==================== multicycle_control
==> multicycle_control/placement.png <==
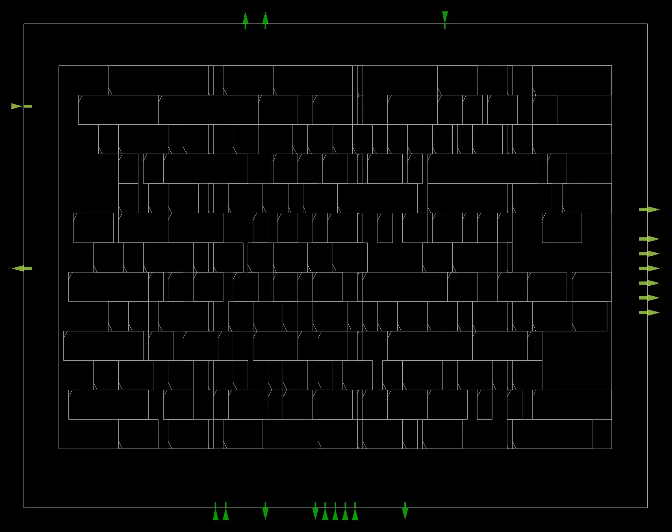

## src/rtl/multicycle_control_pkg.sv

```systemverilog
`default_nettype none
// +----------------------------------------------------------------------------+
// | Module      : multicycle_control_pkg                                        |
// | Description : Shared opcode map, default widths and FSM state encoding for  |
// |               the multicycle control unit and its opcode decoder.           |
// | Revision    : 1.0 - initial release                                        |
// +----------------------------------------------------------------------------+
package multicycle_control_pkg;

  // Default widths and opcode count used by the controller parameters.
  localparam int OPW_DEF     = 4;
  localparam int ALUOPW_DEF  = 3;
  localparam int NUM_OPS_DEF = 11;

  // Opcode map. ALU opcodes double as their own aluop encoding.
  localparam int OP_ADD = 0;
  localparam int OP_SUB = 1;
  localparam int OP_AND = 2;
  localparam int OP_XOR = 3;
  localparam int OP_SLL = 4;
  localparam int OP_SRL = 5;
  localparam int OP_COM = 6;
  localparam int OP_MUL = 7;
  localparam int OP_LW  = 8;
  localparam int OP_SW  = 9;
  localparam int OP_BEQ = 10;

  // Controller FSM states.
  typedef enum logic [1:0] {
    ST_IDLE = 2'd0,
    ST_EXEC = 2'd1,
    ST_MEM  = 2'd2,
    ST_WB   = 2'd3
  } state_t;

endpackage
`default_nettype wire

```

## src/rtl/multicycle_control_ctrl_decode.sv

```systemverilog
`default_nettype none
// +----------------------------------------------------------------------------+
// | Module      : ctrl_decode                                                   |
// | Description : Pure combinational opcode decoder. Maps an opcode onto its    |
// |               ALU control and class flags, and flags out-of-range opcodes. |
// | Revision    : 1.0 - initial release                                        |
// +----------------------------------------------------------------------------+
// | Ports                                                                      |
// |   op        in  OPW     opcode to decode                                   |
// |   aluop     out ALUOPW  ALU operation for this opcode                      |
// |   alu_src   out 1       ALU B operand is the immediate                     |
// |   reg_dst   out 1       destination/second-source field select            |
// |   is_mem    out 1       LW or SW                                           |
// |   is_load   out 1       LW                                                 |
// |   is_branch out 1       BEQ                                                |
// |   is_mul    out 1       MUL                                                |
// |   legal     out 1       opcode is below NUM_OPS                            |
// +----------------------------------------------------------------------------+
module ctrl_decode
  import multicycle_control_pkg::*;
#(
  parameter int OPW     = OPW_DEF,
  parameter int ALUOPW  = ALUOPW_DEF,
  parameter int NUM_OPS = NUM_OPS_DEF
) (
  input  logic [OPW-1:0]    op,
  output logic [ALUOPW-1:0] aluop,
  output logic              alu_src,
  output logic              reg_dst,
  output logic              is_mem,
  output logic              is_load,
  output logic              is_branch,
  output logic              is_mul,
  output logic              legal
);

  localparam logic [31:0] NUM_OPS_U = NUM_OPS;

  logic [31:0] op_ext;

  always_comb begin
    op_ext    = 32'(op);
    legal     = (op_ext < NUM_OPS_U);
    aluop     = '0;
    alu_src   = 1'b0;
    reg_dst   = 1'b0;
    is_mem    = 1'b0;
    is_load   = 1'b0;
    is_branch = 1'b0;
    is_mul    = 1'b0;
    // Illegal opcodes decode to all-zero controls so nothing downstream acts.
    if (legal) begin
      if (op == OPW'(OP_LW) || op == OPW'(OP_SW)) begin
        // Address generation: base + immediate.
        aluop   = ALUOPW'(OP_ADD);
        alu_src = 1'b1;
        is_mem  = 1'b1;
        is_load = (op == OPW'(OP_LW));
        reg_dst = (op == OPW'(OP_SW));
      end else if (op == OPW'(OP_BEQ)) begin
        // Compare by subtraction; the datapath tests the zero flag.
        aluop     = ALUOPW'(OP_SUB);
        reg_dst   = 1'b1;
        is_branch = 1'b1;
      end else begin
        aluop   = op[ALUOPW-1:0];
        alu_src = (op == OPW'(OP_SLL)) || (op == OPW'(OP_SRL));
        is_mul  = (op == OPW'(OP_MUL));
      end
    end
  end

endmodule
`default_nettype wire

```

## src/rtl/multicycle_control.sv

```systemverilog
`default_nettype none
// +----------------------------------------------------------------------------+
// | Module      : multicycle_control                                            |
// | Description : Multicycle instruction controller. Accepts one opcode per     |
// |               valid/ready handshake and sequences it through EXEC, MEM and |
// |               WB. Handles multi-cycle MUL, handshaked data memory with a   |
// |               timeout, and illegal-opcode rejection.                       |
// | Revision    : 1.0 - initial release                                        |
// +----------------------------------------------------------------------------+
// | Ports                                                                      |
// |   clk, rst    in  1       clock (rising edge), synchronous active-high rst |
// |   inst        in  OPW     opcode from fetch, sampled on accept             |
// |   inst_valid  in  1       opcode present                                   |
// |   inst_ready  out 1       controller is IDLE and not in reset             |
// |   dmem_ready  in  1       data memory completes the access this cycle     |
// |   wen         out 1       register file write enable                       |
// |   aluop       out ALUOPW  ALU operation                                    |
// |   branch      out 1       BEQ compare cycle                                |
// |   mem_to_reg  out 1       writeback selects memory data                   |
// |   mem_write   out 1       data memory write request                        |
// |   mem_read    out 1       data memory read request                         |
// |   alu_src     out 1       ALU B operand is the immediate                   |
// |   reg_dst     out 1       destination/second-source field select          |
// |   illegal     out 1       one-cycle pulse: rejected opcode                 |
// |   bus_err     out 1       one-cycle pulse: memory timeout                  |
// +----------------------------------------------------------------------------+
module multicycle_control
  import multicycle_control_pkg::*;
#(
  parameter int OPW         = OPW_DEF,
  parameter int ALUOPW      = ALUOPW_DEF,
  parameter int NUM_OPS     = NUM_OPS_DEF,
  parameter int MUL_CYCLES  = 4,
  parameter int MEM_TIMEOUT = 16
) (
  input  logic              clk,
  input  logic              rst,
  input  logic [OPW-1:0]    inst,
  input  logic              inst_valid,
  output logic              inst_ready,
  input  logic              dmem_ready,
  output logic              wen,
  output logic [ALUOPW-1:0] aluop,
  output logic              branch,
  output logic              mem_to_reg,
  output logic              mem_write,
  output logic              mem_read,
  output logic              alu_src,
  output logic              reg_dst,
  output logic              illegal,
  output logic              bus_err
);

  localparam int MCW = (MUL_CYCLES  > 1) ? $clog2(MUL_CYCLES)  : 1;
  localparam int TCW = (MEM_TIMEOUT > 1) ? $clog2(MEM_TIMEOUT) : 1;
  localparam logic [MCW-1:0] MUL_LOAD = MCW'(MUL_CYCLES - 1);
  localparam logic [TCW-1:0] MEM_LAST = TCW'(MEM_TIMEOUT - 1);

  state_t           state_q,   state_d;
  logic [OPW-1:0]   op_q,      op_d;
  logic [MCW-1:0]   mul_cnt_q, mul_cnt_d;
  logic [TCW-1:0]   tmo_cnt_q, tmo_cnt_d;
  logic             illegal_q, illegal_d;
  logic             bus_err_q, bus_err_d;

  // Decode of the latched opcode drives all datapath controls.
  logic [ALUOPW-1:0] dec_aluop;
  logic              dec_alu_src, dec_reg_dst, dec_is_mem, dec_is_load;
  logic              dec_is_branch, dec_is_mul, dec_legal;

  ctrl_decode #(
    .OPW     (OPW),
    .ALUOPW  (ALUOPW),
    .NUM_OPS (NUM_OPS)
  ) u_dec_op (
    .op        (op_q),
    .aluop     (dec_aluop),
    .alu_src   (dec_alu_src),
    .reg_dst   (dec_reg_dst),
    .is_mem    (dec_is_mem),
    .is_load   (dec_is_load),
    .is_branch (dec_is_branch),
    .is_mul    (dec_is_mul),
    .legal     (dec_legal)
  );

  // Decode of the incoming opcode is only needed for the legality check.
  logic [ALUOPW-1:0] in_aluop;
  logic              in_alu_src, in_reg_dst, in_is_mem, in_is_load;
  logic              in_is_branch, in_is_mul, in_legal;

  ctrl_decode #(
    .OPW     (OPW),
    .ALUOPW  (ALUOPW),
    .NUM_OPS (NUM_OPS)
  ) u_dec_inst (
    .op        (inst),
    .aluop     (in_aluop),
    .alu_src   (in_alu_src),
    .reg_dst   (in_reg_dst),
    .is_mem    (in_is_mem),
    .is_load   (in_is_load),
    .is_branch (in_is_branch),
    .is_mul    (in_is_mul),
    .legal     (in_legal)
  );

  // op_q only ever holds legal opcodes, so its legality bit carries no info.
  logic unused_dec;
  assign unused_dec = ^{in_aluop, in_alu_src, in_reg_dst, in_is_mem, in_is_load,
                        in_is_branch, in_is_mul, dec_legal};

  assign inst_ready = (state_q == ST_IDLE) && !rst;

  // Next-state logic.
  always_comb begin
    state_d   = state_q;
    op_d      = op_q;
    mul_cnt_d = mul_cnt_q;
    tmo_cnt_d = tmo_cnt_q;
    illegal_d = 1'b0;
    bus_err_d = 1'b0;
    case (state_q)
      ST_IDLE: begin
        if (inst_valid && inst_ready) begin
          if (in_legal) begin
            op_d      = inst;
            state_d   = ST_EXEC;
            mul_cnt_d = MUL_LOAD;
          end else begin
            illegal_d = 1'b1;
          end
        end
      end
      ST_EXEC: begin
        // A MUL holds EXEC until its counter drains; other ops leave at once.
        if (dec_is_mul && (mul_cnt_q != '0)) begin
          mul_cnt_d = mul_cnt_q - 1'b1;
        end else if (dec_is_mem) begin
          state_d   = ST_MEM;
          tmo_cnt_d = '0;
        end else if (dec_is_branch) begin
          state_d = ST_IDLE;
        end else begin
          state_d = ST_WB;
        end
      end
      ST_MEM: begin
        // A ready on the last allowed cycle completes normally.
        if (dmem_ready) begin
          state_d = dec_is_load ? ST_WB : ST_IDLE;
        end else if (tmo_cnt_q == MEM_LAST) begin
          state_d   = ST_IDLE;
          bus_err_d = 1'b1;
        end else begin
          tmo_cnt_d = tmo_cnt_q + 1'b1;
        end
      end
      ST_WB: begin
        state_d = ST_IDLE;
      end
      default: begin
        state_d = ST_IDLE;
      end
    endcase
  end

  always_ff @(posedge clk) begin
    if (rst) begin
      state_q   <= ST_IDLE;
      op_q      <= '0;
      mul_cnt_q <= '0;
      tmo_cnt_q <= '0;
      illegal_q <= 1'b0;
      bus_err_q <= 1'b0;
    end else begin
      state_q   <= state_d;
      op_q      <= op_d;
      mul_cnt_q <= mul_cnt_d;
      tmo_cnt_q <= tmo_cnt_d;
      illegal_q <= illegal_d;
      bus_err_q <= bus_err_d;
    end
  end

  // Output decode from registered state and opcode. Everything is forced low
  // while rst is high so an interrupted instruction cannot write or access.
  always_comb begin
    wen        = 1'b0;
    aluop      = '0;
    branch     = 1'b0;
    mem_to_reg = 1'b0;
    mem_write  = 1'b0;
    mem_read   = 1'b0;
    alu_src    = 1'b0;
    reg_dst    = 1'b0;
    illegal    = 1'b0;
    bus_err    = 1'b0;
    if (!rst) begin
      illegal = illegal_q;
      bus_err = bus_err_q;
      case (state_q)
        ST_EXEC: begin
          aluop   = dec_aluop;
          alu_src = dec_alu_src;
          reg_dst = dec_reg_dst;
          branch  = dec_is_branch;
        end
        ST_MEM: begin
          // Address operands held stable for the whole access.
          aluop     = ALUOPW'(OP_ADD);
          alu_src   = 1'b1;
          mem_read  = dec_is_load;
          mem_write = !dec_is_load;
        end
        ST_WB: begin
          wen        = 1'b1;
          mem_to_reg = dec_is_load;
        end
        default: begin
        end
      endcase
    end
  end

endmodule
`default_nettype wire

```

## config.mk

```make
export PLATFORM = sky130hd
export DESIGN_NAME = multicycle_control
export DESIGN_NICKNAME = d
export VERILOG_FILES = /design/src/rtl/multicycle_control_pkg.sv /design/src/rtl/multicycle_control_ctrl_decode.sv /design/src/rtl/multicycle_control.sv
export SDC_FILE = /design/constraint.sdc
export NUM_CORES = 1
export LEC_CHECK = 0
export CORE_ASPECT_RATIO = 0.75
export CORE_MARGIN = 3
export CORE_UTILIZATION = 50
export DETAILED_ROUTE_END_ITERATION = 6
export HOLD_SLACK_MARGIN = 0.1
export MAX_ROUTING_LAYER = met4
export PLACE_DENSITY = 0.79
export SKIP_LAST_GASP = 1
export SYNTH_ARGS = -nofsm -noshare
export SYNTH_HDL_FRONTEND = slang
export SYNTH_SLANG_ARGS = --single-unit
```

## constraint.sdc

```tcl
create_clock -name clk -period 2.5 [get_ports clk]
set_clock_uncertainty 0.2 [all_clocks]
set_input_delay 0.375 -clock clk [delete_from_list [all_inputs] [get_ports clk]]
set_output_delay 0.375 -clock clk [all_outputs]
set_load 0.01 [all_outputs]
```

==================== load_store_unit
<file path="src/rtl/lsu_pkg.sv">
// lsu_pkg: shared size encodings, FSM state type and lane-select helpers for the load/store unit
package lsu_pkg;
    localparam logic [1:0] LSU_BYTE = 2'b00;
    localparam logic [1:0] LSU_HALF = 2'b01;
    localparam logic [1:0] LSU_WORD = 2'b10;
    typedef enum logic [1:0] {IDLE, RD, WR, RESP} lsuState_t;
    // bit offset of the addressed lane inside the word (word and size 11 use lane 0)
    function automatic logic [4:0] laneShift(input logic [1:0] size, input logic [1:0] addrLo);
        return size == LSU_BYTE ? {addrLo, 3'b000} : size == LSU_HALF ? {addrLo[1], 4'b0000} : 5'd0;
    endfunction
    function automatic logic [31:0] laneMask(input logic [1:0] size, input logic [1:0] addrLo);
        return (size == LSU_BYTE ? 32'h0000_00FF : size == LSU_HALF ? 32'h0000_FFFF : 32'hFFFF_FFFF)
               << laneShift(size, addrLo);
    endfunction
endpackage

</file>
<file path="src/rtl/lsu_align.sv">
// lsu_align: combinational lane logic for the load/store unit
//  size/addrLo/isUnsigned : latched request attributes
//  rword                  : word read from memory
//  wdata                  : right-justified store data
//  loadData               : extracted and sign/zero-extended load result
//  mergeData              : rword with the addressed lane(s) replaced by wdata (wdata for word stores)
module lsu_align
    import lsu_pkg::*;
(
    input  logic [1:0]  size,
    input  logic [1:0]  addrLo,
    input  logic        isUnsigned,
    input  logic [31:0] rword,
    input  logic [31:0] wdata,
    output logic [31:0] loadData,
    output logic [31:0] mergeData
);
    logic [4:0]  shift;
    logic [31:0] mask;
    logic [31:0] lane;
    assign shift = laneShift(size, addrLo);
    assign mask  = laneMask(size, addrLo);
    assign lane  = rword >> shift;
    assign loadData = size == LSU_BYTE ? {{24{~isUnsigned & lane[7]}}, lane[7:0]} :
                      size == LSU_HALF ? {{16{~isUnsigned & lane[15]}}, lane[15:0]} : rword;
    assign mergeData = (rword & ~mask) | ((wdata << shift) & mask);
endmodule

</file>
<file path="src/rtl/load_store_unit.sv">
// load_store_unit: MEM-stage front end for a word-only, negedge-sampled data memory
//  Clk, reset (sync, active-low)
//  req_valid/req_ready/req_write/req_size/req_unsigned/req_addr/req_wdata : pipeline request
//  resp_valid/resp_rdata : one-cycle completion pulse and load result
//  busy                  : high whenever not idle
//  MemRead/MemWrite/Address/WriteData/ReadData : data memory interface
//  misalign              : only with MISALIGN_TRAP_EN defined; flags a trapped misaligned access
module load_store_unit
    import lsu_pkg::*;
#(
    parameter int ADDR_W = 5
) (
    input  logic        Clk,
    input  logic        reset,
    input  logic        req_valid,
    output logic        req_ready,
    input  logic        req_write,
    input  logic [1:0]  req_size,
    input  logic        req_unsigned,
    input  logic [31:0] req_addr,
    input  logic [31:0] req_wdata,
    output logic        resp_valid,
    output logic [31:0] resp_rdata,
    output logic        busy,
    output logic        MemRead,
    output logic        MemWrite,
    output logic [31:0] Address,
    output logic [31:0] WriteData,
`ifdef MISALIGN_TRAP_EN
    output logic        misalign,
`endif
    input  logic [31:0] ReadData
);
    lsuState_t         state, nextState;
    logic [ADDR_W+1:0] addrQ;
    logic [1:0]        sizeQ;
    logic              unsQ, writeQ, misQ;
    logic [31:0]       wdataQ, rword, loadData, mergeData;
    logic              accept, isWord, misNow;
    logic              unusedAddr;
    assign unusedAddr = ^req_addr[31:ADDR_W+2];
    assign accept = req_valid && state == IDLE;
    assign isWord = req_size >= LSU_WORD;
`ifdef MISALIGN_TRAP_EN
    assign misNow = (req_size == LSU_HALF && req_addr[0]) || (isWord && |req_addr[1:0]);
    assign misalign = state == RESP && misQ;
`else
    assign misNow = 1'b0;
`endif
    always_ff @(posedge Clk) begin
        if (!reset) begin
            state  <= IDLE;
            addrQ  <= '0;
            sizeQ  <= '0;
            unsQ   <= 1'b0;
            writeQ <= 1'b0;
            misQ   <= 1'b0;
            wdataQ <= '0;
            rword  <= '0;
        end else begin
            state <= nextState;
            if (accept) begin
                addrQ  <= req_addr[ADDR_W+1:0];
                sizeQ  <= req_size;
                unsQ   <= req_unsigned;
                writeQ <= req_write;
                misQ   <= misNow;
                wdataQ <= req_wdata;
            end
            if (state == RD)
                rword <= ReadData;
        end
    end
    // word stores skip the read; trapped accesses go straight to the response
    always_comb begin
        nextState = IDLE;
        nextState = state == IDLE ? (req_valid ? (misNow ? RESP : (req_write && isWord) ? WR : RD) : IDLE) :
                    state == RD   ? (writeQ ? WR : RESP) :
                    state == WR   ? RESP : IDLE;
    end
    lsu_align align (
        .size      (sizeQ),
        .addrLo    (addrQ[1:0]),
        .isUnsigned(unsQ),
        .rword     (rword),
        .wdata     (wdataQ),
        .loadData  (loadData),
        .mergeData (mergeData)
    );
    assign req_ready  = state == IDLE;
    assign busy       = state != IDLE;
    assign resp_valid = state == RESP;
    assign MemRead    = state == RD;
    assign MemWrite   = state == WR;
    assign Address    = {{(32-ADDR_W){1'b0}}, addrQ[ADDR_W+1:2]};
    assign WriteData  = state == WR ? mergeData : 32'd0;
    assign resp_rdata = (state == RESP && !writeQ && !misQ) ? loadData : 32'd0;
endmodule

</file>
<file path="config.mk">
export PLATFORM = sky130hd
export DESIGN_NAME = load_store_unit
export DESIGN_NICKNAME = d
export VERILOG_FILES = /design/src/rtl/lsu_pkg.sv /design/src/rtl/lsu_align.sv /design/src/rtl/load_store_unit.sv
export SDC_FILE = /design/constraint.sdc
export NUM_CORES = 1
export LEC_CHECK = 0
export CAP_MARGIN = 15
export CORE_UTILIZATION = 33
export CTS_CLUSTER_SIZE = 16
export DETAILED_ROUTE_END_ITERATION = 8
export GPL_ROUTABILITY_DRIVEN = 0
export PLACE_DENSITY_LB_ADDON = 0.08
export RECOVER_POWER = 50
export SLEW_MARGIN = 20
export SYNTH_ARGS = -nofsm -noshare
export SYNTH_HDL_FRONTEND = slang
export SYNTH_SLANG_ARGS = --single-unit
export TNS_END_PERCENT = 50
</file>
<file path="constraint.sdc">
create_clock -name Clk -period 2.71 [get_ports Clk]
set_clock_uncertainty 0.1 [all_clocks]
set_input_delay 0.813 -clock Clk [delete_from_list [all_inputs] [get_ports Clk]]
set_output_delay 0.813 -clock Clk [all_outputs]
set_load 0.02 [all_outputs]
</file>
==================== increment_scheduler
## config.mk

```make
export PLATFORM = sky130hd
export DESIGN_NAME = increment_scheduler
export DESIGN_NICKNAME = d
export VERILOG_FILES = /design/src/rtl/increment_scheduler.sv
export SDC_FILE = /design/constraint.sdc
export NUM_CORES = 1
export LEC_CHECK = 0
export CAP_MARGIN = 20
export CORE_MARGIN = 8
export CORE_UTILIZATION = 35
export DETAILED_ROUTE_END_ITERATION = 10
export PLACE_DENSITY_LB_ADDON = 0.12
export SYNTH_ARGS = -nofsm -noshare
export SYNTH_HDL_FRONTEND = slang
export SYNTH_SLANG_ARGS = --single-unit
```

## constraint.sdc

```tcl
create_clock -name i_Clock -period 3.5 [get_ports i_Clock]
set_clock_uncertainty 0.2 [all_clocks]
set_input_delay 0.875 -clock i_Clock [delete_from_list [all_inputs] [get_ports i_Clock]]
set_output_delay 0.875 -clock i_Clock [all_outputs]
set_load 0.005 [all_outputs]
```

## src/rtl/increment_scheduler.sv

```systemverilog
// increment_scheduler
// Turns the raw "adjust" push-button into single-cycle increment strobes for
// the time counters. The button is synchronised and debounced; each accepted
// press gives one strobe. Holding the button starts auto-repeat: the first
// repeat follows a hold delay, and later ones come at a fixed repeat rate.
// Strobes are only produced while the control unit's increment-enable is high.
// A press that is already held when enable rises is ignored until the button
// is released.

module increment_scheduler #(
   parameter int unsigned DEBOUNCE_CYCLES = 50000,
   parameter int unsigned HOLD_CYCLES     = 25000000,
   parameter int unsigned REPEAT_CYCLES   = 5000000,
   parameter int unsigned CNT_W           = 26
) (
   input  logic i_Clock,
   input  logic i_Reset_n,
   input  logic i_Enable_Increment,
   input  logic i_Button,
   output logic o_Increment_Pulse,
   output logic o_Repeat_Active,
   output logic o_Button_Level
);

   // Terminal counts. Each counter restarts at zero, so an interval of N
   // cycles ends when the counter reaches N-1.
   localparam logic [CNT_W-1:0] DB_LAST  = CNT_W'(DEBOUNCE_CYCLES - 1);
   localparam logic [CNT_W-1:0] HOLD_LAST = CNT_W'(HOLD_CYCLES - 1);
   localparam logic [CNT_W-1:0] REP_LAST = CNT_W'(REPEAT_CYCLES - 1);
   localparam logic [CNT_W-1:0] CNT_ONE  = {{(CNT_W-1){1'b0}}, 1'b1};

   typedef enum logic [1:0] {
      ST_IDLE    = 2'd0,
      ST_HOLD    = 2'd1,
      ST_REPEAT  = 2'd2,
      ST_LOCKOUT = 2'd3
   } state_t;

   // Synchroniser flops
   logic sync1_q;
   logic sync2_q;

   // Debouncer state
   logic             db_q;
   logic             db_d;
   logic [CNT_W-1:0] dc_q;
   logic [CNT_W-1:0] dc_d;

   // Scheduler state
   state_t           state_q;
   state_t           state_d;
   logic [CNT_W-1:0] ic_q;
   logic [CNT_W-1:0] ic_d;
   logic             pulse_q;
   logic             pulse_d;
   logic             rep_q;

   // Bring the asynchronous button into the clock domain
   always_ff @(posedge i_Clock or negedge i_Reset_n) begin
      if (!i_Reset_n) begin
         sync1_q <= 1'b0;
         sync2_q <= 1'b0;
      end else begin
         sync1_q <= i_Button;
         sync2_q <= sync1_q;
      end
   end

   // Accept a new level only after it has been stable for the full debounce
   // window; any return to the current level restarts the count.
   always_comb begin
      db_d = db_q;
      dc_d = '0;
      if (sync2_q != db_q) begin
         if (dc_q == DB_LAST) begin
            db_d = sync2_q;
            dc_d = '0;
         end else begin
            dc_d = dc_q + CNT_ONE;
         end
      end
   end

   // Debouncer registers
   always_ff @(posedge i_Clock or negedge i_Reset_n) begin
      if (!i_Reset_n) begin
         db_q <= 1'b0;
         dc_q <= '0;
      end else begin
         db_q <= db_d;
         dc_q <= dc_d;
      end
   end

   // Scheduler next state. Within HOLD/REPEAT the order of tests gives the
   // precedence: enable low first, then release, then interval expiry, so a
   // strobe is never issued on a cycle that leaves the active states.
   always_comb begin
      state_d = state_q;
      ic_d    = ic_q;
      pulse_d = 1'b0;
      unique case (state_q)
         ST_IDLE: begin
            ic_d = '0;
            if (db_q) begin
               if (i_Enable_Increment) begin
                  state_d = ST_HOLD;
                  pulse_d = 1'b1;
               end else begin
                  state_d = ST_LOCKOUT;
               end
            end
         end
         ST_HOLD: begin
            if (!i_Enable_Increment) begin
               state_d = ST_LOCKOUT;
               ic_d    = '0;
            end else if (!db_q) begin
               state_d = ST_IDLE;
               ic_d    = '0;
            end else if (ic_q == HOLD_LAST) begin
               state_d = ST_REPEAT;
               pulse_d = 1'b1;
               ic_d    = '0;
            end else begin
               ic_d = ic_q + CNT_ONE;
            end
         end
         ST_REPEAT: begin
            if (!i_Enable_Increment) begin
               state_d = ST_LOCKOUT;
               ic_d    = '0;
            end else if (!db_q) begin
               state_d = ST_IDLE;
               ic_d    = '0;
            end else if (ic_q == REP_LAST) begin
               pulse_d = 1'b1;
               ic_d    = '0;
            end else begin
               ic_d = ic_q + CNT_ONE;
            end
         end
         ST_LOCKOUT: begin
            // A held press must be released before it can count again
            ic_d = '0;
            if (!db_q) begin
               state_d = ST_IDLE;
            end
         end
         default: begin
            state_d = ST_IDLE;
            ic_d    = '0;
         end
      endcase
   end

   // Scheduler registers; strobe and repeat flag are registered with the state
   always_ff @(posedge i_Clock or negedge i_Reset_n) begin
      if (!i_Reset_n) begin
         state_q <= ST_IDLE;
         ic_q    <= '0;
         pulse_q <= 1'b0;
         rep_q   <= 1'b0;
      end else begin
         state_q <= state_d;
         ic_q    <= ic_d;
         pulse_q <= pulse_d;
         rep_q   <= (state_d == ST_REPEAT);
      end
   end

   assign o_Increment_Pulse = pulse_q;
   assign o_Repeat_Active   = rep_q;
   assign o_Button_Level    = db_q;

endmodule

```

==> multicycle_control/metal_density.png <==
Scale bar: 20 um. The die is cut into 12 by 9 equal tiles; black is low, pale yellow is high, scaled to the fullest tile. Values are wire area over tile area, all layers added.
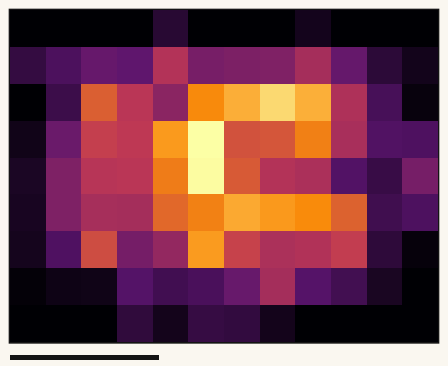
densest ninth of the die = centre
nearly empty tiles = 19%
fullest tile = 0.51
tiles over half the peak = 23%
mean over tiles = 0.16
total vias in the final route: 1013
routed wire length: 2512 um

Notes on multicycle_control/placement.png above:
core region area: 1805 sq um
number of fillers in the final layout: 143
count of sequential standard cells: 14
sequential cell area share: 21.50%

==> results.ini, multicycle_control <==
[layout]
clkCellAreaFrac_pct=2.746

[clocking]
htreeDepth=1
clock_tree_from_tritoncts=built

[critical_path]
crit_family=buffers and inverters
worst_path_max_delay_cell=clkdlybuf4s50_1
required_ns=1.92
worstSetupPathType=register to primary output

[sta]
worstMarginPinSlew_ns=0.4335
finalWorstPathRequiredPeriod_ns=2.446

[routing]
final_antenna_net_count=0

[grt]
first_global_vias=933

[run_status]
outcome=finished clean

[power_and_ir_drop]
irDropWorstVdd_v=0.0003328

[synth]
postSynth.asyncResetShare_pct=0

[placement]
placedCellCount=169

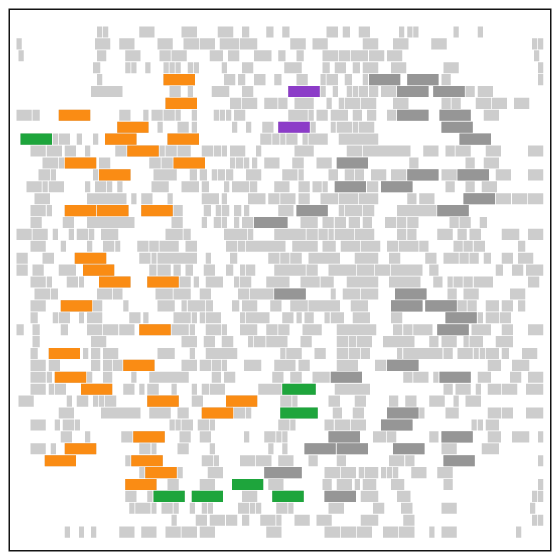
(load_store_unit/flops_by_reg.png)
Other sequential cells in the stronger grey, the rest of the logic in the fainter grey.
purple -> state  # placed flops 2
orange -> wdataQ  # placed flops 32, where a vertical strip on the left
green -> addrQ  # placed flops 7
area used by sequential logic in the layout: 1551 sq um
seq pwr: 1.28 mW

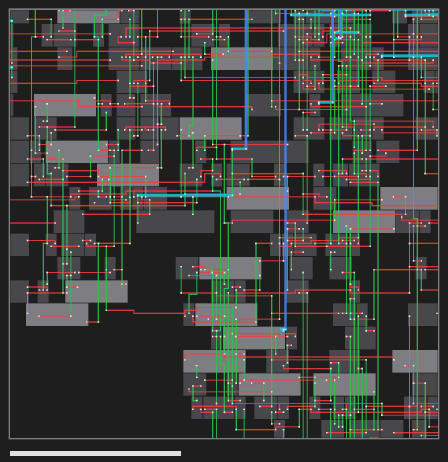
(load_store_unit/detail.png)
Scale bar: 20 um. Window x 6 to 56, y 6 to 56 um. Cells in grey, sequential cells in the stronger grey; small squares are vias.
blue -> metal 4
green -> metal 2
cyan -> metal 3
red -> metal 1
netlist names of flops here include = wdataQ (15), addrQ (3)
cells with their middle in the window = 146
most frequent = nand2_1 (44), a21boi_0 (18), dfxtp_1 (18)
sequential cells in the window = 18

==> results.ini, load_store_unit <==
[run_status]
violated_checks=setup timing
outcome=finished, violations left

[synth]
edf_count=0
xor_xnor_cells_area_fraction_pct=0
post-synth-top-count-cell=nand2_1
synth_top_cell_by_area=dfxtp_1
synth_seq_share_pct=31.73
synthFlopType=dfxtp_1
synth_flops=77
top_cells_by_count=143 x nand2_1, 77 x dfxtp_1, 47 x a21boi_0
synth-cells-yosys=604

[min_path]
min_to=wdataQ[17]
hold_path_depth=2
min-delay-start=wdataQ[17]

[sta]
hold_viol=0
timing.slew.headroom_pct=26.24
final_critical_path_setup_slack_ns=-0.2164
min_period_over_period_pct=108.0
report.final.setup_viol=61
worst_hold_slack_ns=0.3594

[critical_path]
required_ns=1.80
worstPathArrival_ns=2.01
critical_path.max_stage_delay_ns=0.51
path_max_fanout=4

[layout]
clkbuf_count=13
final_layout_size_suffix_gt1_share_pct=29.62
inverter_count_of_the_layout_excluding_clock_inverters=6
non_clock_buffer_count=225
clkCellAreaFrac_pct=4.490
num_antenna_cells=0
post_layout_nonfiller_instances=970

[clocking]
clock_latency_ns=0.34
worst_path_clk_slew_ns=0.06

[routing]
drc=0
wl_met1_um=7532
wl_met2_um=7965

[die]
chipHeight_um=123.3
initial_utilization_pct=34.47
floorplan.tapcells=180
die.size.x_um=123.3

[power_and_ir_drop]
p_leak_nw=3.100

[placement]
placedCellCount=942

[grt]
grt_max_degree=45
first_global_vias=4745

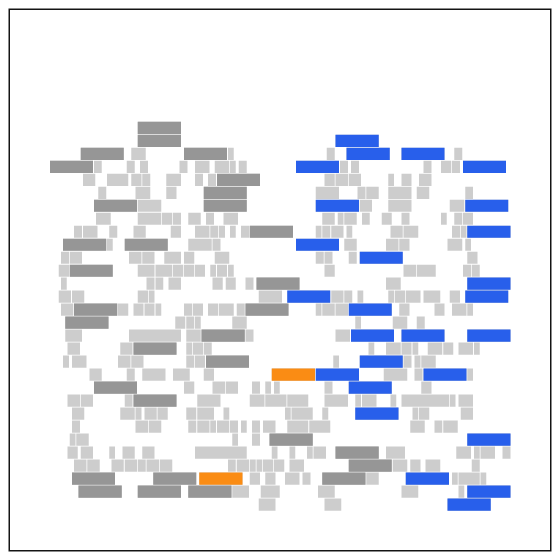
(increment_scheduler/flops_by_reg.png)
Other sequential cells in the stronger grey, the rest of the logic in the fainter grey.
blue -> dc_q  # placed flops 26
orange -> state_q  # placed flops 2
not coloured = 31
final core area utilization: 39.85%
seq pwr: 707 uW
sequential cell area share: 40.29%
area used by sequential logic in the layout: 1476 sq um

==> results.ini, increment_scheduler <==
[grt]
grt_first_pass_wirelength_um=12950
first_global_vias=2538
global_route.usage.met3_pct=3.781
globalRouteMet1Util_pct=16.13
grt_max_degree=27

[clocking]
htreeDepth=3
hold_buffers=0
numClockSinks=59

[critical_path]
kind_of_end_point_of_the_critical_path=register
critical_r2r_launch=dc_q[19]
required_ns=3.51
crit_family=simple AND/OR/NAND/NOR gates
worst_r2r_setup_slack_ns=0.75
count_of_cell_instances_traversed_by_the_critical_path=5

[power_and_ir_drop]
sw_frac_of_total_pct=23.38
clock_power_share_pct=46.5
p_total_mw=1.537
p_leak_nw=1.343
power_share_of_the_combinational_group_pct=7.4

[synth]
top_cells_by_count=59 x dfrtp_1, 26 x a21oi_1, 23 x nor2_1
edf_count=0
synth.top_cells.by_area=dfrtp_1 45%, xor2_1 4.2%, or4_1 4.1%

[die]
floorplan.tapcells=111
die.size.x_um=113.1
chip_footprint_sq_um=12790

[layout]
post_layout_nonfiller_instances=465
final_layout_size_suffix_gt1_share_pct=8.475
top_regs=dc_q x26, ic_q x26, state_q x2
comb_share_pct=45.85
design.seq.count=59
clkbuf_count=12
multi_input_comb_area_sq_um=1680

[run_status]
outcome=finished clean

[sta]
finalWorstPathRequiredPeriod_ns=2.754
fmax_mhz=363.1
final_max_slew_violation_count=0

[routing]
drc=0
routed_wirelength_um=7380

[placement]
placedInstanceArea_sq_um=3437
placedCellCount=449

[min_path]
hold_path_class=register to register
min-delay-start=sync1_q


==================== ysyx_22041412_lsu_req
### src/rtl/ysyx_22041412_lsu_req_pkg.sv
// Shared types for the MEM-stage load/store requester.
// Holds the FSM state encoding, the funct3 size codes and the stall bit index of MEM.
// No logic of its own apart from one alignment helper.
package ysyx_22041412_lsu_req_pkg;

    typedef enum logic [1:0] {
        ST_IDLE = 2'd0,
        ST_REQ  = 2'd1,
        ST_WAIT = 2'd2,
        ST_DONE = 2'd3
    } lsu_state_e;

    localparam logic [1:0] SZ_B = 2'b00;
    localparam logic [1:0] SZ_H = 2'b01;
    localparam logic [1:0] SZ_W = 2'b10;
    localparam logic [1:0] SZ_D = 2'b11;

    localparam int STALL_MEM = 4;

    function automatic logic misaligned(input logic [2:0] size, input logic [2:0] off);
        case (size[1:0])
            SZ_H:    return off[0];
            SZ_W:    return |off[1:0];
            SZ_D:    return |off;
            default: return 1'b0;
        endcase
    endfunction

endpackage

### src/rtl/ysyx_22041412_lsu_align.sv
// Byte-lane steering: store strobes and shifted data, and load extract/extend.
// Purely combinational, zero latency.
// No handshake; the caller decides when the results are used.
module ysyx_22041412_lsu_align
    import ysyx_22041412_lsu_req_pkg::*;
#(
    parameter int DW = 64,
    localparam int SW = DW / 8,
    localparam int OW = $clog2(SW)
) (
    input  logic [2:0]    size,
    input  logic [OW-1:0] off,
    input  logic [DW-1:0] wdata,
    input  logic [DW-1:0] rdata,
    output logic [SW-1:0] wstrb,
    output logic [DW-1:0] wdata_sh,
    output logic [DW-1:0] ld_ext
);

    logic [DW-1:0] rsh;
    logic          sgn;

    always_comb begin
        wstrb    = '0;
        ld_ext   = '0;
        wdata_sh = wdata << {off, 3'b000};
        rsh      = rdata >> {off, 3'b000};
        sgn      = ~size[2];
        // Strobes wider than the remaining lanes simply fall off the top.
        case (size[1:0])
            SZ_B: begin
                wstrb  = SW'(1) << off;
                ld_ext = {{(DW-8){sgn & rsh[7]}}, rsh[7:0]};
            end
            SZ_H: begin
                wstrb  = SW'(3) << off;
                ld_ext = {{(DW-16){sgn & rsh[15]}}, rsh[15:0]};
            end
            SZ_W: begin
                wstrb  = SW'(15) << off;
                ld_ext = {{(DW-32){sgn & rsh[31]}}, rsh[31:0]};
            end
            default: begin
                wstrb  = '1;
                ld_ext = rsh;
            end
        endcase
    end

endmodule

### src/rtl/ysyx_22041412_lsu_req.sv
// MEM-stage requester: one bus transaction per load/store, pipeline held until the response.
// Request goes out combinationally in the access cycle; result is registered and shown in DONE.
// Stalls while granting/awaiting; DONE waits for stall[4]=0. Optional LSU_MISALIGN_CHK_EN.
module ysyx_22041412_lsu_req
    import ysyx_22041412_lsu_req_pkg::*;
#(
    parameter int AW = 32,
    parameter int DW = 64
) (
    input  logic            clk,
    input  logic            rst,
    input  logic            mem_valid,
    input  logic            mem_ren,
    input  logic            mem_wen,
    input  logic [2:0]      mem_size,
    input  logic [AW-1:0]   mem_addr,
    input  logic [DW-1:0]   mem_wdata,
    input  logic [5:0]      stall,
    output logic            stall_from_mem,
    output logic [DW-1:0]   ld_data,
    output logic            ld_valid,
    output logic            bus_req,
    output logic            bus_we,
    output logic [AW-1:0]   bus_addr,
    output logic [DW-1:0]   bus_wdata,
    output logic [DW/8-1:0] bus_wstrb,
    input  logic            bus_gnt,
    input  logic            bus_rvalid,
    input  logic [DW-1:0]   bus_rdata
`ifdef LSU_MISALIGN_CHK_EN
    ,
    output logic            misalign
`endif
);

    localparam int OW = $clog2(DW / 8);

    lsu_state_e state_q, state_d;

    logic            acc, mis, issue;
    logic            we_q, ren_q;
    logic [2:0]      size_q;
    logic [AW-1:0]   addr_q;
    logic [DW-1:0]   wdata_q, ld_q;

    logic            sel_we;
    logic [2:0]      sel_size;
    logic [AW-1:0]   sel_addr;
    logic [DW-1:0]   sel_wdata;
    logic [DW/8-1:0] al_wstrb;
    logic [DW-1:0]   al_wdata, al_ld;
    logic            unused_stall;

    assign unused_stall = ^{stall[5], stall[3:0]};
    assign acc          = mem_valid & (mem_ren | mem_wen);

`ifdef LSU_MISALIGN_CHK_EN
    assign mis      = acc & misaligned(mem_size, mem_addr[2:0]);
    assign misalign = rst & mis;
`else
    assign mis = 1'b0;
`endif

    assign issue = acc & ~mis;

    // IDLE steers straight from the MEM inputs; every later state uses the captured copy.
    always_comb begin
        if (state_q == ST_IDLE) begin
            sel_we    = mem_wen;
            sel_size  = mem_size;
            sel_addr  = mem_addr;
            sel_wdata = mem_wdata;
        end else begin
            sel_we    = we_q;
            sel_size  = size_q;
            sel_addr  = addr_q;
            sel_wdata = wdata_q;
        end
    end

    ysyx_22041412_lsu_align #(.DW(DW)) u_align (
        .size     (sel_size),
        .off      (sel_addr[OW-1:0]),
        .wdata    (sel_wdata),
        .rdata    (bus_rdata),
        .wstrb    (al_wstrb),
        .wdata_sh (al_wdata),
        .ld_ext   (al_ld)
    );

    always_ff @(posedge clk or negedge rst) begin
        if (!rst) begin
            state_q <= ST_IDLE;
            we_q    <= 1'b0;
            ren_q   <= 1'b0;
            size_q  <= '0;
            addr_q  <= '0;
            wdata_q <= '0;
            ld_q    <= '0;
        end else begin
            state_q <= state_d;
            if (state_q == ST_IDLE && issue) begin
                we_q    <= mem_wen;
                ren_q   <= mem_ren;
                size_q  <= mem_size;
                addr_q  <= mem_addr;
                wdata_q <= mem_wdata;
            end
            if (state_q == ST_WAIT && bus_rvalid) begin
                ld_q <= al_ld;
            end
        end
    end

    // Outputs are gated by reset so nothing leaks out combinationally while it is held.
    always_comb begin
        state_d        = state_q;
        stall_from_mem = 1'b0;
        ld_data        = '0;
        ld_valid       = 1'b0;
        bus_req        = 1'b0;
        bus_we         = 1'b0;
        bus_addr       = '0;
        bus_wdata      = '0;
        bus_wstrb      = '0;
        if (rst) begin
            case (state_q)
                ST_IDLE: begin
                    if (issue) begin
                        stall_from_mem = 1'b1;
                        bus_req        = 1'b1;
                        state_d        = bus_gnt ? ST_WAIT : ST_REQ;
                    end
                end
                ST_REQ: begin
                    stall_from_mem = 1'b1;
                    bus_req        = 1'b1;
                    if (bus_gnt) state_d = ST_WAIT;
                end
                ST_WAIT: begin
                    stall_from_mem = 1'b1;
                    if (bus_rvalid) state_d = ST_DONE;
                end
                ST_DONE: begin
                    ld_valid = ren_q;
                    ld_data  = ld_q;
                    if (!stall[STALL_MEM]) state_d = ST_IDLE;
                end
                default: state_d = ST_IDLE;
            endcase
            if (bus_req) begin
                bus_we    = sel_we;
                bus_addr  = {sel_addr[AW-1:OW], {OW{1'b0}}};
                bus_wdata = al_wdata;
                bus_wstrb = al_wstrb;
            end
        end
    end

endmodule
### config.mk
export PLATFORM = sky130hd
export DESIGN_NAME = ysyx_22041412_lsu_req
export DESIGN_NICKNAME = d
export VERILOG_FILES = /design/src/rtl/ysyx_22041412_lsu_req_pkg.sv /design/src/rtl/ysyx_22041412_lsu_align.sv /design/src/rtl/ysyx_22041412_lsu_req.sv
export SDC_FILE = /design/constraint.sdc
export NUM_CORES = 1
export LEC_CHECK = 0
export ABC_CLOCK_PERIOD_IN_PS = 4080
export CAP_MARGIN = 5
export CORE_MARGIN = 1.5
export CORE_UTILIZATION = 50
export CTS_BUF_LIST = sky130_fd_sc_hd__clkbuf_8
export DETAILED_ROUTE_END_ITERATION = 6
export PLACE_DENSITY = 0.84
export SLEW_MARGIN = 15
export SYNTH_ARGS = -nofsm -noshare
export SYNTH_HDL_FRONTEND = slang
export SYNTH_SLANG_ARGS = --single-unit
### constraint.sdc
create_clock -name clk -period 4.08 [get_ports clk]
set_input_delay 0.408 -clock clk [delete_from_list [all_inputs] [get_ports clk]]
set_output_delay 0.408 -clock clk [all_outputs]
set_load 0.005 [all_outputs]
==================== alu_multicycle
`src/rtl/alu_multicycle.sv`:
```
// alu_multicycle: multi-cycle ALU for the ARMv4 datapath.
// Single-cycle ops (ADD, SUB, shifts, logic) register their result at the
// accept edge. MULT (shift-add) and, when ALU_DIV_EN is defined, DIV/MOD
// (restoring division) iterate for M cycles. Without ALU_DIV_EN, DIV/MOD
// complete in one cycle with resultado=0 and V=1.
// Ports:
//   clk         rising-edge clock
//   reset       asynchronous active-low reset
//   start       request, sampled only while idle
//   a, b        operands (b is also the shift amount), latched on accept
//   ALUControl  4-bit opcode
//   resultado   registered result
//   Z, N, V, C  registered flags
//   busy        high while an iterative op runs
//   done        one-cycle pulse when resultado/flags update
module alu_multicycle #(
  parameter int M = 32
) (
  input  logic         clk,
  input  logic         reset,
  input  logic         start,
  input  logic [M-1:0] a,
  input  logic [M-1:0] b,
  input  logic [3:0]   ALUControl,
  output logic [M-1:0] resultado,
  output logic         Z,
  output logic         N,
  output logic         V,
  output logic         C,
  output logic         busy,
  output logic         done
);

  localparam logic [3:0] OP_ADD  = 4'd0;
  localparam logic [3:0] OP_SUB  = 4'd1;
  localparam logic [3:0] OP_MULT = 4'd2;
  localparam logic [3:0] OP_DIV  = 4'd3;
  localparam logic [3:0] OP_SLL  = 4'd4;
  localparam logic [3:0] OP_SRL  = 4'd5;
  localparam logic [3:0] OP_AND  = 4'd6;
  localparam logic [3:0] OP_OR   = 4'd7;
  localparam logic [3:0] OP_XOR  = 4'd8;
  localparam logic [3:0] OP_NOT  = 4'd9;
  localparam logic [3:0] OP_MOD  = 4'd10;
  localparam logic [3:0] OP_SRA  = 4'd11;
  localparam int         CW      = $clog2(M) + 1;

  typedef enum logic {IDLE, RUN} state_t;
  state_t state, state_next;

  logic [3:0]    op_q;
  logic [M-1:0]  opb_q;          // multiplicand (MULT) or divisor (DIV/MOD)
  logic [M-1:0]  hi_q, lo_q;     // product {hi,lo} or {remainder, quotient}
  logic [CW-1:0] cnt_q;

  logic accept, is_iter, last;

  assign accept = (state == IDLE) && start;
  assign last   = (state == RUN) && (cnt_q == CW'(1));

  always_comb begin
    is_iter = (ALUControl == OP_MULT);
`ifdef ALU_DIV_EN
    if (ALUControl == OP_DIV || ALUControl == OP_MOD) is_iter = 1'b1;
`endif
  end

  // ---------------- single-cycle datapath ----------------
  logic [M-1:0] sc_res;
  logic         sc_v, sc_c;
  logic [M:0]   add_w, sll_w, srl_w;
  logic [M-1:0] sub_w;

  always_comb begin
    add_w  = {1'b0, a} + {1'b0, b};
    sub_w  = a - b;
    // Widened shifts keep the last bit shifted out at bit M (left) or bit 0
    // (right); amounts beyond M shift it out too, leaving C=0.
    sll_w  = {1'b0, a} << b;
    srl_w  = {a, 1'b0} >> b;
    sc_res = '0;
    sc_v   = 1'b0;
    sc_c   = 1'b0;
    case (ALUControl)
      OP_ADD: begin
        sc_res = add_w[M-1:0];
        sc_c   = add_w[M];
        sc_v   = (a[M-1] == b[M-1]) && (add_w[M-1] != a[M-1]);
      end
      OP_SUB: begin
        sc_res = sub_w;
        sc_c   = (a >= b);
        sc_v   = (a[M-1] != b[M-1]) && (sub_w[M-1] != a[M-1]);
      end
      OP_SLL: begin sc_res = sll_w[M-1:0]; sc_c = sll_w[M]; end
      OP_SRL: begin sc_res = srl_w[M:1];   sc_c = srl_w[0]; end
      OP_SRA: begin sc_res = $signed(a) >>> b; sc_c = srl_w[0]; end
      OP_AND: sc_res = a & b;
      OP_OR:  sc_res = a | b;
      OP_XOR: sc_res = a ^ b;
      OP_NOT: sc_res = ~a;
      // Reserved opcodes, plus DIV/MOD when the divider is not built.
      default: sc_v = 1'b1;
    endcase
  end

  // ---------------- iterative datapath ----------------
  logic [M:0]   mul_sum;
  logic [M-1:0] hi_n, lo_n, it_res;
  logic         it_v;

  always_comb begin
    mul_sum = {1'b0, hi_q} + {1'b0, (lo_q[0] ? opb_q : {M{1'b0}})};
    hi_n    = mul_sum[M:1];
    lo_n    = {mul_sum[0], lo_q[M-1:1]};
    it_res  = lo_n;
    it_v    = |hi_n;
`ifdef ALU_DIV_EN
    if (op_q != OP_MULT) begin : div_step
      logic [M:0] rsh;
      rsh = {hi_q, lo_q[M-1]};
      if (rsh >= {1'b0, opb_q}) begin
        hi_n = rsh[M-1:0] - opb_q;
        lo_n = {lo_q[M-2:0], 1'b1};
      end else begin
        hi_n = rsh[M-1:0];
        lo_n = {lo_q[M-2:0], 1'b0};
      end
      // Dividing by zero subtracts nothing each step, so the quotient fills
      // with ones and the remainder ends as the dividend.
      it_res = (op_q == OP_MOD) ? hi_n : lo_n;
      it_v   = (opb_q == '0);
    end
`endif
  end

  // ---------------- FSM ----------------
  always_ff @(posedge clk or negedge reset) begin
    if (!reset) state <= IDLE;
    else        state <= state_next;
  end

  always_comb begin
    state_next = state;
    case (state)
      IDLE: if (accept && is_iter) state_next = RUN;
      RUN:  if (last)              state_next = IDLE;
      default:                     state_next = IDLE;
    endcase
  end

  always_comb begin
    busy = (state == RUN);
  end

  // ---------------- registers ----------------
  always_ff @(posedge clk or negedge reset) begin
    if (!reset) begin
      op_q      <= '0;
      opb_q     <= '0;
      hi_q      <= '0;
      lo_q      <= '0;
      cnt_q     <= '0;
      resultado <= '0;
      Z         <= 1'b0;
      N         <= 1'b0;
      V         <= 1'b0;
      C         <= 1'b0;
      done      <= 1'b0;
    end else begin
      done <= 1'b0;
      if (accept) begin
        if (is_iter) begin
          op_q  <= ALUControl;
          cnt_q <= CW'(M);
          hi_q  <= '0;
          if (ALUControl == OP_MULT) begin
            lo_q  <= b;
            opb_q <= a;
          end else begin
            lo_q  <= a;
            opb_q <= b;
          end
        end else begin
          resultado <= sc_res;
          Z         <= (sc_res == '0);
          N         <= sc_res[M-1];
          V         <= sc_v;
          C         <= sc_c;
          done      <= 1'b1;
        end
      end else if (state == RUN) begin
        hi_q  <= hi_n;
        lo_q  <= lo_n;
        cnt_q <= cnt_q - CW'(1);
        if (last) begin
          resultado <= it_res;
          Z         <= (it_res == '0);
          N         <= it_res[M-1];
          V         <= it_v;
          C         <= 1'b0;
          done      <= 1'b1;
        end
      end
    end
  end

endmodule

```
`config.mk`:
```
export PLATFORM = sky130hd
export DESIGN_NAME = alu_multicycle
export DESIGN_NICKNAME = d
export VERILOG_FILES = /design/src/rtl/alu_multicycle.sv
export SDC_FILE = /design/constraint.sdc
export NUM_CORES = 1
export LEC_CHECK = 0
export CAP_MARGIN = 15
export CORE_MARGIN = 2
export CORE_UTILIZATION = 40
export DETAILED_ROUTE_END_ITERATION = 16
export PLACE_DENSITY = 0.56
export REMOVE_ABC_BUFFERS = 1
export SLEW_MARGIN = 25
export SYNTH_ARGS = -nofsm -noshare
export SYNTH_HDL_FRONTEND = slang
export SYNTH_SLANG_ARGS = --single-unit
```
`constraint.sdc`:
```
create_clock -name clk -period 11.2 [get_ports clk]
set_input_delay 2.24 -clock clk [delete_from_list [all_inputs] [get_ports clk]]
set_output_delay 2.24 -clock clk [all_outputs]
set_load 0.05 [all_outputs]
```
==================== decode_stage
File: config.mk
export PLATFORM = sky130hd
export DESIGN_NAME = decode_stage
export DESIGN_NICKNAME = d
export VERILOG_FILES = /design/src/rtl/decode_stage.sv
export SDC_FILE = /design/constraint.sdc
export NUM_CORES = 1
export LEC_CHECK = 0
export CAP_MARGIN = 40
export CORE_MARGIN = 2
export CORE_UTILIZATION = 47
export DETAILED_ROUTE_END_ITERATION = 7
export PLACE_DENSITY = 0.84
export SLEW_MARGIN = 20
export SYNTH_ARGS = -nofsm -noshare
export SYNTH_HDL_FRONTEND = slang
export SYNTH_SLANG_ARGS = --single-unit
File: constraint.sdc
create_clock -name clk -period 3.33 [get_ports clk]
set_input_delay 0.333 -clock clk [delete_from_list [all_inputs] [get_ports clk]]
set_output_delay 0.333 -clock clk [all_outputs]
set_load 0.005 [all_outputs]
File: src/rtl/decode_stage.sv
// decode_stage: RV32I ID stage. Decodes the IF beat and registers it into the ID/EX register.
// Latency: 1 cycle from an accepted IF beat to id_valid.
// Backpressure: if_ready drops on ~ex_ready or a load-use hazard; flush forces if_ready=1 and discards the beat.
//
// Ports:
//   clk, rst                  clock, synchronous active-high reset
//   if_valid/if_instr/if_pc   instruction beat from IF
//   if_ready                  ID accepts the IF beat this cycle (combinational)
//   flush                     kill the ID/EX register contents and any incoming beat
//   ex_ready                  EX consumes the ID/EX register this cycle
//   id_valid/id_ctrl/id_pc    ID/EX register: valid, packed control bundle, PC
//   id_rs1/id_rs2/id_rd       register indices (zero when the instruction does not use them)
//   id_illegal                only with DECODE_ILLEGAL_FLAG_EN: held beat was an illegal instruction
//
// Optional feature macro: DECODE_ILLEGAL_FLAG_EN
//   defined   -> illegal beats are registered as valid entries flagged by id_illegal
//   undefined -> illegal beats are consumed and turned into bubbles

package coreUtils;

  // ALU operation codes: {funct7[5], funct3} for the RV32I ALU ops, plus a NOP.
  localparam logic [3:0] ALU_ADD  = 4'b0000;
  localparam logic [3:0] ALU_SLL  = 4'b0001;
  localparam logic [3:0] ALU_SLT  = 4'b0010;
  localparam logic [3:0] ALU_SLTU = 4'b0011;
  localparam logic [3:0] ALU_XOR  = 4'b0100;
  localparam logic [3:0] ALU_SRL  = 4'b0101;
  localparam logic [3:0] ALU_OR   = 4'b0110;
  localparam logic [3:0] ALU_AND  = 4'b0111;
  localparam logic [3:0] ALU_SUB  = 4'b1000;
  localparam logic [3:0] ALU_SRA  = 4'b1101;
  localparam logic [3:0] ALU_NOP  = 4'b1111;

  typedef enum logic [1:0] {
    NON_TYPE         = 2'd0,
    JAL_TYPE         = 2'd1,
    JALR_TYPE        = 2'd2,
    CONDITIONAL_TYPE = 2'd3
  } branch_type_t;

  // 49-bit control bundle carried through the ID/EX register.
  typedef struct packed {
    logic [3:0]   alu_codes;
    branch_type_t branch_type;
    logic         isLoad;
    logic         Wmem;
    logic         Rmem;
    logic         Wreg;
    logic         aluIn1_m;   // rs1 is read
    logic         aluIn2_m;   // rs2 is read
    logic         aluImm_m;   // ALU operand B = imm
    logic         aluPC_m;    // ALU operand A = PC
    logic [2:0]   f3;
    logic [31:0]  imm;
  } control_signals_t;

  // Bubble: no architectural side effects, EX can use it without looking at id_valid.
  localparam control_signals_t BUBBLE_CTRL = '{
    alu_codes:   ALU_NOP,
    branch_type: NON_TYPE,
    isLoad:      1'b0,
    Wmem:        1'b0,
    Rmem:        1'b0,
    Wreg:        1'b0,
    aluIn1_m:    1'b0,
    aluIn2_m:    1'b0,
    aluImm_m:    1'b0,
    aluPC_m:     1'b0,
    f3:          3'b000,
    imm:         32'h0000_0000
  };

  // Immediate extractors. Argument v is instr[31:7], so instr[k] == v[k-7].
  function automatic logic [31:0] get_i_imm(input logic [24:0] v);
    return {{20{v[24]}}, v[24:13]};
  endfunction

  function automatic logic [31:0] get_s_imm(input logic [24:0] v);
    return {{20{v[24]}}, v[24:18], v[4:0]};
  endfunction

  function automatic logic [31:0] get_b_imm(input logic [24:0] v);
    return {{19{v[24]}}, v[24], v[0], v[23:18], v[4:1], 1'b0};
  endfunction

  function automatic logic [31:0] get_u_imm(input logic [24:0] v);
    return {v[24:5], 12'h000};
  endfunction

  function automatic logic [31:0] get_j_imm(input logic [24:0] v);
    return {{11{v[24]}}, v[24], v[12:5], v[13], v[23:14], 1'b0};
  endfunction

endpackage

module decode_stage
  import coreUtils::*;
#(
  parameter int                XLEN     = 32,   // only 32 is supported
  parameter logic [XLEN-1:0]   RESET_PC = 32'h0000_0000
) (
  input  logic            clk,
  input  logic            rst,
  input  logic            if_valid,
  input  logic [31:0]     if_instr,
  input  logic [XLEN-1:0] if_pc,
  output logic            if_ready,
  input  logic            flush,
  input  logic            ex_ready,
`ifdef DECODE_ILLEGAL_FLAG_EN
  output logic            id_illegal,
`endif
  output logic            id_valid,
  output logic [48:0]     id_ctrl,
  output logic [XLEN-1:0] id_pc,
  output logic [4:0]      id_rs1,
  output logic [4:0]      id_rs2,
  output logic [4:0]      id_rd
);

  // Major opcodes, instr[6:2].
  localparam logic [4:0] OPC_LOAD   = 5'b00000;
  localparam logic [4:0] OPC_OPIMM  = 5'b00100;
  localparam logic [4:0] OPC_AUIPC  = 5'b00101;
  localparam logic [4:0] OPC_STORE  = 5'b01000;
  localparam logic [4:0] OPC_OP     = 5'b01100;
  localparam logic [4:0] OPC_LUI    = 5'b01101;
  localparam logic [4:0] OPC_BRANCH = 5'b11000;
  localparam logic [4:0] OPC_JALR   = 5'b11001;
  localparam logic [4:0] OPC_JAL    = 5'b11011;

  // ---------------------------------------------------------------------------
  // ID/EX register state
  // ---------------------------------------------------------------------------
  logic             valid_q, valid_d;
  control_signals_t ctrl_q,  ctrl_d;
  logic [XLEN-1:0]  pc_q,    pc_d;
  logic [4:0]       rs1_q,   rs1_d;
  logic [4:0]       rs2_q,   rs2_d;
  logic [4:0]       rd_q,    rd_d;
`ifdef DECODE_ILLEGAL_FLAG_EN
  logic             illegal_q, illegal_d;
`endif

  // ---------------------------------------------------------------------------
  // Combinational decode of the IF beat
  // ---------------------------------------------------------------------------
  control_signals_t dec;
  logic             dec_legal;
  logic [4:0]       dec_rs1, dec_rs2, dec_rd;
  logic [4:0]       opcode;
  logic [2:0]       f3;
  logic [24:0]      ibits;

  assign opcode = if_instr[6:2];
  assign f3     = if_instr[14:12];
  assign ibits  = if_instr[31:7];

  always_comb begin
    dec       = BUBBLE_CTRL;
    dec_legal = 1'b1;

    case (opcode)
      OPC_LUI: begin
        dec.Wreg      = 1'b1;
        dec.aluImm_m  = 1'b1;
        dec.imm       = get_u_imm(ibits);
        dec.alu_codes = ALU_ADD;
      end
      OPC_AUIPC: begin
        dec.Wreg      = 1'b1;
        dec.aluPC_m   = 1'b1;
        dec.aluImm_m  = 1'b1;
        dec.imm       = get_u_imm(ibits);
        dec.alu_codes = ALU_ADD;
      end
      OPC_OPIMM: begin
        dec.Wreg      = 1'b1;
        dec.aluIn1_m  = 1'b1;
        dec.aluImm_m  = 1'b1;
        dec.imm       = get_i_imm(ibits);
        // instr[30] selects SRAI only; for the other OP-IMM ops it is immediate data.
        dec.alu_codes = {if_instr[30] & (f3 == 3'b101), f3};
      end
      OPC_OP: begin
        dec.Wreg      = 1'b1;
        dec.aluIn1_m  = 1'b1;
        dec.aluIn2_m  = 1'b1;
        dec.alu_codes = {if_instr[30], f3};
      end
      OPC_LOAD: begin
        dec.Wreg      = 1'b1;
        dec.Rmem      = 1'b1;
        dec.isLoad    = 1'b1;
        dec.aluIn1_m  = 1'b1;
        dec.aluImm_m  = 1'b1;
        dec.imm       = get_i_imm(ibits);
        dec.alu_codes = ALU_ADD;
      end
      OPC_STORE: begin
        dec.Wmem      = 1'b1;
        dec.aluIn1_m  = 1'b1;
        dec.aluIn2_m  = 1'b1;
        dec.aluImm_m  = 1'b1;
        dec.imm       = get_s_imm(ibits);
        dec.alu_codes = ALU_ADD;
      end
      OPC_JAL: begin
        dec.Wreg        = 1'b1;
        dec.aluPC_m     = 1'b1;
        dec.imm         = get_j_imm(ibits);
        dec.branch_type = JAL_TYPE;
        dec.alu_codes   = ALU_ADD;
      end
      OPC_JALR: begin
        dec.Wreg        = 1'b1;
        dec.aluIn1_m    = 1'b1;
        dec.aluImm_m    = 1'b1;
        dec.imm         = get_i_imm(ibits);
        dec.branch_type = JALR_TYPE;
        dec.alu_codes   = ALU_ADD;
      end
      OPC_BRANCH: begin
        dec.aluIn1_m    = 1'b1;
        dec.aluIn2_m    = 1'b1;
        dec.imm         = get_b_imm(ibits);
        dec.branch_type = CONDITIONAL_TYPE;
        dec.alu_codes   = ALU_SUB;
      end
      default: dec_legal = 1'b0;
    endcase

    // Compressed / reserved encodings are not supported.
    if (if_instr[1:0] != 2'b11) dec_legal = 1'b0;

    if (dec_legal) dec.f3 = f3;
    else           dec    = BUBBLE_CTRL;

    // Indices the instruction does not use are zeroed so the hazard compare
    // and the register file never see stale encoding bits.
    dec_rs1 = dec.aluIn1_m ? if_instr[19:15] : 5'd0;
    dec_rs2 = dec.aluIn2_m ? if_instr[24:20] : 5'd0;
    dec_rd  = dec.Wreg     ? if_instr[11:7]  : 5'd0;
  end

  // ---------------------------------------------------------------------------
  // Load-use hazard: the load in ID/EX has not produced data yet, so a consumer
  // of its rd must wait one cycle. x0 never carries a dependency.
  // ---------------------------------------------------------------------------
  logic hazard;
  logic rs1_match, rs2_match;

  assign rs1_match = dec.aluIn1_m & (dec_rs1 == rd_q);
  assign rs2_match = dec.aluIn2_m & (dec_rs2 == rd_q);
  assign hazard    = valid_q & ctrl_q.isLoad & (rd_q != 5'd0) &
                     (rs1_match | rs2_match) & if_valid;

  // During flush the beat is taken off IF's hands and dropped.
  assign if_ready = (ex_ready & ~hazard) | flush;

  // ---------------------------------------------------------------------------
  // ID/EX next state, highest priority first
  // ---------------------------------------------------------------------------
  always_comb begin
    valid_d   = valid_q;
    ctrl_d    = ctrl_q;
    pc_d      = pc_q;
    rs1_d     = rs1_q;
    rs2_d     = rs2_q;
    rd_d      = rd_q;
`ifdef DECODE_ILLEGAL_FLAG_EN
    illegal_d = illegal_q;
`endif

    if (flush || (ex_ready && (hazard || !if_valid))) begin
      // Bubble: flush (independent of ex_ready), hazard stall, or nothing offered.
      valid_d   = 1'b0;
      ctrl_d    = BUBBLE_CTRL;
      rs1_d     = 5'd0;
      rs2_d     = 5'd0;
      rd_d      = 5'd0;
`ifdef DECODE_ILLEGAL_FLAG_EN
      illegal_d = 1'b0;
`endif
    end else if (ex_ready) begin
      // if_valid is set and there is no hazard here.
      if (dec_legal) begin
        valid_d   = 1'b1;
        ctrl_d    = dec;
        pc_d      = if_pc;
        rs1_d     = dec_rs1;
        rs2_d     = dec_rs2;
        rd_d      = dec_rd;
`ifdef DECODE_ILLEGAL_FLAG_EN
        illegal_d = 1'b0;
`endif
      end else begin
`ifdef DECODE_ILLEGAL_FLAG_EN
        // Keep the faulting PC visible to a downstream trap unit; the control
        // bundle stays a bubble so nothing architectural happens in EX.
        valid_d   = 1'b1;
        illegal_d = 1'b1;
        pc_d      = if_pc;
`else
        valid_d   = 1'b0;
`endif
        ctrl_d    = BUBBLE_CTRL;
        rs1_d     = 5'd0;
        rs2_d     = 5'd0;
        rd_d      = 5'd0;
      end
    end
    // else: ~ex_ready without flush -> hold everything
  end

  always_ff @(posedge clk) begin
    if (rst) begin
      valid_q   <= 1'b0;
      ctrl_q    <= BUBBLE_CTRL;
      pc_q      <= RESET_PC;
      rs1_q     <= 5'd0;
      rs2_q     <= 5'd0;
      rd_q      <= 5'd0;
`ifdef DECODE_ILLEGAL_FLAG_EN
      illegal_q <= 1'b0;
`endif
    end else begin
      valid_q   <= valid_d;
      ctrl_q    <= ctrl_d;
      pc_q      <= pc_d;
      rs1_q     <= rs1_d;
      rs2_q     <= rs2_d;
      rd_q      <= rd_d;
`ifdef DECODE_ILLEGAL_FLAG_EN
      illegal_q <= illegal_d;
`endif
    end
  end

  assign id_valid   = valid_q;
  assign id_ctrl    = ctrl_q;
  assign id_pc      = pc_q;
  assign id_rs1     = rs1_q;
  assign id_rs2     = rs2_q;
  assign id_rd      = rd_q;
`ifdef DECODE_ILLEGAL_FLAG_EN
  assign id_illegal = illegal_q;
`endif

endmodule


==> layout pictures side by side <==
A small window of the routed layout.
(a)
Scale bar: 20 um. Window x 14 to 64, y 14 to 64 um. Cells in grey, sequential cells in the stronger grey; small squares are vias.
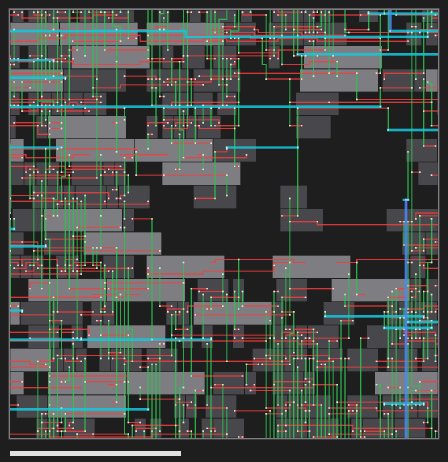
(b)
Scale bar: 20 um. Window x 30 to 80, y 30 to 80 um. Cells in grey, sequential cells in the stronger grey; small squares are vias.
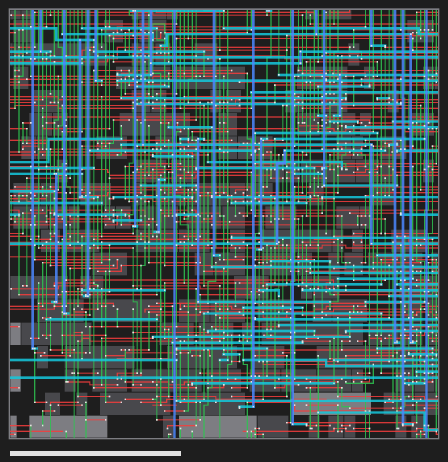
(c)
Scale bar: 20 um. Window x 0 to 50, y 0 to 50 um. Cells in grey, sequential cells in the stronger grey; small squares are vias.
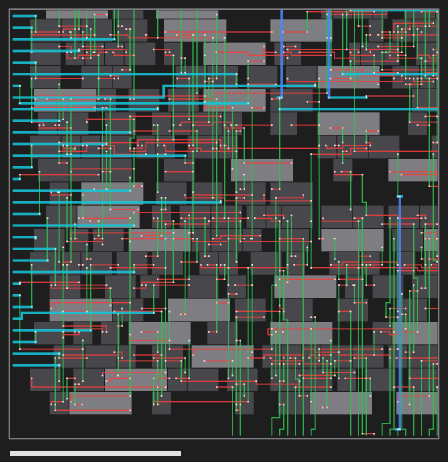
Of these, largest die: (b)
Of these, smallest die: (c)
For decode_stage, see (c).
For alu_multicycle, see (b).
For ysyx_22041412_lsu_req, see (a).

Key to (a):
green -> metal 2
red -> metal 1
cyan -> metal 3
blue -> metal 4
netlist names of flops here include = addr_q (14), wdata_q (10)
cells with their middle in the window = 179
most frequent = nand2_1 (68), dfrtp_1 (25), clkdlybuf4s50_1 (25)
sequential cells in the window = 25

==> ysyx_22041412_lsu_req/placement_by_type.png <==
Fill, decap, tap and diode cells in grey.
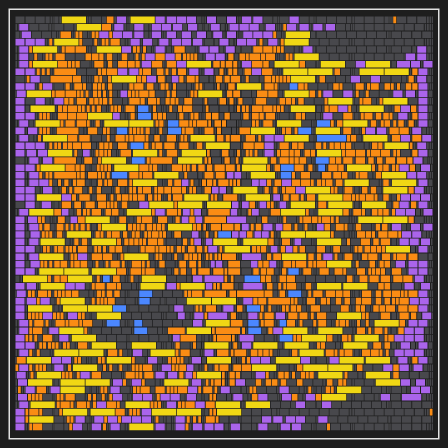
orange -> combinational and other logic  # cells 1201, share of their area 46%
blue -> clock drivers and dummy loads  # cells 32, share of their area 2.6%
purple -> other buffers and delay cells  # cells 393, share of their area 25%
yellow -> flops  # cells 167, share of their area 27%
core region area: 23400 sq um
final core area utilization: 68.91%
sequential cell area share: 25.92%
post-route design area: 16130 sq um
row count: 56

==> results.ini, ysyx_22041412_lsu_req <==
[routing]
drc=11
dr.pass1.iters=7

[grt]
track_usage_pct=37.00
grtUsageMet2_pct=58.97

[sta]
worst_hold_slack_ns=0.4201
min_period_over_period_pct=95.15
hold_viol=0

[critical_path]
critPathCapture=bus_wdata[32]
worst_r2r_setup_slack_ns=0.62

[synth]
synth_flops=167
synth_top_cell_by_area=dfrtp_1
synth_seq_share_pct=35.10
synthFlopType=dfrtp_1
synth.comb.largest_family=simple AND/OR/NAND/NOR gates
syn-instance-count=1507
post_synth_num_cell_types=46
number_of_warning_messages_in_the_yosys_log=0

[clocking]
numClockSinks=167
hold_buffers=1

[flow_run]
max_cap_viol=0

[placement]
final_wtd_congestion=1.013
placement.setup.worst_slack_ns=0.3206

[run_status]
outcome=finished, violations left
violated_checks=DRC

[power_and_ir_drop]
p_sw_mw=6.034
irDropWorstVdd_v=0.0004254

[layout]
non_clock_buffer_count=393
logic_gate_count=1194
multi_input_comb_area_sq_um=7209
final_layout_size_suffix_gt1_share_pct=8.199
layout_top_cell_excl_fill_tap=nand2_1

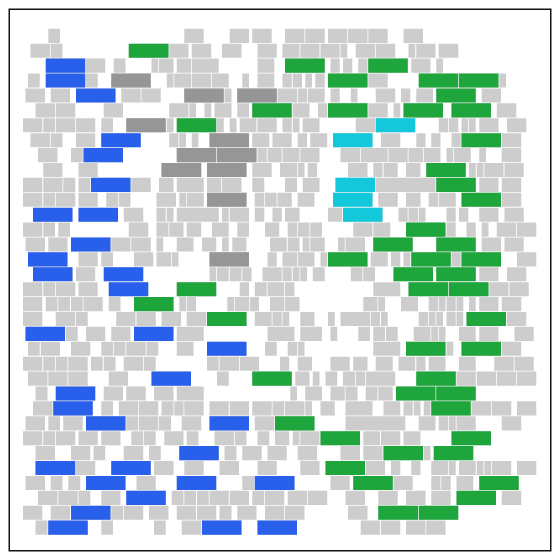
(decode_stage/flops_by_reg.png)
Other sequential cells in the stronger grey, the rest of the logic in the fainter grey.
green -> id_ctrl  # placed flops 48
blue -> id_pc  # placed flops 32
cyan -> id_rd  # placed flops 5
not coloured = 11
seq pwr: 1.15 mW
area used by sequential logic in the layout: 1922 sq um
sequential cell area share: 31.16%
final core area utilization: 71.08%

==> results.ini, decode_stage <==
[run_status]
outcome=finished clean

[layout]
largest_reg_flops=48
most-common-layout-cells=166 x clkdlybuf4s50_1, 96 x dfxtp_1, 66 x nand2b_1, 40 x nand2_1, 32 x mux2i_1
final_layout_size_suffix_gt1_share_pct=8.766
clkCellAreaFrac_pct=3.529
inverter_count_of_the_layout_excluding_clock_inverters=6
post_layout_nonfiller_instances=724
design.seq.count=96

[flow_run]
max_cap_viol=0

[synth]
synth-cells-yosys=449
top_cells_by_count=96 x dfxtp_1, 66 x nand2b_1, 40 x nand2_1
ys_sh_aoi_pct=18.31
syn_avg_cell_area_sq_um=9.360
synth_top_area_share_pct=45.73
synth.comb.largest_family=simple AND/OR/NAND/NOR gates
number_of_warning_messages_in_the_yosys_log=0
synth.top_cells.by_area=dfxtp_1 46%, nand2b_1 9.8%, mux2i_1 7.6%
multiplexer_area_fraction_after_synthesis_pct=7.621
edf_count=0

[clocking]
clock_tree.buffer_depth=2
clock_tree_from_tritoncts=built
post-cts-setup-buffer-count=0

[power_and_ir_drop]
p_leak_nw=2.094
clock_power_share_pct=37.6
p_total_mw=2.219
irDropWorstVdd_v=0.0002025
internal_power_mw=1.704

[grt]
antenna_violations_before_repair=0
track_usage_pct=24.27
global_route.usage.met3_pct=7.092

[critical_path]
setup.worst_path.start_class=primary input
required_ns=3.00
path_buffers=2
critical_path.max_stage_delay_ns=0.60

[min_path]
min-delay-start=id_ctrl[19]
hold_path_class=register to register

[sta]
worst_clk_skew_ns=0.008489
min_period_over_period_pct=86.84

[placement]
portBuffers=166

[die]
die.size.x_um=98.56

[routing]
final_antenna_net_count=0

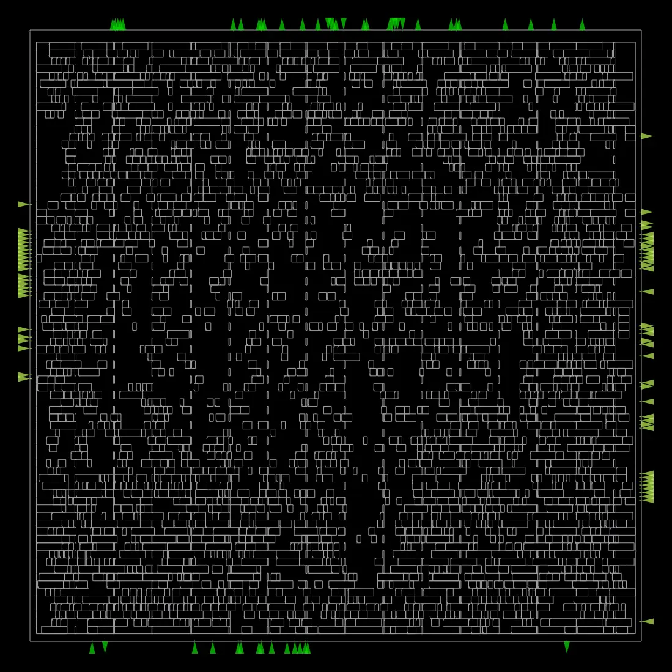
(alu_multicycle/placement.png)
count of sequential standard cells: 139
row count: 78
sequential cell area share: 16.74%

==> results.ini, alu_multicycle <==
[synth]
synthFlopType=dfrtp_1
syn_avg_cell_area_sq_um=7.471
synth.comb.largest_family=AND-OR/OR-AND gates
number_of_warning_messages_in_the_yosys_log=0

[layout]
flow.area_growth_from_synthesis_pct=12.13
most-common-layout-cells=285 x nand2_1, 209 x nor2_1, 206 x o21ai_0, 186 x a21oi_1, 138 x dfrtp_1
multi_input_comb_area_sq_um=13960
clkbuf_count=17

[routing]
drt-vias-per-instance=6.967
maxUsedRoutingLayer=met5

[run_status]
outcome=finished clean

[clocking]
clock_tree.buffer_depth=2
htreeDepth=4
cts-root-buf=clkbuf_16

[power_and_ir_drop]
irDropWorstVdd_v=0.0001598
internal_power_mw=1.574
powerSeq_uw=838

[critical_path]
count_of_cell_instances_traversed_by_the_critical_path=14
critPathCapture=Z
worst_r2r_path_depth=16
worstPathArrival_ns=8.78
critical_r2r_launch=lo_q[0]

[placement]
final_wtd_congestion=1.089
portBuffers=108

[grt]
grt_max_degree=90
grt_first_pass_wirelength_um=144600
antenna_violations_before_repair=5


==================== seq_div16
File: src/rtl/seq_div16.sv
// rtl/seq_div16.sv - multi-cycle unsigned radix-2 restoring divider with valid/ready handshakes
// One quotient bit per clock; results held until the consumer takes them.
module seq_div16 #(
    parameter int WIDTH = 16
) (
    input  logic             clk,
    input  logic             rst_n,
    input  logic             in_valid,
    output logic             in_ready,
    input  logic [WIDTH-1:0] dividend,
    input  logic [WIDTH-1:0] divisor,
    output logic             out_valid,
    input  logic             out_ready,
    output logic [WIDTH-1:0] quotient,
    output logic [WIDTH-1:0] remainder,
    output logic             div_by_zero
);

    localparam int CW = (WIDTH > 2) ? $clog2(WIDTH) : 1;
    localparam logic [CW-1:0] LAST = CW'(WIDTH - 1);

    typedef enum logic [1:0] {
        IDLE = 2'd0,
        CALC = 2'd1,
        DONE = 2'd2
    } state_t;

    state_t           state_q;
    logic [WIDTH-1:0] d_q;
    logic [WIDTH-1:0] q_q;
    logic [WIDTH-1:0] r_q;
    logic [CW-1:0]    cnt_q;
    logic [WIDTH-1:0] quotient_q;
    logic [WIDTH-1:0] remainder_q;
    logic             dbz_q;
    logic             out_valid_q;

    logic [WIDTH:0]   t_d;
    logic             ge_d;
    logic [WIDTH-1:0] r_d;
    logic [WIDTH-1:0] q_d;

    // Partial remainder always stays below D, so the subtraction fits in WIDTH bits
    // even though the trial value needs WIDTH+1 bits for the compare.
    always_comb begin
        t_d  = {r_q, q_q[WIDTH-1]};
        ge_d = (t_d >= {1'b0, d_q});
        r_d  = ge_d ? (t_d[WIDTH-1:0] - d_q) : t_d[WIDTH-1:0];
        q_d  = {q_q[WIDTH-2:0], ge_d};
    end

    assign in_ready    = (state_q == IDLE) && rst_n;
    assign out_valid   = out_valid_q;
    assign quotient    = quotient_q;
    assign remainder   = remainder_q;
    assign div_by_zero = dbz_q;

    always_ff @(posedge clk or negedge rst_n) begin
        if (!rst_n) begin
            state_q     <= IDLE;
            d_q         <= '0;
            q_q         <= '0;
            r_q         <= '0;
            cnt_q       <= '0;
            quotient_q  <= '0;
            remainder_q <= '0;
            dbz_q       <= 1'b0;
            out_valid_q <= 1'b0;
        end else begin
            case (state_q)
                IDLE: begin
                    if (in_valid) begin
                        if (divisor != '0) begin
                            d_q     <= divisor;
                            q_q     <= dividend;
                            r_q     <= '0;
                            cnt_q   <= '0;
                            state_q <= CALC;
                        end else begin
                            quotient_q  <= '1;
                            remainder_q <= dividend;
                            dbz_q       <= 1'b1;
                            state_q     <= DONE;
                        end
                    end
                end
                CALC: begin
                    r_q   <= r_d;
                    q_q   <= q_d;
                    cnt_q <= cnt_q + 1'b1;
                    if (cnt_q == LAST) begin
                        quotient_q  <= q_d;
                        remainder_q <= r_d;
                        dbz_q       <= 1'b0;
                        out_valid_q <= 1'b1;
                        state_q     <= DONE;
                    end
                end
                DONE: begin
                    // A zero-divisor result enters DONE without valid; it is raised one edge later.
                    if (!out_valid_q) begin
                        out_valid_q <= 1'b1;
                    end else if (out_ready) begin
                        out_valid_q <= 1'b0;
                        state_q     <= IDLE;
                    end
                end
                default: state_q <= IDLE;
            endcase
        end
    end

endmodule
File: config.mk
export PLATFORM = sky130hd
export DESIGN_NAME = seq_div16
export DESIGN_NICKNAME = d
export VERILOG_FILES = /design/src/rtl/seq_div16.sv
export SDC_FILE = /design/constraint.sdc
export NUM_CORES = 1
export LEC_CHECK = 0
export ABC_AREA = 1
export CELL_PAD_IN_SITES_DETAIL_PLACEMENT = 0
export CELL_PAD_IN_SITES_GLOBAL_PLACEMENT = 1
export CORE_UTILIZATION = 40
export DETAILED_ROUTE_END_ITERATION = 12
export PLACE_DENSITY = 0.77
export SLEW_MARGIN = 20
export SYNTH_ARGS = -nofsm -noshare
export SYNTH_HDL_FRONTEND = slang
export SYNTH_SLANG_ARGS = --single-unit
File: constraint.sdc
create_clock -name clk -period 2.8 [get_ports clk]
set_clock_uncertainty 0.2 [all_clocks]
set_input_delay 0.7 -clock clk [delete_from_list [all_inputs] [get_ports clk]]
set_output_delay 0.7 -clock clk [all_outputs]
set_load 0.02 [all_outputs]
==================== opb_reg_bank_ctrl
`src/rtl/opb_reg_bank_pkg.sv`:
```
// Shared types and widths for the OPB register-bank controller.
// OPB numbers bits big-endian (bit 0 = MSB); buses here are declared
// [W-1:0], so OPB bit 0 maps to bit W-1 and numeric values are unchanged.
package opb_reg_bank_pkg;

    localparam int unsigned OPB_AW  = 32;
    localparam int unsigned OPB_DW  = 32;
    localparam int unsigned OPB_BEW = 4;
    localparam int unsigned TIMER_W = 8;

    typedef enum logic [1:0] {
        IDLE   = 2'd0,
        ACCESS = 2'd1,
        RESP   = 2'd2,
        GAP    = 2'd3
    } state_e;

    typedef enum logic [1:0] {
        ACK   = 2'd0,
        ERR   = 2'd1,
        RETRY = 2'd2
    } resp_kind_e;

    // Width of a slave index; a single slave still needs one bit.
    function automatic int unsigned idx_width(input int unsigned n);
        return (n > 1) ? $clog2(n) : 1;
    endfunction

endpackage

```
`src/rtl/opb_addr_decode.sv`:
```
// Combinational window decode: is the address inside the bank, and which slave.
module opb_addr_decode
    import opb_reg_bank_pkg::*;
#(
    parameter int unsigned       N_SLV      = 8,
    parameter logic [OPB_AW-1:0] C_BASEADDR = 32'h01088000,
    parameter int unsigned       SPAN_LOG2  = 8,
    localparam int unsigned      IDX_W      = idx_width(N_SLV)
) (
    input  logic [OPB_AW-1:0] abus_i,
    output logic              hit_o,
    output logic [IDX_W-1:0]  idx_o
);

    localparam int unsigned     EXT_W  = OPB_AW + 1;
    // One extra bit so the window end cannot wrap past 2^32.
    localparam logic [EXT_W-1:0] WIN_LO = {1'b0, C_BASEADDR};
    localparam logic [EXT_W-1:0] WIN_HI = WIN_LO + (EXT_W'(N_SLV) << SPAN_LOG2);

    logic [EXT_W-1:0] addr_ext;

    assign addr_ext = {1'b0, abus_i};
    assign hit_o    = (addr_ext >= WIN_LO) && (addr_ext < WIN_HI);
    assign idx_o    = IDX_W'((abus_i - C_BASEADDR) >> SPAN_LOG2);

endmodule

```
`src/rtl/opb_reg_bank_ctrl.sv`:
```
// Shares one OPB slave attachment among N_SLV register slaves: decodes the
// window, runs one transaction at a time, times it out, and registers the
// response back onto the OPB.
module opb_reg_bank_ctrl
    import opb_reg_bank_pkg::*;
#(
    parameter int unsigned       N_SLV      = 8,
    parameter logic [OPB_AW-1:0] C_BASEADDR = 32'h01088000,
    parameter int unsigned       SPAN_LOG2  = 8,
    parameter int unsigned       TIMEOUT    = 16
) (
    input  logic                      OPB_Clk,
    input  logic                      OPB_Rst_n,
    input  logic [OPB_AW-1:0]         OPB_ABus,
    input  logic [OPB_BEW-1:0]        OPB_BE,
    input  logic [OPB_DW-1:0]         OPB_DBus,
    input  logic                      OPB_RNW,
    input  logic                      OPB_select,
    input  logic                      OPB_seqAddr,
    output logic [OPB_DW-1:0]         Sl_DBus,
    output logic                      Sl_xferAck,
    output logic                      Sl_errAck,
    output logic                      Sl_retry,
    output logic                      Sl_toutSup,
    output logic [N_SLV-1:0]          slv_select,
    output logic [OPB_AW-1:0]         slv_ABus,
    output logic [OPB_DW-1:0]         slv_DBus,
    output logic [OPB_BEW-1:0]        slv_BE,
    output logic                      slv_RNW,
    input  logic [N_SLV*OPB_DW-1:0]   slv_rdata,
    input  logic [N_SLV-1:0]          slv_xferAck,
    input  logic [N_SLV-1:0]          slv_errAck,
    input  logic [N_SLV-1:0]          slv_retry
);

    localparam int unsigned        IDX_W      = idx_width(N_SLV);
    localparam logic [TIMER_W-1:0] TIMER_LAST = TIMER_W'(TIMEOUT - 1);

    logic                          dec_hit;
    logic [IDX_W-1:0]              dec_idx;
    logic [N_SLV-1:0][OPB_DW-1:0]  rdata_arr;
    logic [OPB_DW-1:0]             sel_rdata;

    state_e                        state_q;
    logic [IDX_W-1:0]              idx_q;
    logic [TIMER_W-1:0]            timer_q;
    logic [N_SLV-1:0]              slv_select_q;
    logic                          xfer_ack_q;
    logic                          err_ack_q;
    logic                          retry_q;
    logic [OPB_DW-1:0]             dbus_q;

    logic                          evt_c;
    resp_kind_e                    evt_kind_c;

    logic                          unused_seq_addr;

    opb_addr_decode #(
        .N_SLV      (N_SLV),
        .C_BASEADDR (C_BASEADDR),
        .SPAN_LOG2  (SPAN_LOG2)
    ) u_decode (
        .abus_i (OPB_ABus),
        .hit_o  (dec_hit),
        .idx_o  (dec_idx)
    );

    // Sequential addresses carry no meaning for single-beat register access.
    assign unused_seq_addr = OPB_seqAddr;

    assign rdata_arr = slv_rdata;
    assign sel_rdata = rdata_arr[idx_q];

    // Pick the ACCESS-phase event for the selected slave, highest priority first.
    always_comb begin
        evt_c      = 1'b0;
        evt_kind_c = ACK;
        if (slv_xferAck[idx_q]) begin
            evt_c      = 1'b1;
            evt_kind_c = ACK;
        end else if (slv_errAck[idx_q]) begin
            evt_c      = 1'b1;
            evt_kind_c = ERR;
        end else if (slv_retry[idx_q]) begin
            evt_c      = 1'b1;
            evt_kind_c = RETRY;
        end else if (timer_q == TIMER_LAST) begin
            evt_c      = 1'b1;
            evt_kind_c = ERR;
        end
    end

    // Transaction FSM with registered slave select and OPB response.
    always_ff @(posedge OPB_Clk or negedge OPB_Rst_n) begin
        if (!OPB_Rst_n) begin
            state_q      <= IDLE;
            idx_q        <= '0;
            timer_q      <= '0;
            slv_select_q <= '0;
            xfer_ack_q   <= 1'b0;
            err_ack_q    <= 1'b0;
            retry_q      <= 1'b0;
            dbus_q       <= '0;
        end else begin
            case (state_q)
                IDLE: begin
                    if (OPB_select && dec_hit) begin
                        idx_q        <= dec_idx;
                        timer_q      <= '0;
                        slv_select_q <= N_SLV'(1) << dec_idx;
                        state_q      <= ACCESS;
                    end
                end
                ACCESS: begin
                    timer_q <= timer_q + TIMER_W'(1);
                    if (evt_c) begin
                        slv_select_q <= '0;
                        xfer_ack_q   <= (evt_kind_c != RETRY);
                        err_ack_q    <= (evt_kind_c == ERR);
                        retry_q      <= (evt_kind_c == RETRY);
                        dbus_q       <= ((evt_kind_c == ACK) && OPB_RNW) ? sel_rdata : '0;
                        state_q      <= RESP;
                    end else if (!OPB_select) begin
                        // Master gave up: leave quietly, no response on the bus.
                        slv_select_q <= '0;
                        state_q      <= IDLE;
                    end
                end
                RESP: begin
                    xfer_ack_q <= 1'b0;
                    err_ack_q  <= 1'b0;
                    retry_q    <= 1'b0;
                    dbus_q     <= '0;
                    state_q    <= GAP;
                end
                GAP: begin
                    state_q <= IDLE;
                end
                default: begin
                    state_q <= IDLE;
                end
            endcase
        end
    end

    assign Sl_DBus    = dbus_q;
    assign Sl_xferAck = xfer_ack_q;
    assign Sl_errAck  = err_ack_q;
    assign Sl_retry   = retry_q;
    assign Sl_toutSup = (state_q == ACCESS);
    assign slv_select = slv_select_q;

    // Address, data and byte enables go straight through to the slaves.
    assign slv_ABus = OPB_ABus;
    assign slv_DBus = OPB_DBus;
    assign slv_BE   = OPB_BE;
    assign slv_RNW  = OPB_RNW;

endmodule
```
`config.mk`:
```
export PLATFORM = sky130hd
export DESIGN_NAME = opb_reg_bank_ctrl
export DESIGN_NICKNAME = d
export VERILOG_FILES = /design/src/rtl/opb_reg_bank_pkg.sv /design/src/rtl/opb_addr_decode.sv /design/src/rtl/opb_reg_bank_ctrl.sv
export SDC_FILE = /design/constraint.sdc
export NUM_CORES = 1
export LEC_CHECK = 0
export ABC_AREA = 1
export CAP_MARGIN = 5
export CORE_AREA = 2 2 183 185
export CTS_CLUSTER_DIAMETER = 30
export CTS_CLUSTER_SIZE = 40
export DETAILED_ROUTE_END_ITERATION = 8
export DIE_AREA = 0 0 185 187
export MAX_ROUTING_LAYER = met4
export PLACE_DENSITY_LB_ADDON = 0.15
export SKIP_LAST_GASP = 1
export SLEW_MARGIN = 5
export SYNTH_ARGS = -nofsm -noshare
export SYNTH_HDL_FRONTEND = slang
export SYNTH_HIERARCHICAL = 1
export SYNTH_SLANG_ARGS = --single-unit
export TNS_END_PERCENT = 1
```
`constraint.sdc`:
```
create_clock -name OPB_Clk -period 2.07 [get_ports OPB_Clk]
set_input_delay 0.5175 -clock OPB_Clk [delete_from_list [all_inputs] [get_ports OPB_Clk]]
set_output_delay 0.5175 -clock OPB_Clk [all_outputs]
set_load 0.005 [all_outputs]
```
==================== multimode_register
===== src/rtl/multimode_register.sv =====
// WIDTH-bit register with hold, shift, rotate, parallel load and up/down count modes.
// Async active-low clear, synchronous preset, complementary outputs and serial tap.
module multimode_register #(
  parameter int               WIDTH        = 8,
  parameter logic [WIDTH-1:0] CLEAR_VALUE  = {WIDTH{1'b0}},
  parameter logic [WIDTH-1:0] PRESET_VALUE = {WIDTH{1'b1}}
) (
  input  logic             input_clk,
  input  logic             input_clear_n,
  input  logic             input_preset,
  input  logic             input_enable,
  input  logic [2:0]       input_mode,
  input  logic [WIDTH-1:0] input_data,
  input  logic             input_serial_msb,
  input  logic             input_serial_lsb,
  output logic [WIDTH-1:0] output_q,
  output logic [WIDTH-1:0] output_q_n,
  output logic             output_serial_out,
  output logic             output_terminal
);

  localparam logic [2:0] MODE_HOLD = 3'b000;
  localparam logic [2:0] MODE_SHR  = 3'b001;
  localparam logic [2:0] MODE_SHL  = 3'b010;
  localparam logic [2:0] MODE_LOAD = 3'b011;
  localparam logic [2:0] MODE_ROR  = 3'b100;
  localparam logic [2:0] MODE_ROL  = 3'b101;
  localparam logic [2:0] MODE_UP   = 3'b110;
  localparam logic [2:0] MODE_DOWN = 3'b111;

  localparam logic [WIDTH-1:0] ONE       = {{(WIDTH-1){1'b0}}, 1'b1};
  localparam logic [WIDTH-1:0] ALL_ONES  = {WIDTH{1'b1}};
  localparam logic [WIDTH-1:0] ALL_ZEROS = {WIDTH{1'b0}};

  logic [WIDTH-1:0] q_d, q_q;
  logic             serial_d, serial_q;

  // Next-state selection: preset overrides enable, enable=0 holds everything.
  always_comb begin
    q_d      = q_q;
    serial_d = serial_q;
    if (input_preset) begin
      q_d      = PRESET_VALUE;
      serial_d = 1'b0;
    end else if (input_enable) begin
      case (input_mode)
        MODE_HOLD: begin
          q_d = q_q;
        end
        MODE_SHR: begin
          q_d      = {input_serial_msb, q_q[WIDTH-1:1]};
          serial_d = q_q[0];
        end
        MODE_SHL: begin
          q_d      = {q_q[WIDTH-2:0], input_serial_lsb};
          serial_d = q_q[WIDTH-1];
        end
        MODE_LOAD: begin
          q_d = input_data;
        end
        MODE_ROR: begin
          q_d      = {q_q[0], q_q[WIDTH-1:1]};
          serial_d = q_q[0];
        end
        MODE_ROL: begin
          q_d      = {q_q[WIDTH-2:0], q_q[WIDTH-1]};
          serial_d = q_q[WIDTH-1];
        end
        MODE_UP: begin
          q_d = q_q + ONE;
        end
        MODE_DOWN: begin
          q_d = q_q - ONE;
        end
        default: begin
          q_d      = q_q;
          serial_d = serial_q;
        end
      endcase
    end else begin
      q_d      = q_q;
      serial_d = serial_q;
    end
  end

  // State register with asynchronous clear.
  always_ff @(posedge input_clk or negedge input_clear_n) begin
    if (!input_clear_n) begin
      q_q      <= CLEAR_VALUE;
      serial_q <= 1'b0;
    end else begin
      q_q      <= q_d;
      serial_q <= serial_d;
    end
  end

  // Terminal count flag: only meaningful while a count mode is actually applied.
  always_comb begin
    output_terminal = 1'b0;
    if (input_clear_n && !input_preset && input_enable) begin
      if (input_mode == MODE_UP) begin
        output_terminal = (q_q == ALL_ONES);
      end else if (input_mode == MODE_DOWN) begin
        output_terminal = (q_q == ALL_ZEROS);
      end else begin
        output_terminal = 1'b0;
      end
    end else begin
      output_terminal = 1'b0;
    end
  end

  assign output_q          = q_q;
  assign output_q_n        = ~q_q;
  assign output_serial_out = serial_q;

  multimode_register_chk #(.WIDTH(WIDTH)) u_chk (
    .clk     (input_clk),
    .clear_n (input_clear_n),
    .preset  (input_preset),
    .enable  (input_enable),
    .mode    (input_mode),
    .q       (output_q),
    .q_n     (output_q_n)
  );

endmodule

// Protocol checker: mode must be known whenever it is applied, and q_n mirrors q.
module multimode_register_chk #(
  parameter int WIDTH = 8
) (
  input logic             clk,
  input logic             clear_n,
  input logic             preset,
  input logic             enable,
  input logic [2:0]       mode,
  input logic [WIDTH-1:0] q,
  input logic [WIDTH-1:0] q_n
);

  a_mode_known: assert property (@(posedge clk) disable iff (!clear_n)
    (enable && !preset) |-> !$isunknown(mode));

  a_q_n_complement: assert property (@(posedge clk) q_n == ~q);

endmodule


===== config.mk =====
export PLATFORM = sky130hd
export DESIGN_NAME = multimode_register
export DESIGN_NICKNAME = d
export VERILOG_FILES = /design/src/rtl/multimode_register.sv
export SDC_FILE = /design/constraint.sdc
export NUM_CORES = 1
export LEC_CHECK = 0
export CAP_MARGIN = 20
export CORE_MARGIN = 2
export CORE_UTILIZATION = 49
export DETAILED_ROUTE_END_ITERATION = 16
export GPL_TIMING_DRIVEN = 0
export PLACE_DENSITY = 0.85
export SLEW_MARGIN = 10
export SYNTH_ARGS = -nofsm -noshare
export SYNTH_HDL_FRONTEND = slang
export SYNTH_HIERARCHICAL = 1
export SYNTH_SLANG_ARGS = --single-unit

===== constraint.sdc =====
create_clock -name input_clk -period 4.5 [get_ports input_clk]
set_input_delay 1.35 -clock input_clk [delete_from_list [all_inputs] [get_ports input_clk]]
set_output_delay 1.35 -clock input_clk [all_outputs]
set_load 0.02 [all_outputs]

==================== breath_mode_ctrl_flat
**config.mk**
```make
export PLATFORM = sky130hd
export DESIGN_NAME = breath_mode_ctrl_flat
export DESIGN_NICKNAME = d
export VERILOG_FILES = /design/src/rtl/breath_mode_ctrl_if.sv /design/src/rtl/breath_mode_ctrl.sv /design/src/flat_wrapper.sv
export SDC_FILE = /design/constraint.sdc
export NUM_CORES = 1
export LEC_CHECK = 0
export CAP_MARGIN = 40
export CORE_UTILIZATION = 41
export DETAILED_ROUTE_END_ITERATION = 8
export SYNTH_ARGS = -nofsm -noshare
export SYNTH_HDL_FRONTEND = slang
export SYNTH_SLANG_ARGS = --single-unit
export TNS_END_PERCENT = 10
```
**constraint.sdc**
```tcl
create_clock -name clk -period 3.1 [get_ports clk]
set_input_delay 0.31 -clock clk [delete_from_list [all_inputs] [get_ports clk]]
set_output_delay 0.31 -clock clk [all_outputs]
set_load 0.01 [all_outputs]
```
**src/rtl/breath_mode_ctrl_if.sv**
```systemverilog
// Bundles the button input and the breathing-stage control outputs of breath_mode_ctrl.
// Latency: none, wiring only.
// Backpressure: none; all signals are levels or single-cycle pulses.
// Ports: key_n (raw active-low button), mode[1:0], breath_en, led_force, tick, press_pulse.
// master = the controller (drives the outputs), slave = the consumer side (drives key_n).
interface breath_mode_ctrl_if;
  logic       key_n;
  logic [1:0] mode;
  logic       breath_en;
  logic       led_force;
  logic       tick;
  logic       press_pulse;

  modport master (
    input  key_n,
    output mode, breath_en, led_force, tick, press_pulse
  );

  modport slave (
    output key_n,
    input  mode, breath_en, led_force, tick, press_pulse
  );
endinterface

```
**src/rtl/breath_mode_ctrl.sv**
```systemverilog
// Debounces an active-low button, classifies short/long presses, cycles a 2-bit LED mode and emits breathing timebase ticks.
// Latency: key_n -> key_db 2+DEBOUNCE_CYCLES edges; key_db rise -> mode/press_pulse 1 edge; mode -> breath_en/led_force 1 edge.
// Backpressure: none; outputs are levels and single-cycle pulses that are never stalled.
// Ports: clk, rst (sync, active-high), bus (master): key_n in; mode, breath_en, led_force, tick, press_pulse out.
module breath_mode_ctrl #(
  parameter int DEBOUNCE_CYCLES   = 1_000_000,
  parameter int LONG_PRESS_CYCLES = 50_000_000,
  parameter int TICK_DIV_SLOW     = 100,
  parameter int TICK_DIV_FAST     = 50
) (
  input  logic                clk,
  input  logic                rst,
  breath_mode_ctrl_if.master  bus
);

  localparam int DW   = $clog2(DEBOUNCE_CYCLES);
  localparam int HW   = $clog2(LONG_PRESS_CYCLES);
  localparam int TMAX = (TICK_DIV_SLOW > TICK_DIV_FAST) ? TICK_DIV_SLOW : TICK_DIV_FAST;
  localparam int TW   = $clog2(TMAX);

  localparam logic [DW-1:0] DCNT_MAX  = DW'(DEBOUNCE_CYCLES - 1);
  localparam logic [HW-1:0] HCNT_MAX  = HW'(LONG_PRESS_CYCLES - 1);
  localparam logic [TW-1:0] TSLOW_MAX = TW'(TICK_DIV_SLOW - 1);
  localparam logic [TW-1:0] TFAST_MAX = TW'(TICK_DIV_FAST - 1);

  localparam logic [1:0] MODE_OFF  = 2'd0;
  localparam logic [1:0] MODE_SLOW = 2'd1;
  localparam logic [1:0] MODE_FAST = 2'd2;
  localparam logic [1:0] MODE_ON   = 2'd3;

  typedef enum logic [1:0] {ST_IDLE, ST_PRESSED, ST_LONG} state_t;

  logic          key_sync1;
  logic          key_s;
  logic          key_db;
  logic          key_db_d;
  logic [DW-1:0] dcnt;
  logic          press_evt;
  logic          release_evt;

  state_t        state, state_nxt;
  logic [HW-1:0] hcnt, hcnt_nxt;
  logic [1:0]    mode_r, mode_nxt;
  logic          pulse_nxt;
  logic          press_pulse_r;
  logic          breath_en_r;
  logic          led_force_r;

  logic [TW-1:0] tcnt;
  logic          tick_r;

  // Two-flop synchronizer plus debounce: key_db only follows key_s after
  // DEBOUNCE_CYCLES consecutive cycles of disagreement.
  always_ff @(posedge clk) begin
    if (rst) begin
      key_sync1 <= 1'b1;
      key_s     <= 1'b1;
      key_db    <= 1'b1;
      key_db_d  <= 1'b1;
      dcnt      <= '0;
    end else begin
      key_sync1 <= bus.key_n;
      key_s     <= key_sync1;
      key_db_d  <= key_db;
      if (key_s == key_db) begin
        dcnt <= '0;
      end else if (dcnt == DCNT_MAX) begin
        key_db <= key_s;
        dcnt   <= '0;
      end else begin
        dcnt <= dcnt + 1'b1;
      end
    end
  end

  assign press_evt   =  key_db_d & ~key_db;
  assign release_evt = ~key_db_d &  key_db;

  // Press classification. Release is tested before the long-press limit so a
  // release landing on the limit cycle still counts as a short press.
  always_comb begin
    state_nxt = state;
    hcnt_nxt  = hcnt;
    mode_nxt  = mode_r;
    pulse_nxt = 1'b0;
    case (state)
      ST_IDLE: begin
        if (press_evt) begin
          state_nxt = ST_PRESSED;
          hcnt_nxt  = '0;
        end
      end
      ST_PRESSED: begin
        if (release_evt) begin
          mode_nxt  = mode_r + 2'd1;
          pulse_nxt = 1'b1;
          state_nxt = ST_IDLE;
        end else if (hcnt == HCNT_MAX) begin
          mode_nxt  = MODE_OFF;
          state_nxt = ST_LONG;
        end else begin
          hcnt_nxt  = hcnt + 1'b1;
        end
      end
      ST_LONG: begin
        if (release_evt) begin
          state_nxt = ST_IDLE;
        end
      end
      default: state_nxt = ST_IDLE;
    endcase
  end

  always_ff @(posedge clk) begin
    if (rst) begin
      state         <= ST_IDLE;
      hcnt          <= '0;
      mode_r        <= MODE_OFF;
      press_pulse_r <= 1'b0;
      breath_en_r   <= 1'b0;
      led_force_r   <= 1'b0;
    end else begin
      state         <= state_nxt;
      hcnt          <= hcnt_nxt;
      mode_r        <= mode_nxt;
      press_pulse_r <= pulse_nxt;
      breath_en_r   <= (mode_r == MODE_SLOW) || (mode_r == MODE_FAST);
      led_force_r   <= (mode_r == MODE_ON);
    end
  end

  // Timebase: restarts from 0 whenever the mode is about to change, so the
  // first tick in a new mode lands exactly one full period after the change.
  always_ff @(posedge clk) begin
    if (rst) begin
      tcnt   <= '0;
      tick_r <= 1'b0;
    end else if ((mode_nxt != mode_r) || (mode_r == MODE_OFF) || (mode_r == MODE_ON)) begin
      tcnt   <= '0;
      tick_r <= 1'b0;
    end else if (((mode_r == MODE_SLOW) && (tcnt == TSLOW_MAX)) ||
                 ((mode_r == MODE_FAST) && (tcnt == TFAST_MAX))) begin
      tcnt   <= '0;
      tick_r <= 1'b1;
    end else begin
      tcnt   <= tcnt + 1'b1;
      tick_r <= 1'b0;
    end
  end

  assign bus.mode        = mode_r;
  assign bus.breath_en   = breath_en_r;
  assign bus.led_force   = led_force_r;
  assign bus.tick        = tick_r;
  assign bus.press_pulse = press_pulse_r;

endmodule

```
**src/flat_wrapper.sv**
```systemverilog
// flat-port wrapper written by rule: the top's interface ports become plain ports
module breath_mode_ctrl_flat 
#(
  parameter int DEBOUNCE_CYCLES   = 1_000_000,
  parameter int LONG_PRESS_CYCLES = 50_000_000,
  parameter int TICK_DIV_SLOW     = 100,
  parameter int TICK_DIV_FAST     = 50
)
  (clk, rst, bus_key_n, bus_mode, bus_breath_en, bus_led_force, bus_tick, bus_press_pulse);
  breath_mode_ctrl_if bus_i ();
  input  logic clk;
  input  logic rst;
  input wire logic [$bits(bus_i.key_n)-1:0] bus_key_n;
  output wire logic [$bits(bus_i.mode)-1:0] bus_mode;
  output wire logic [$bits(bus_i.breath_en)-1:0] bus_breath_en;
  output wire logic [$bits(bus_i.led_force)-1:0] bus_led_force;
  output wire logic [$bits(bus_i.tick)-1:0] bus_tick;
  output wire logic [$bits(bus_i.press_pulse)-1:0] bus_press_pulse;
  assign bus_i.key_n = bus_key_n;
  assign bus_mode = bus_i.mode;
  assign bus_breath_en = bus_i.breath_en;
  assign bus_led_force = bus_i.led_force;
  assign bus_tick = bus_i.tick;
  assign bus_press_pulse = bus_i.press_pulse;
  breath_mode_ctrl #(.DEBOUNCE_CYCLES(DEBOUNCE_CYCLES), .LONG_PRESS_CYCLES(LONG_PRESS_CYCLES), .TICK_DIV_SLOW(TICK_DIV_SLOW), .TICK_DIV_FAST(TICK_DIV_FAST)) u_core (.clk(clk), .rst(rst), .bus(bus_i));
endmodule
```
==> breath_mode_ctrl_flat/placement.png <==
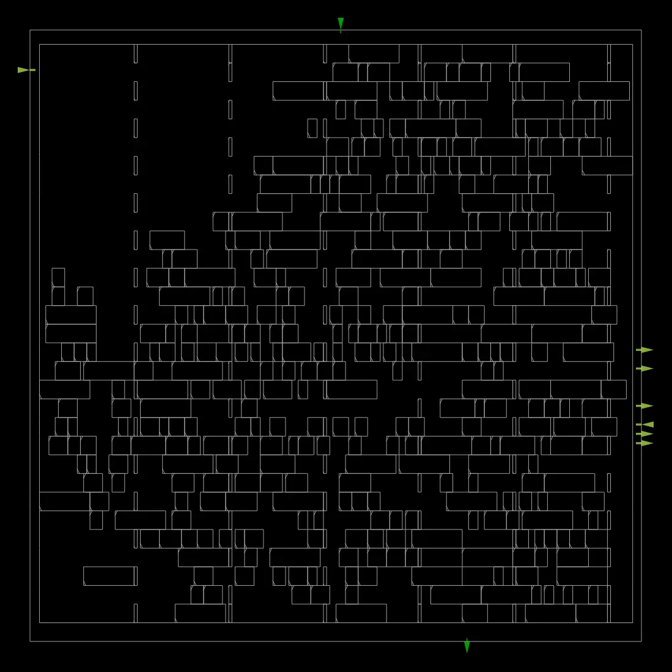
tap cells: 99
row count: 31
core region area: 7292 sq um
sequential cell area share: 37.65%
number of fillers in the final layout: 750

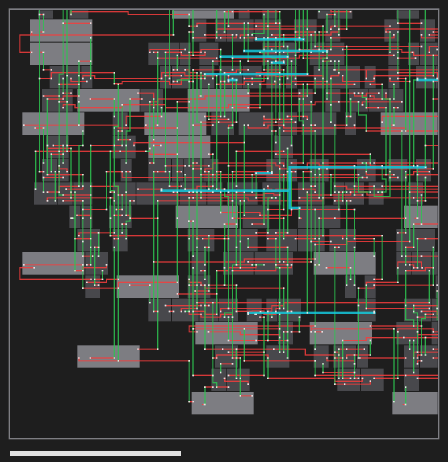
(breath_mode_ctrl_flat/detail.png)
Scale bar: 20 um. Window x 0 to 50, y 0 to 50 um. Cells in grey, sequential cells in the stronger grey; small squares are vias.
red -> metal 1
cyan -> metal 3
green -> metal 2
sequential cells in the window = 18
netlist names of flops here include = u_core.hcnt (18)
cells with their middle in the window = 140
most frequent = dfxtp_1 (18), nand2_1 (13), a21oi_1 (13)

==> results.ini, breath_mode_ctrl_flat <==
[routing]
maxUsedRoutingLayer=met4
wl_met1_um=3087

[power_and_ir_drop]
dominant_power_group=registers
sequentialPowerShare_pct=56.2
powerSeq_uw=837
power_density_nw_per_um2=430.8

[synth]
synthFlopType=dfxtp_1
xor_xnor_cells_area_fraction_pct=7.034
synth_flops=65
synth_seq_share_pct=41.80
synth.top_cells.by_area=dfxtp_1 42%, nor2_1 5.4%, nand3_1 4.5%
top_cells_by_count=65 x dfxtp_1, 45 x nor2_1, 28 x nand3_1

[critical_path]
critical_path.max_stage_delay_ns=0.62
series_of_cell_instances_along_the_critical_path=or4b_2 > nor4_1 > nand3_1 > o311ai_2 > nor2_1
critical_r2r_launch=u_core.hcnt[6]

[layout]
post_layout_nonfiller_instances=476
inverter_count_of_the_layout_excluding_clock_inverters=9
comb_share_pct=49.64
design.seq.count=65
clkbuf_count=11
most-common-layout-cells=65 x dfxtp_1, 45 x nor2_1, 28 x nand3_1, 27 x nand2_1, 23 x a21oi_1
fin_nets=384
logic_gate_count=276

[min_path]
hold_path_class=register to register

[grt]
global_route.usage.met3_pct=5.540

[placement]
dp_hpwl_um=4158
portBuffers=8

[flow_run]
tool_warnings=30

[die]
initial_utilization_pct=42.69

[sta]
finalSetupTns_ns=0
rsz0062_at_grt=false
worst_hold_slack_ns=0.4124

[run_status]
outcome=finished clean

[clocking]
worst_path_clk_slew_ns=0.07
hold_buffers=0

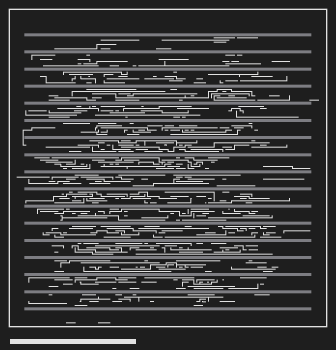
(multimode_register/layer_met1.png)
Scale bar: 20 um. Supply wires on this layer in grey.
share of all routed wire = 43%
longest straight run = 21.6 um
routed wire length: 3390 um
met1 layer usage reported by global route: 40.04%
total vias in the final route: 1345

==> results.ini, multimode_register <==
[routing]
wl_met2_um=1555
maxUsedRoutingLayer=met4
drc=0
dr.pass1.iters=4

[clocking]
numClockSinks=9
cts_inserted_buffers=3

[power_and_ir_drop]
irDropWorstVdd_v=0.0002046
sw_frac_of_total_pct=41.21
pwr.group.combinational_uw=187
internal_power_uw=210.3

[grt]
grt_max_degree=11
track_usage_pct=30.40
grt_first_pass_wirelength_um=5809
global_route.usage.met3_pct=6.250

[critical_path]
worstPathArrival_ns=2.99
critical_path.reg2reg.endpoint=output_q[7]
worstSetupPathType=primary input to primary output
count_of_cell_instances_traversed_by_the_critical_path=6
worst_r2r_setup_slack_ns=2.54

[run_status]
outcome=finished clean

[layout]
non_clock_buffer_count=44
inverter_count_of_the_layout_excluding_clock_inverters=13
design.seq.count=9
comb_share_pct=50.66
fin_util_pct=72.16
final_layout_size_suffix_gt1_share_pct=5.820
fin_area_sq_um=1430

[synth]
syn_nets=170
synth.yosys.chip_area_sq_um=1045
ys_sh_adder_pct=1.198

[die]
die.size.x_um=50.18
chip_footprint_sq_um=2518
initial_utilization_pct=52.71

[sta]
min_period_over_period_pct=96.49
worst_hold_slack_ns=0.5395
hold_viol=0
timing.slew.headroom_pct=64.04

[placement]
final_wtd_congestion=0.9414
placement.setup.worst_slack_ns=-0.2671

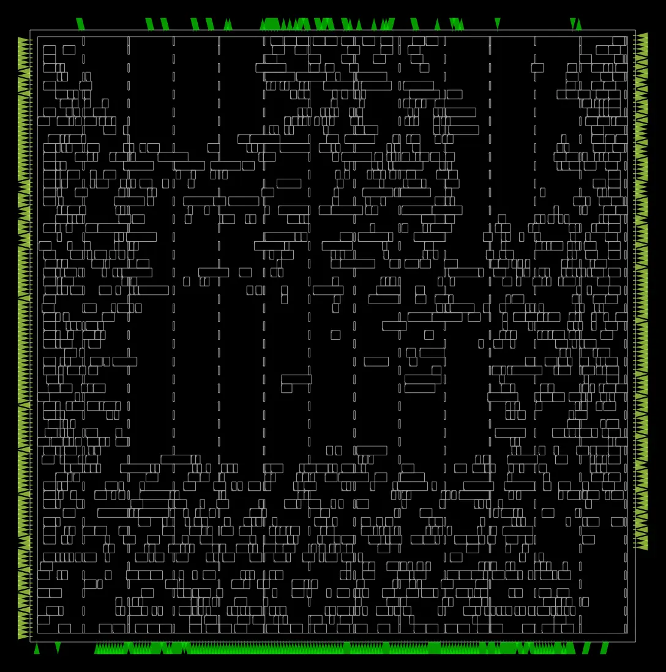
(opb_reg_bank_ctrl/placement.png)
row count: 67
sequential cell area share: 14.26%
core region area: 32860 sq um
tap cells: 448
number of fillers in the final layout: 3699

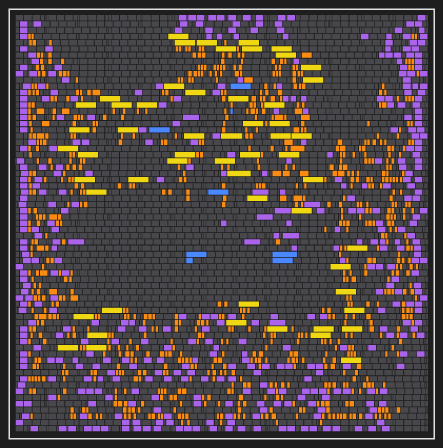
(opb_reg_bank_ctrl/placement_by_type.png)
Fill, decap, tap and diode cells in grey.
orange -> combinational and other logic  # cells 783, share of their area 37%
blue -> clock drivers and dummy loads  # cells 8, share of their area 1.8%
purple -> other buffers and delay cells  # cells 427, share of their area 46%
yellow -> flops  # cells 56, share of their area 15%
post-route design area: 9861 sq um
final core area utilization: 30.01%

==> results.ini, opb_reg_bank_ctrl <==
[run_status]
outcome=finished, violations left
violated_checks=setup timing

[power_and_ir_drop]
power_density_nw_per_um2=578.3
p_clk_mw=1.04
sw_frac_of_total_pct=35.64

[clocking]
cts_inserted_buffers=5
cts-root-buf=clkbuf_16
htreeDepth=2

[critical_path]
count_of_cell_instances_traversed_by_the_critical_path=3
worstPathArrival_ns=1.62
critical_path.reg2reg.endpoint=slv_select[4]
worst_path_max_delay_cell=clkdlybuf4s50_1
setup.worst_path.start_class=primary input
path_buffers=3

[grt]
grt_max_degree=73
grt.overflow.total=0

[layout]
flow.area_growth_from_synthesis_pct=73.36
comb_share_pct=33.30
clkbuf_count=6

[sta]
rsz0062_at_grt=true
min_period_over_period_pct=103.5
fmax_mhz=466.8
finalSetupTns_ns=-0.2486
final_critical_path_setup_slack_ns=-0.07245
worst_clk_skew_ns=0.005398
report.final.setup_viol=5

[synth]
postSynth.asyncResetShare_pct=100.0
synth_seq_share_pct=24.64

[routing]
wl_met2_um=13880
vias=7229

[min_path]
hold_path_class=primary input to asynchronous set/reset pin

[die]
initial_utilization_pct=17.31

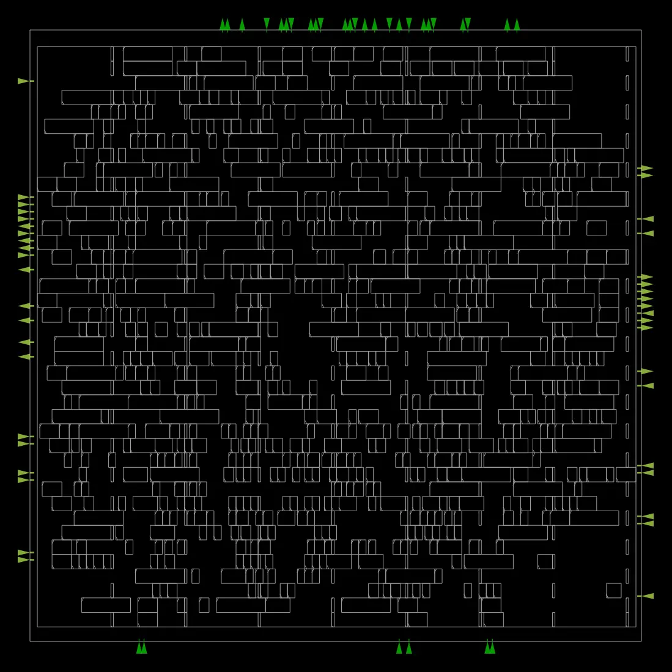
(seq_div16/placement.png)
core region area: 12210 sq um
tally of non-filler cells in the final layout: 920
row count: 40
count of sequential standard cells: 88
tap cells: 168

==> results.ini, seq_div16 <==
[sta]
fmax_mhz=397.7
rsz0062_at_grt=false

[routing]
detail_route.iter0.violations=237

[layout]
comb_share_pct=38.57
fin_util_pct=51.61
fillCellCount=1248
layout_top_cell_excl_fill_tap=nand2_1
most-common-layout-cells=201 x nand2_1, 88 x dfrtp_1, 82 x inv_1, 69 x clkdlybuf4s50_1, 58 x nor2_1
flow.area_growth_from_synthesis_pct=24.16

[power_and_ir_drop]
p_clk_mw=1.30
power_density_nw_per_um2=1306
p_sw_mw=3.790

[run_status]
outcome=finished clean

[synth]
ys_sh_aoi_pct=8.726
xor_xnor_cells_area_fraction_pct=1.380
postSynth.asyncResetShare_pct=100.0

[placement]
final_wtd_congestion=0.8454

[critical_path]
worst_r2r_path_depth=11

[die]
chip_footprint_sq_um=13140

[clocking]
clock_tree.buffer_depth=2


==================== uart_tx_mmio
==> uart_tx_mmio/placement.png <==
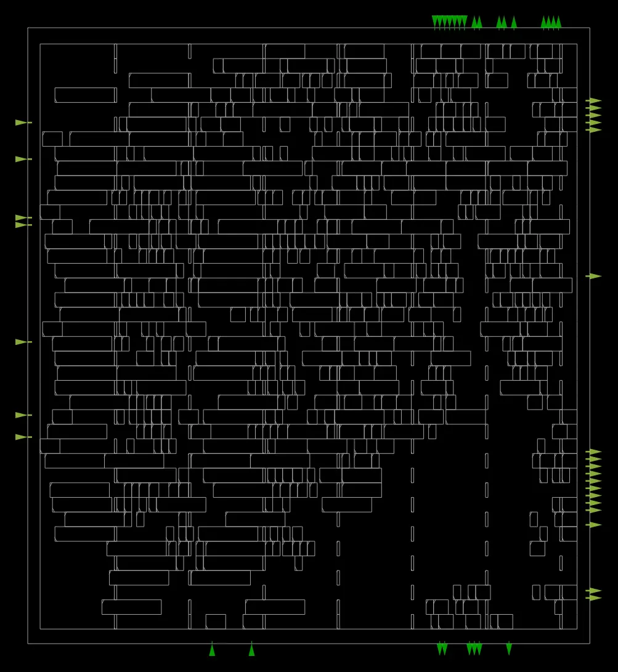
==> uart_tx_mmio/placement_by_type.png <==
Fill, decap, tap and diode cells in grey.
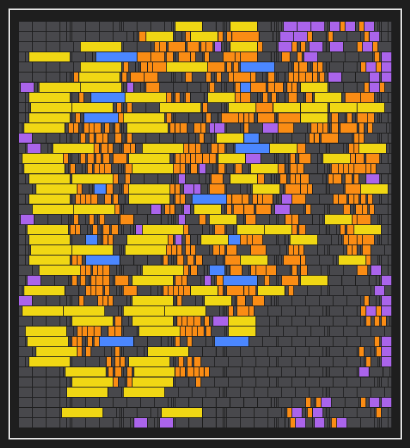
==> uart_tx_mmio/flops_by_reg.png <==
Other sequential cells in the stronger grey, the rest of the logic in the fainter grey.
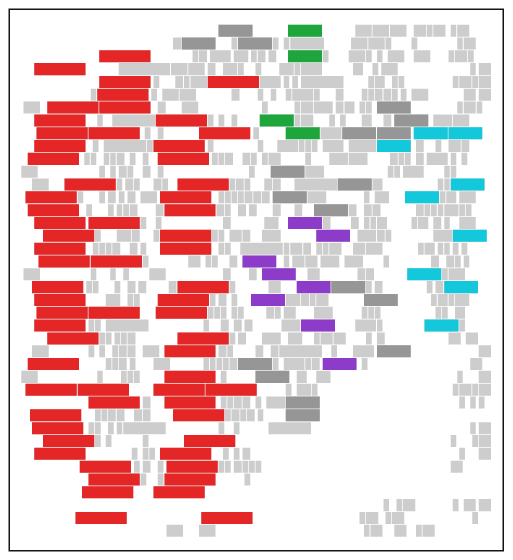
[src/rtl/uart_pkg.sv]
// uart_pkg: register offsets, STATUS bit positions and FSM state encoding for uart_tx_mmio
// Optional parity build: UART_TX_PARITY_EN widens the state enum and adds PARITY.
package uart_pkg;
    localparam logic [3:0] STATUS_OFS = 4'h0;
    localparam logic [3:0] TXDATA_OFS = 4'h4;
    localparam int ST_READY = 0;
    localparam int ST_IDLE  = 1;
    localparam int ST_OVF   = 2;
    localparam int ST_PAR   = 3;
`ifdef UART_TX_PARITY_EN
    typedef enum logic [2:0] {IDLE, START, DATA, PARITY, STOP} state_t;
`else
    typedef enum logic [1:0] {IDLE, START, DATA, STOP} state_t;
`endif
endpackage

[src/rtl/tx_fifo.sv]
// tx_fifo: synchronous first-word-fall-through FIFO; pushes when full and pops when empty are ignored
// Ports: clk, rst (sync, active-high), wr_en/din push, rd_en pop, dout head, full, empty, count
module tx_fifo #(
    parameter int WIDTH = 8,
    parameter int DEPTH = 8
) (
    input  logic                     clk,
    input  logic                     rst,
    input  logic                     wr_en,
    input  logic [WIDTH-1:0]         din,
    input  logic                     rd_en,
    output logic [WIDTH-1:0]         dout,
    output logic                     full,
    output logic                     empty,
    output logic [$clog2(DEPTH):0]   count
);
    localparam int AW = $clog2(DEPTH);
    logic [WIDTH-1:0] mem [DEPTH];
    logic [AW-1:0] wp, rp;
    logic wr_ok, rd_ok;
    assign full  = count == (AW+1)'(DEPTH);
    assign empty = count == '0;
    assign wr_ok = wr_en && !full;
    assign rd_ok = rd_en && !empty;
    assign dout  = mem[rp];
    always_ff @(posedge clk) begin
        if (rst) begin
            wp    <= '0;
            rp    <= '0;
            count <= '0;
        end else begin
            if (wr_ok) wp <= wp + 1'b1;
            if (rd_ok) rp <= rp + 1'b1;
            count <= count + (AW+1)'(wr_ok) - (AW+1)'(rd_ok);
        end
    end
    always_ff @(posedge clk) begin
        if (wr_ok) mem[wp] <= din;
    end
endmodule

[src/rtl/uart_tx_mmio.sv]
// uart_tx_mmio: memory-mapped UART transmitter (8N1, or 8E1 when UART_TX_PARITY_EN is defined)
// Ports: clk, rst (sync, active-high); mmio_addr/mmio_we/mmio_wdata stores, mmio_re/mmio_rdata
// registered loads (STATUS at 0x0, TXDATA at 0x4); FPGA_SERIAL_TX serial line, idles high.
module uart_tx_mmio
    import uart_pkg::*;
#(
    parameter int CLOCK_FREQ = 50_000_000,
    parameter int BAUD_RATE  = 115200,
    parameter int FIFO_DEPTH = 8
) (
    input  logic        clk,
    input  logic        rst,
    input  logic [3:0]  mmio_addr,
    input  logic        mmio_we,
    input  logic [7:0]  mmio_wdata,
    input  logic        mmio_re,
    output logic [31:0] mmio_rdata,
    output logic        FPGA_SERIAL_TX
);
    localparam int BIT_PERIOD = CLOCK_FREQ / BAUD_RATE;
    localparam int BW = BIT_PERIOD > 1 ? $clog2(BIT_PERIOD) : 1;
    localparam int CW = $clog2(FIFO_DEPTH) + 1;
`ifdef UART_TX_PARITY_EN
    localparam logic PAR_EN = 1'b1;
    logic par_bit;
`else
    localparam logic PAR_EN = 1'b0;
`endif
    state_t state, state_n;
    logic push, pop, full, empty, tick, overflow, rd_status, tx_ready, tx_idle;
    logic [7:0] head, shift;
    logic [CW-1:0] count;
    logic [BW-1:0] baud;
    logic [2:0] bit_idx;
    logic [31:0] status;
    assign push      = mmio_we && mmio_addr == TXDATA_OFS;
    assign rd_status = mmio_re && mmio_addr == STATUS_OFS;
    assign pop       = state == IDLE && !empty;
    assign tick      = baud == BW'(BIT_PERIOD - 1);
    assign tx_ready  = count != CW'(FIFO_DEPTH);
    assign tx_idle   = empty && state == IDLE;
    tx_fifo #(.WIDTH(8), .DEPTH(FIFO_DEPTH)) u_fifo (
        .clk   (clk),
        .rst   (rst),
        .wr_en (push),
        .din   (mmio_wdata),
        .rd_en (pop),
        .dout  (head),
        .full  (full),
        .empty (empty),
        .count (count)
    );
    always_comb begin
        status           = '0;
        status[ST_READY] = tx_ready;
        status[ST_IDLE]  = tx_idle;
        status[ST_OVF]   = overflow;
        status[ST_PAR]   = PAR_EN;
    end
    // A drop is judged on the pre-edge FIFO state; set beats a coincident STATUS clear.
    always_ff @(posedge clk) begin
        if (rst) begin
            mmio_rdata <= '0;
            overflow   <= 1'b0;
        end else begin
            if (mmio_re) mmio_rdata <= mmio_addr == STATUS_OFS ? status : '0;
            overflow <= (push && full) || (overflow && !rd_status);
        end
    end
    always_ff @(posedge clk) begin
        state <= rst ? IDLE : state_n;
    end
    always_comb begin
        state_n = state;
        case (state)
            IDLE:   state_n = empty ? IDLE : START;
            START:  state_n = tick ? DATA : START;
`ifdef UART_TX_PARITY_EN
            DATA:   state_n = tick && bit_idx == 3'd7 ? PARITY : DATA;
            PARITY: state_n = tick ? STOP : PARITY;
`else
            DATA:   state_n = tick && bit_idx == 3'd7 ? STOP : DATA;
`endif
            STOP:   state_n = tick ? IDLE : STOP;
            default: state_n = IDLE;
        endcase
    end
    always_comb begin
`ifdef UART_TX_PARITY_EN
        FPGA_SERIAL_TX = state == START ? 1'b0 : state == DATA ? shift[0] : state == PARITY ? par_bit : 1'b1;
`else
        FPGA_SERIAL_TX = state == START ? 1'b0 : state == DATA ? shift[0] : 1'b1;
`endif
    end
    // Parity is captured at pop because the shift register is consumed during DATA.
    always_ff @(posedge clk) begin
        if (rst) begin
            baud    <= '0;
            bit_idx <= '0;
            shift   <= '0;
`ifdef UART_TX_PARITY_EN
            par_bit <= 1'b0;
`endif
        end else if (pop) begin
            baud    <= '0;
            bit_idx <= '0;
            shift   <= head;
`ifdef UART_TX_PARITY_EN
            par_bit <= ^head;
`endif
        end else if (state != IDLE) begin
            baud <= tick ? '0 : baud + 1'b1;
            if (tick && state == DATA) begin
                shift   <= shift >> 1;
                bit_idx <= bit_idx + 1'b1;
            end
        end
    end
endmodule

[config.mk]
export PLATFORM = sky130hd
export DESIGN_NAME = uart_tx_mmio
export DESIGN_NICKNAME = d
export VERILOG_FILES = /design/src/rtl/uart_pkg.sv /design/src/rtl/tx_fifo.sv /design/src/rtl/uart_tx_mmio.sv
export SDC_FILE = /design/constraint.sdc
export NUM_CORES = 1
export LEC_CHECK = 0
export ABC_AREA = 1
export ABC_CLOCK_PERIOD_IN_PS = 6150
export CORE_ASPECT_RATIO = 1.1
export CORE_MARGIN = 2
export CORE_UTILIZATION = 45
export CTS_CLUSTER_SIZE = 30
export DETAILED_ROUTE_END_ITERATION = 10
export GPL_TIMING_DRIVEN = 0
export HOLD_SLACK_MARGIN = 0.15
export PLACE_DENSITY = 0.65
export SYNTH_ARGS = -nofsm -noshare
export SYNTH_HDL_FRONTEND = slang
export SYNTH_SLANG_ARGS = --single-unit
[constraint.sdc]
create_clock -name clk -period 6.15 [get_ports clk]
set_clock_uncertainty 0.05 [all_clocks]
set_input_delay 1.23 -clock clk [delete_from_list [all_inputs] [get_ports clk]]
set_output_delay 1.23 -clock clk [all_outputs]
set_load 0.02 [all_outputs]
==> results.ini <==
[synth]
syn-instance-count=534
synth_flops=103
post-synth-top-count-cell=nand2_1
synth_seq_share_pct=54.07

[layout]
multi_input_comb_area_sq_um=1754
layout.buffer.nonclock.area_share_pct=9.248
layout_top_cell_excl_fill_tap=nand2_1
top_regs=u_fifo.mem x64, baud x9, shift x8
most-common-layout-cells=124 x nand2_1, 74 x inv_1, 64 x edfxtp_1, 49 x nand3_1, 39 x dfxtp_1

[sta]
finalWorstPathRequiredPeriod_ns=3.425
final_critical_path_setup_slack_ns=2.725
report.final.setup_viol=0

[clocking]
cts-root-buf=clkbuf_16
cts_inserted_buffers=9
clock_latency_ns=0.34

[critical_path]
critPathCapture=u_fifo.mem[3][6]
path_buffers=2
critical_path.reg2reg.endpoint=u_fifo.mem[3][6]
cp-startpoint=mmio_addr[1]

[routing]
met3RoutedLength_um=613

[placement]
portBuffers=19
dp_hpwl_um=6846

[power_and_ir_drop]
p_clk_uw=592

[run_status]
outcome=finished clean

## Picture notes: uart_tx_mmio/placement.png
core region area: 10860 sq um
final core area utilization: 53.44%
row count: 40
tap cells: 147
tally of non-filler cells in the final layout: 745

## Picture notes: uart_tx_mmio/placement_by_type.png
yellow -> flops  # cells 103, share of their area 48%
purple -> other buffers and delay cells  # cells 67, share of their area 9.6%
orange -> combinational and other logic  # cells 412, share of their area 37%
blue -> clock drivers and dummy loads  # cells 16, share of their area 5.5%
post-route design area: 5804 sq um
sequential cell area share: 46.56%

## Picture notes: uart_tx_mmio/flops_by_reg.png
red -> u_fifo.mem  # placed flops 64
purple -> shift  # placed flops 8, where centre
green -> u_fifo.count  # placed flops 4, where north
cyan -> baud  # placed flops 9
not coloured = 18
seq pwr: 831 uW
area used by sequential logic in the layout: 2703 sq um



==> layout pictures side by side <==
Wiring heat map.
picture 1
Scale bar: 20 um. The die is cut into 10 by 10 equal tiles; black is low, pale yellow is high, scaled to the fullest tile. Values are wire area over tile area, all layers added.
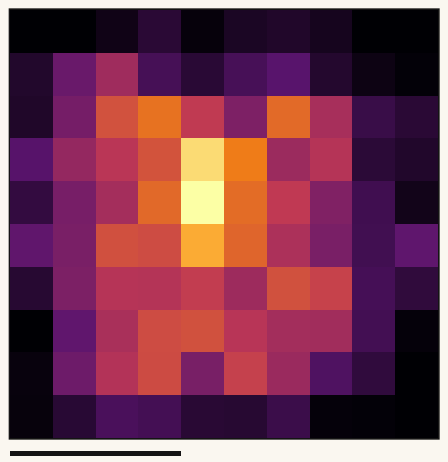
picture 2
Scale bar: 50 um. The die is cut into 22 by 22 equal tiles; black is low, pale yellow is high, scaled to the fullest tile. Values are wire area over tile area, all layers added.
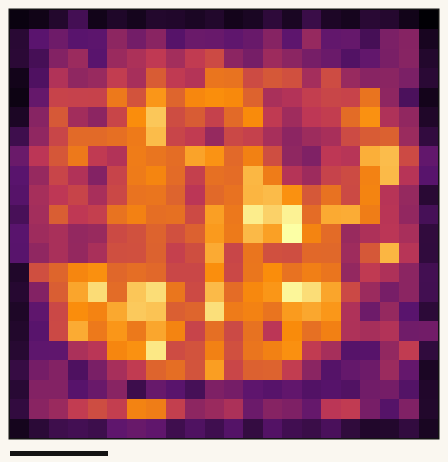
picture 3
Scale bar: 20 um. The die is cut into 23 by 23 equal tiles; black is low, pale yellow is high, scaled to the fullest tile. Values are wire area over tile area, all layers added.
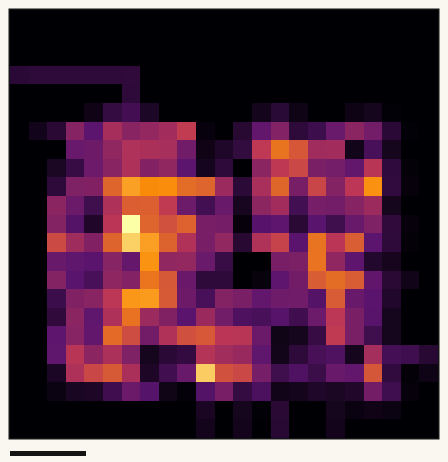
picture 4
Scale bar: 50 um. The die is cut into 37 by 37 equal tiles; black is low, pale yellow is high, scaled to the fullest tile. Values are wire area over tile area, all layers added.
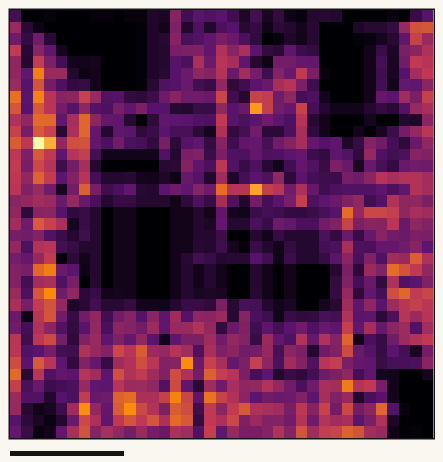
picture 5
Scale bar: 20 um. The die is cut into 23 by 23 equal tiles; black is low, pale yellow is high, scaled to the fullest tile. Values are wire area over tile area, all layers added.
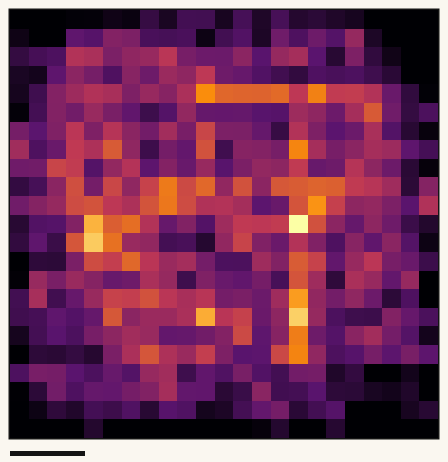
picture 6
Scale bar: 20 um. The die is cut into 18 by 18 equal tiles; black is low, pale yellow is high, scaled to the fullest tile. Values are wire area over tile area, all layers added.
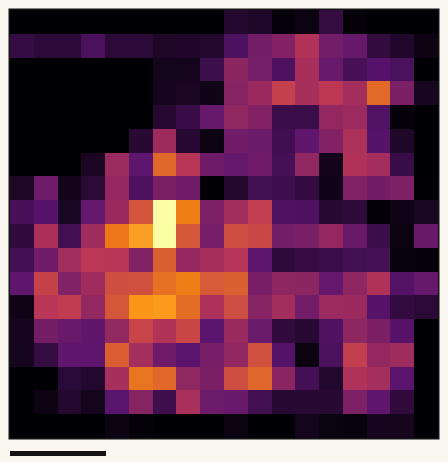
Of these, smallest die: picture 1
Of these, largest die: picture 2
increment_scheduler is picture 3.
multimode_register is picture 1.
alu_multicycle is picture 2.
opb_reg_bank_ctrl is picture 4.
breath_mode_ctrl_flat is picture 6.
seq_div16 is picture 5.

Key to picture 5:
tiles over half the peak = 13%
nearly empty tiles = 10%
emptiest ninth of the die = south-east


==> layout pictures side by side <==
Sequential cells grouped by signal name.
Other sequential cells in the stronger grey, the rest of the logic in the fainter grey.
Plate I
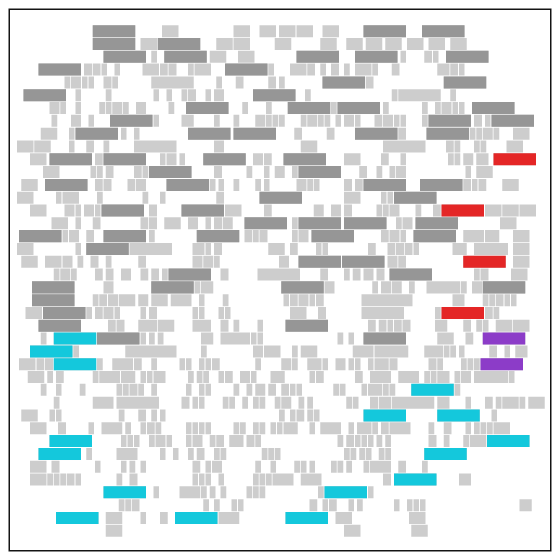
Plate II
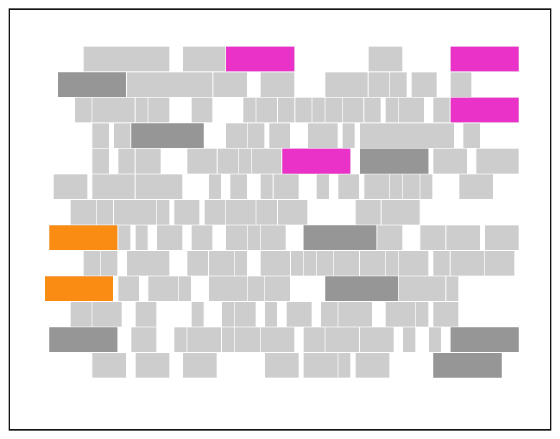
Plate III
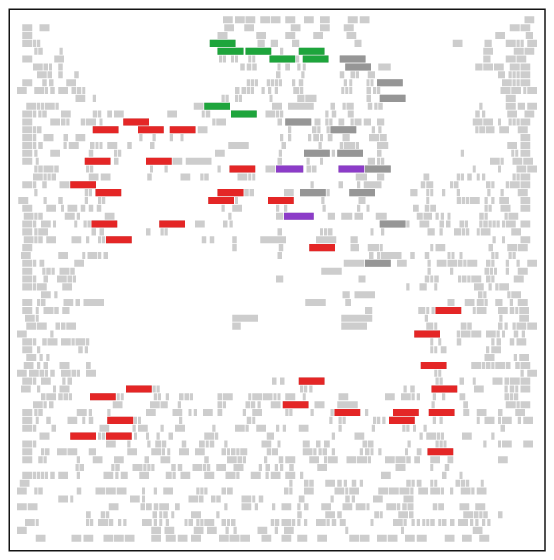
Plate IV
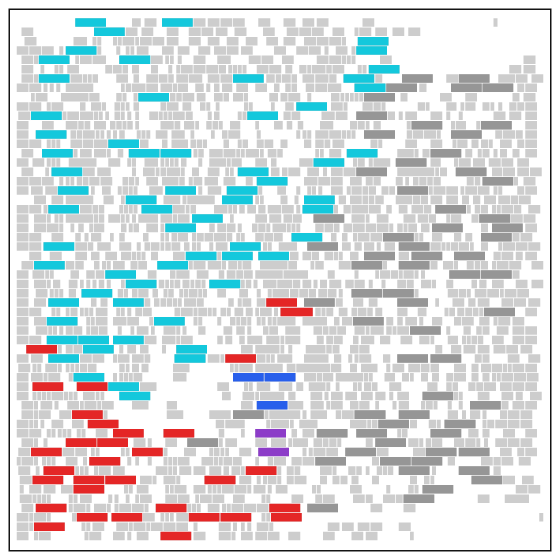
Plate V
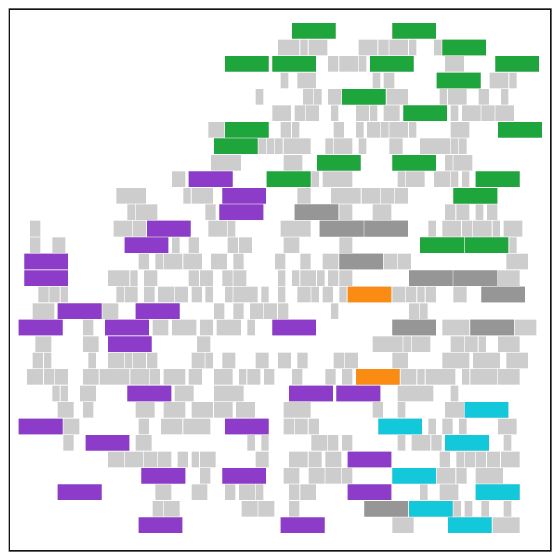
Plate VI
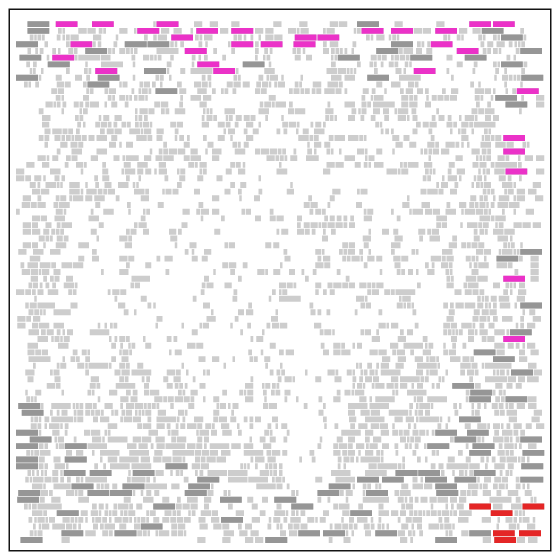
breath_mode_ctrl_flat: Plate V
opb_reg_bank_ctrl: Plate III
ysyx_22041412_lsu_req: Plate IV
seq_div16: Plate I
multicycle_control: Plate II
alu_multicycle: Plate VI
Of these, fewest sequential cells: Plate II

No activity file was given, so power comes from the tool's default toggle rates.
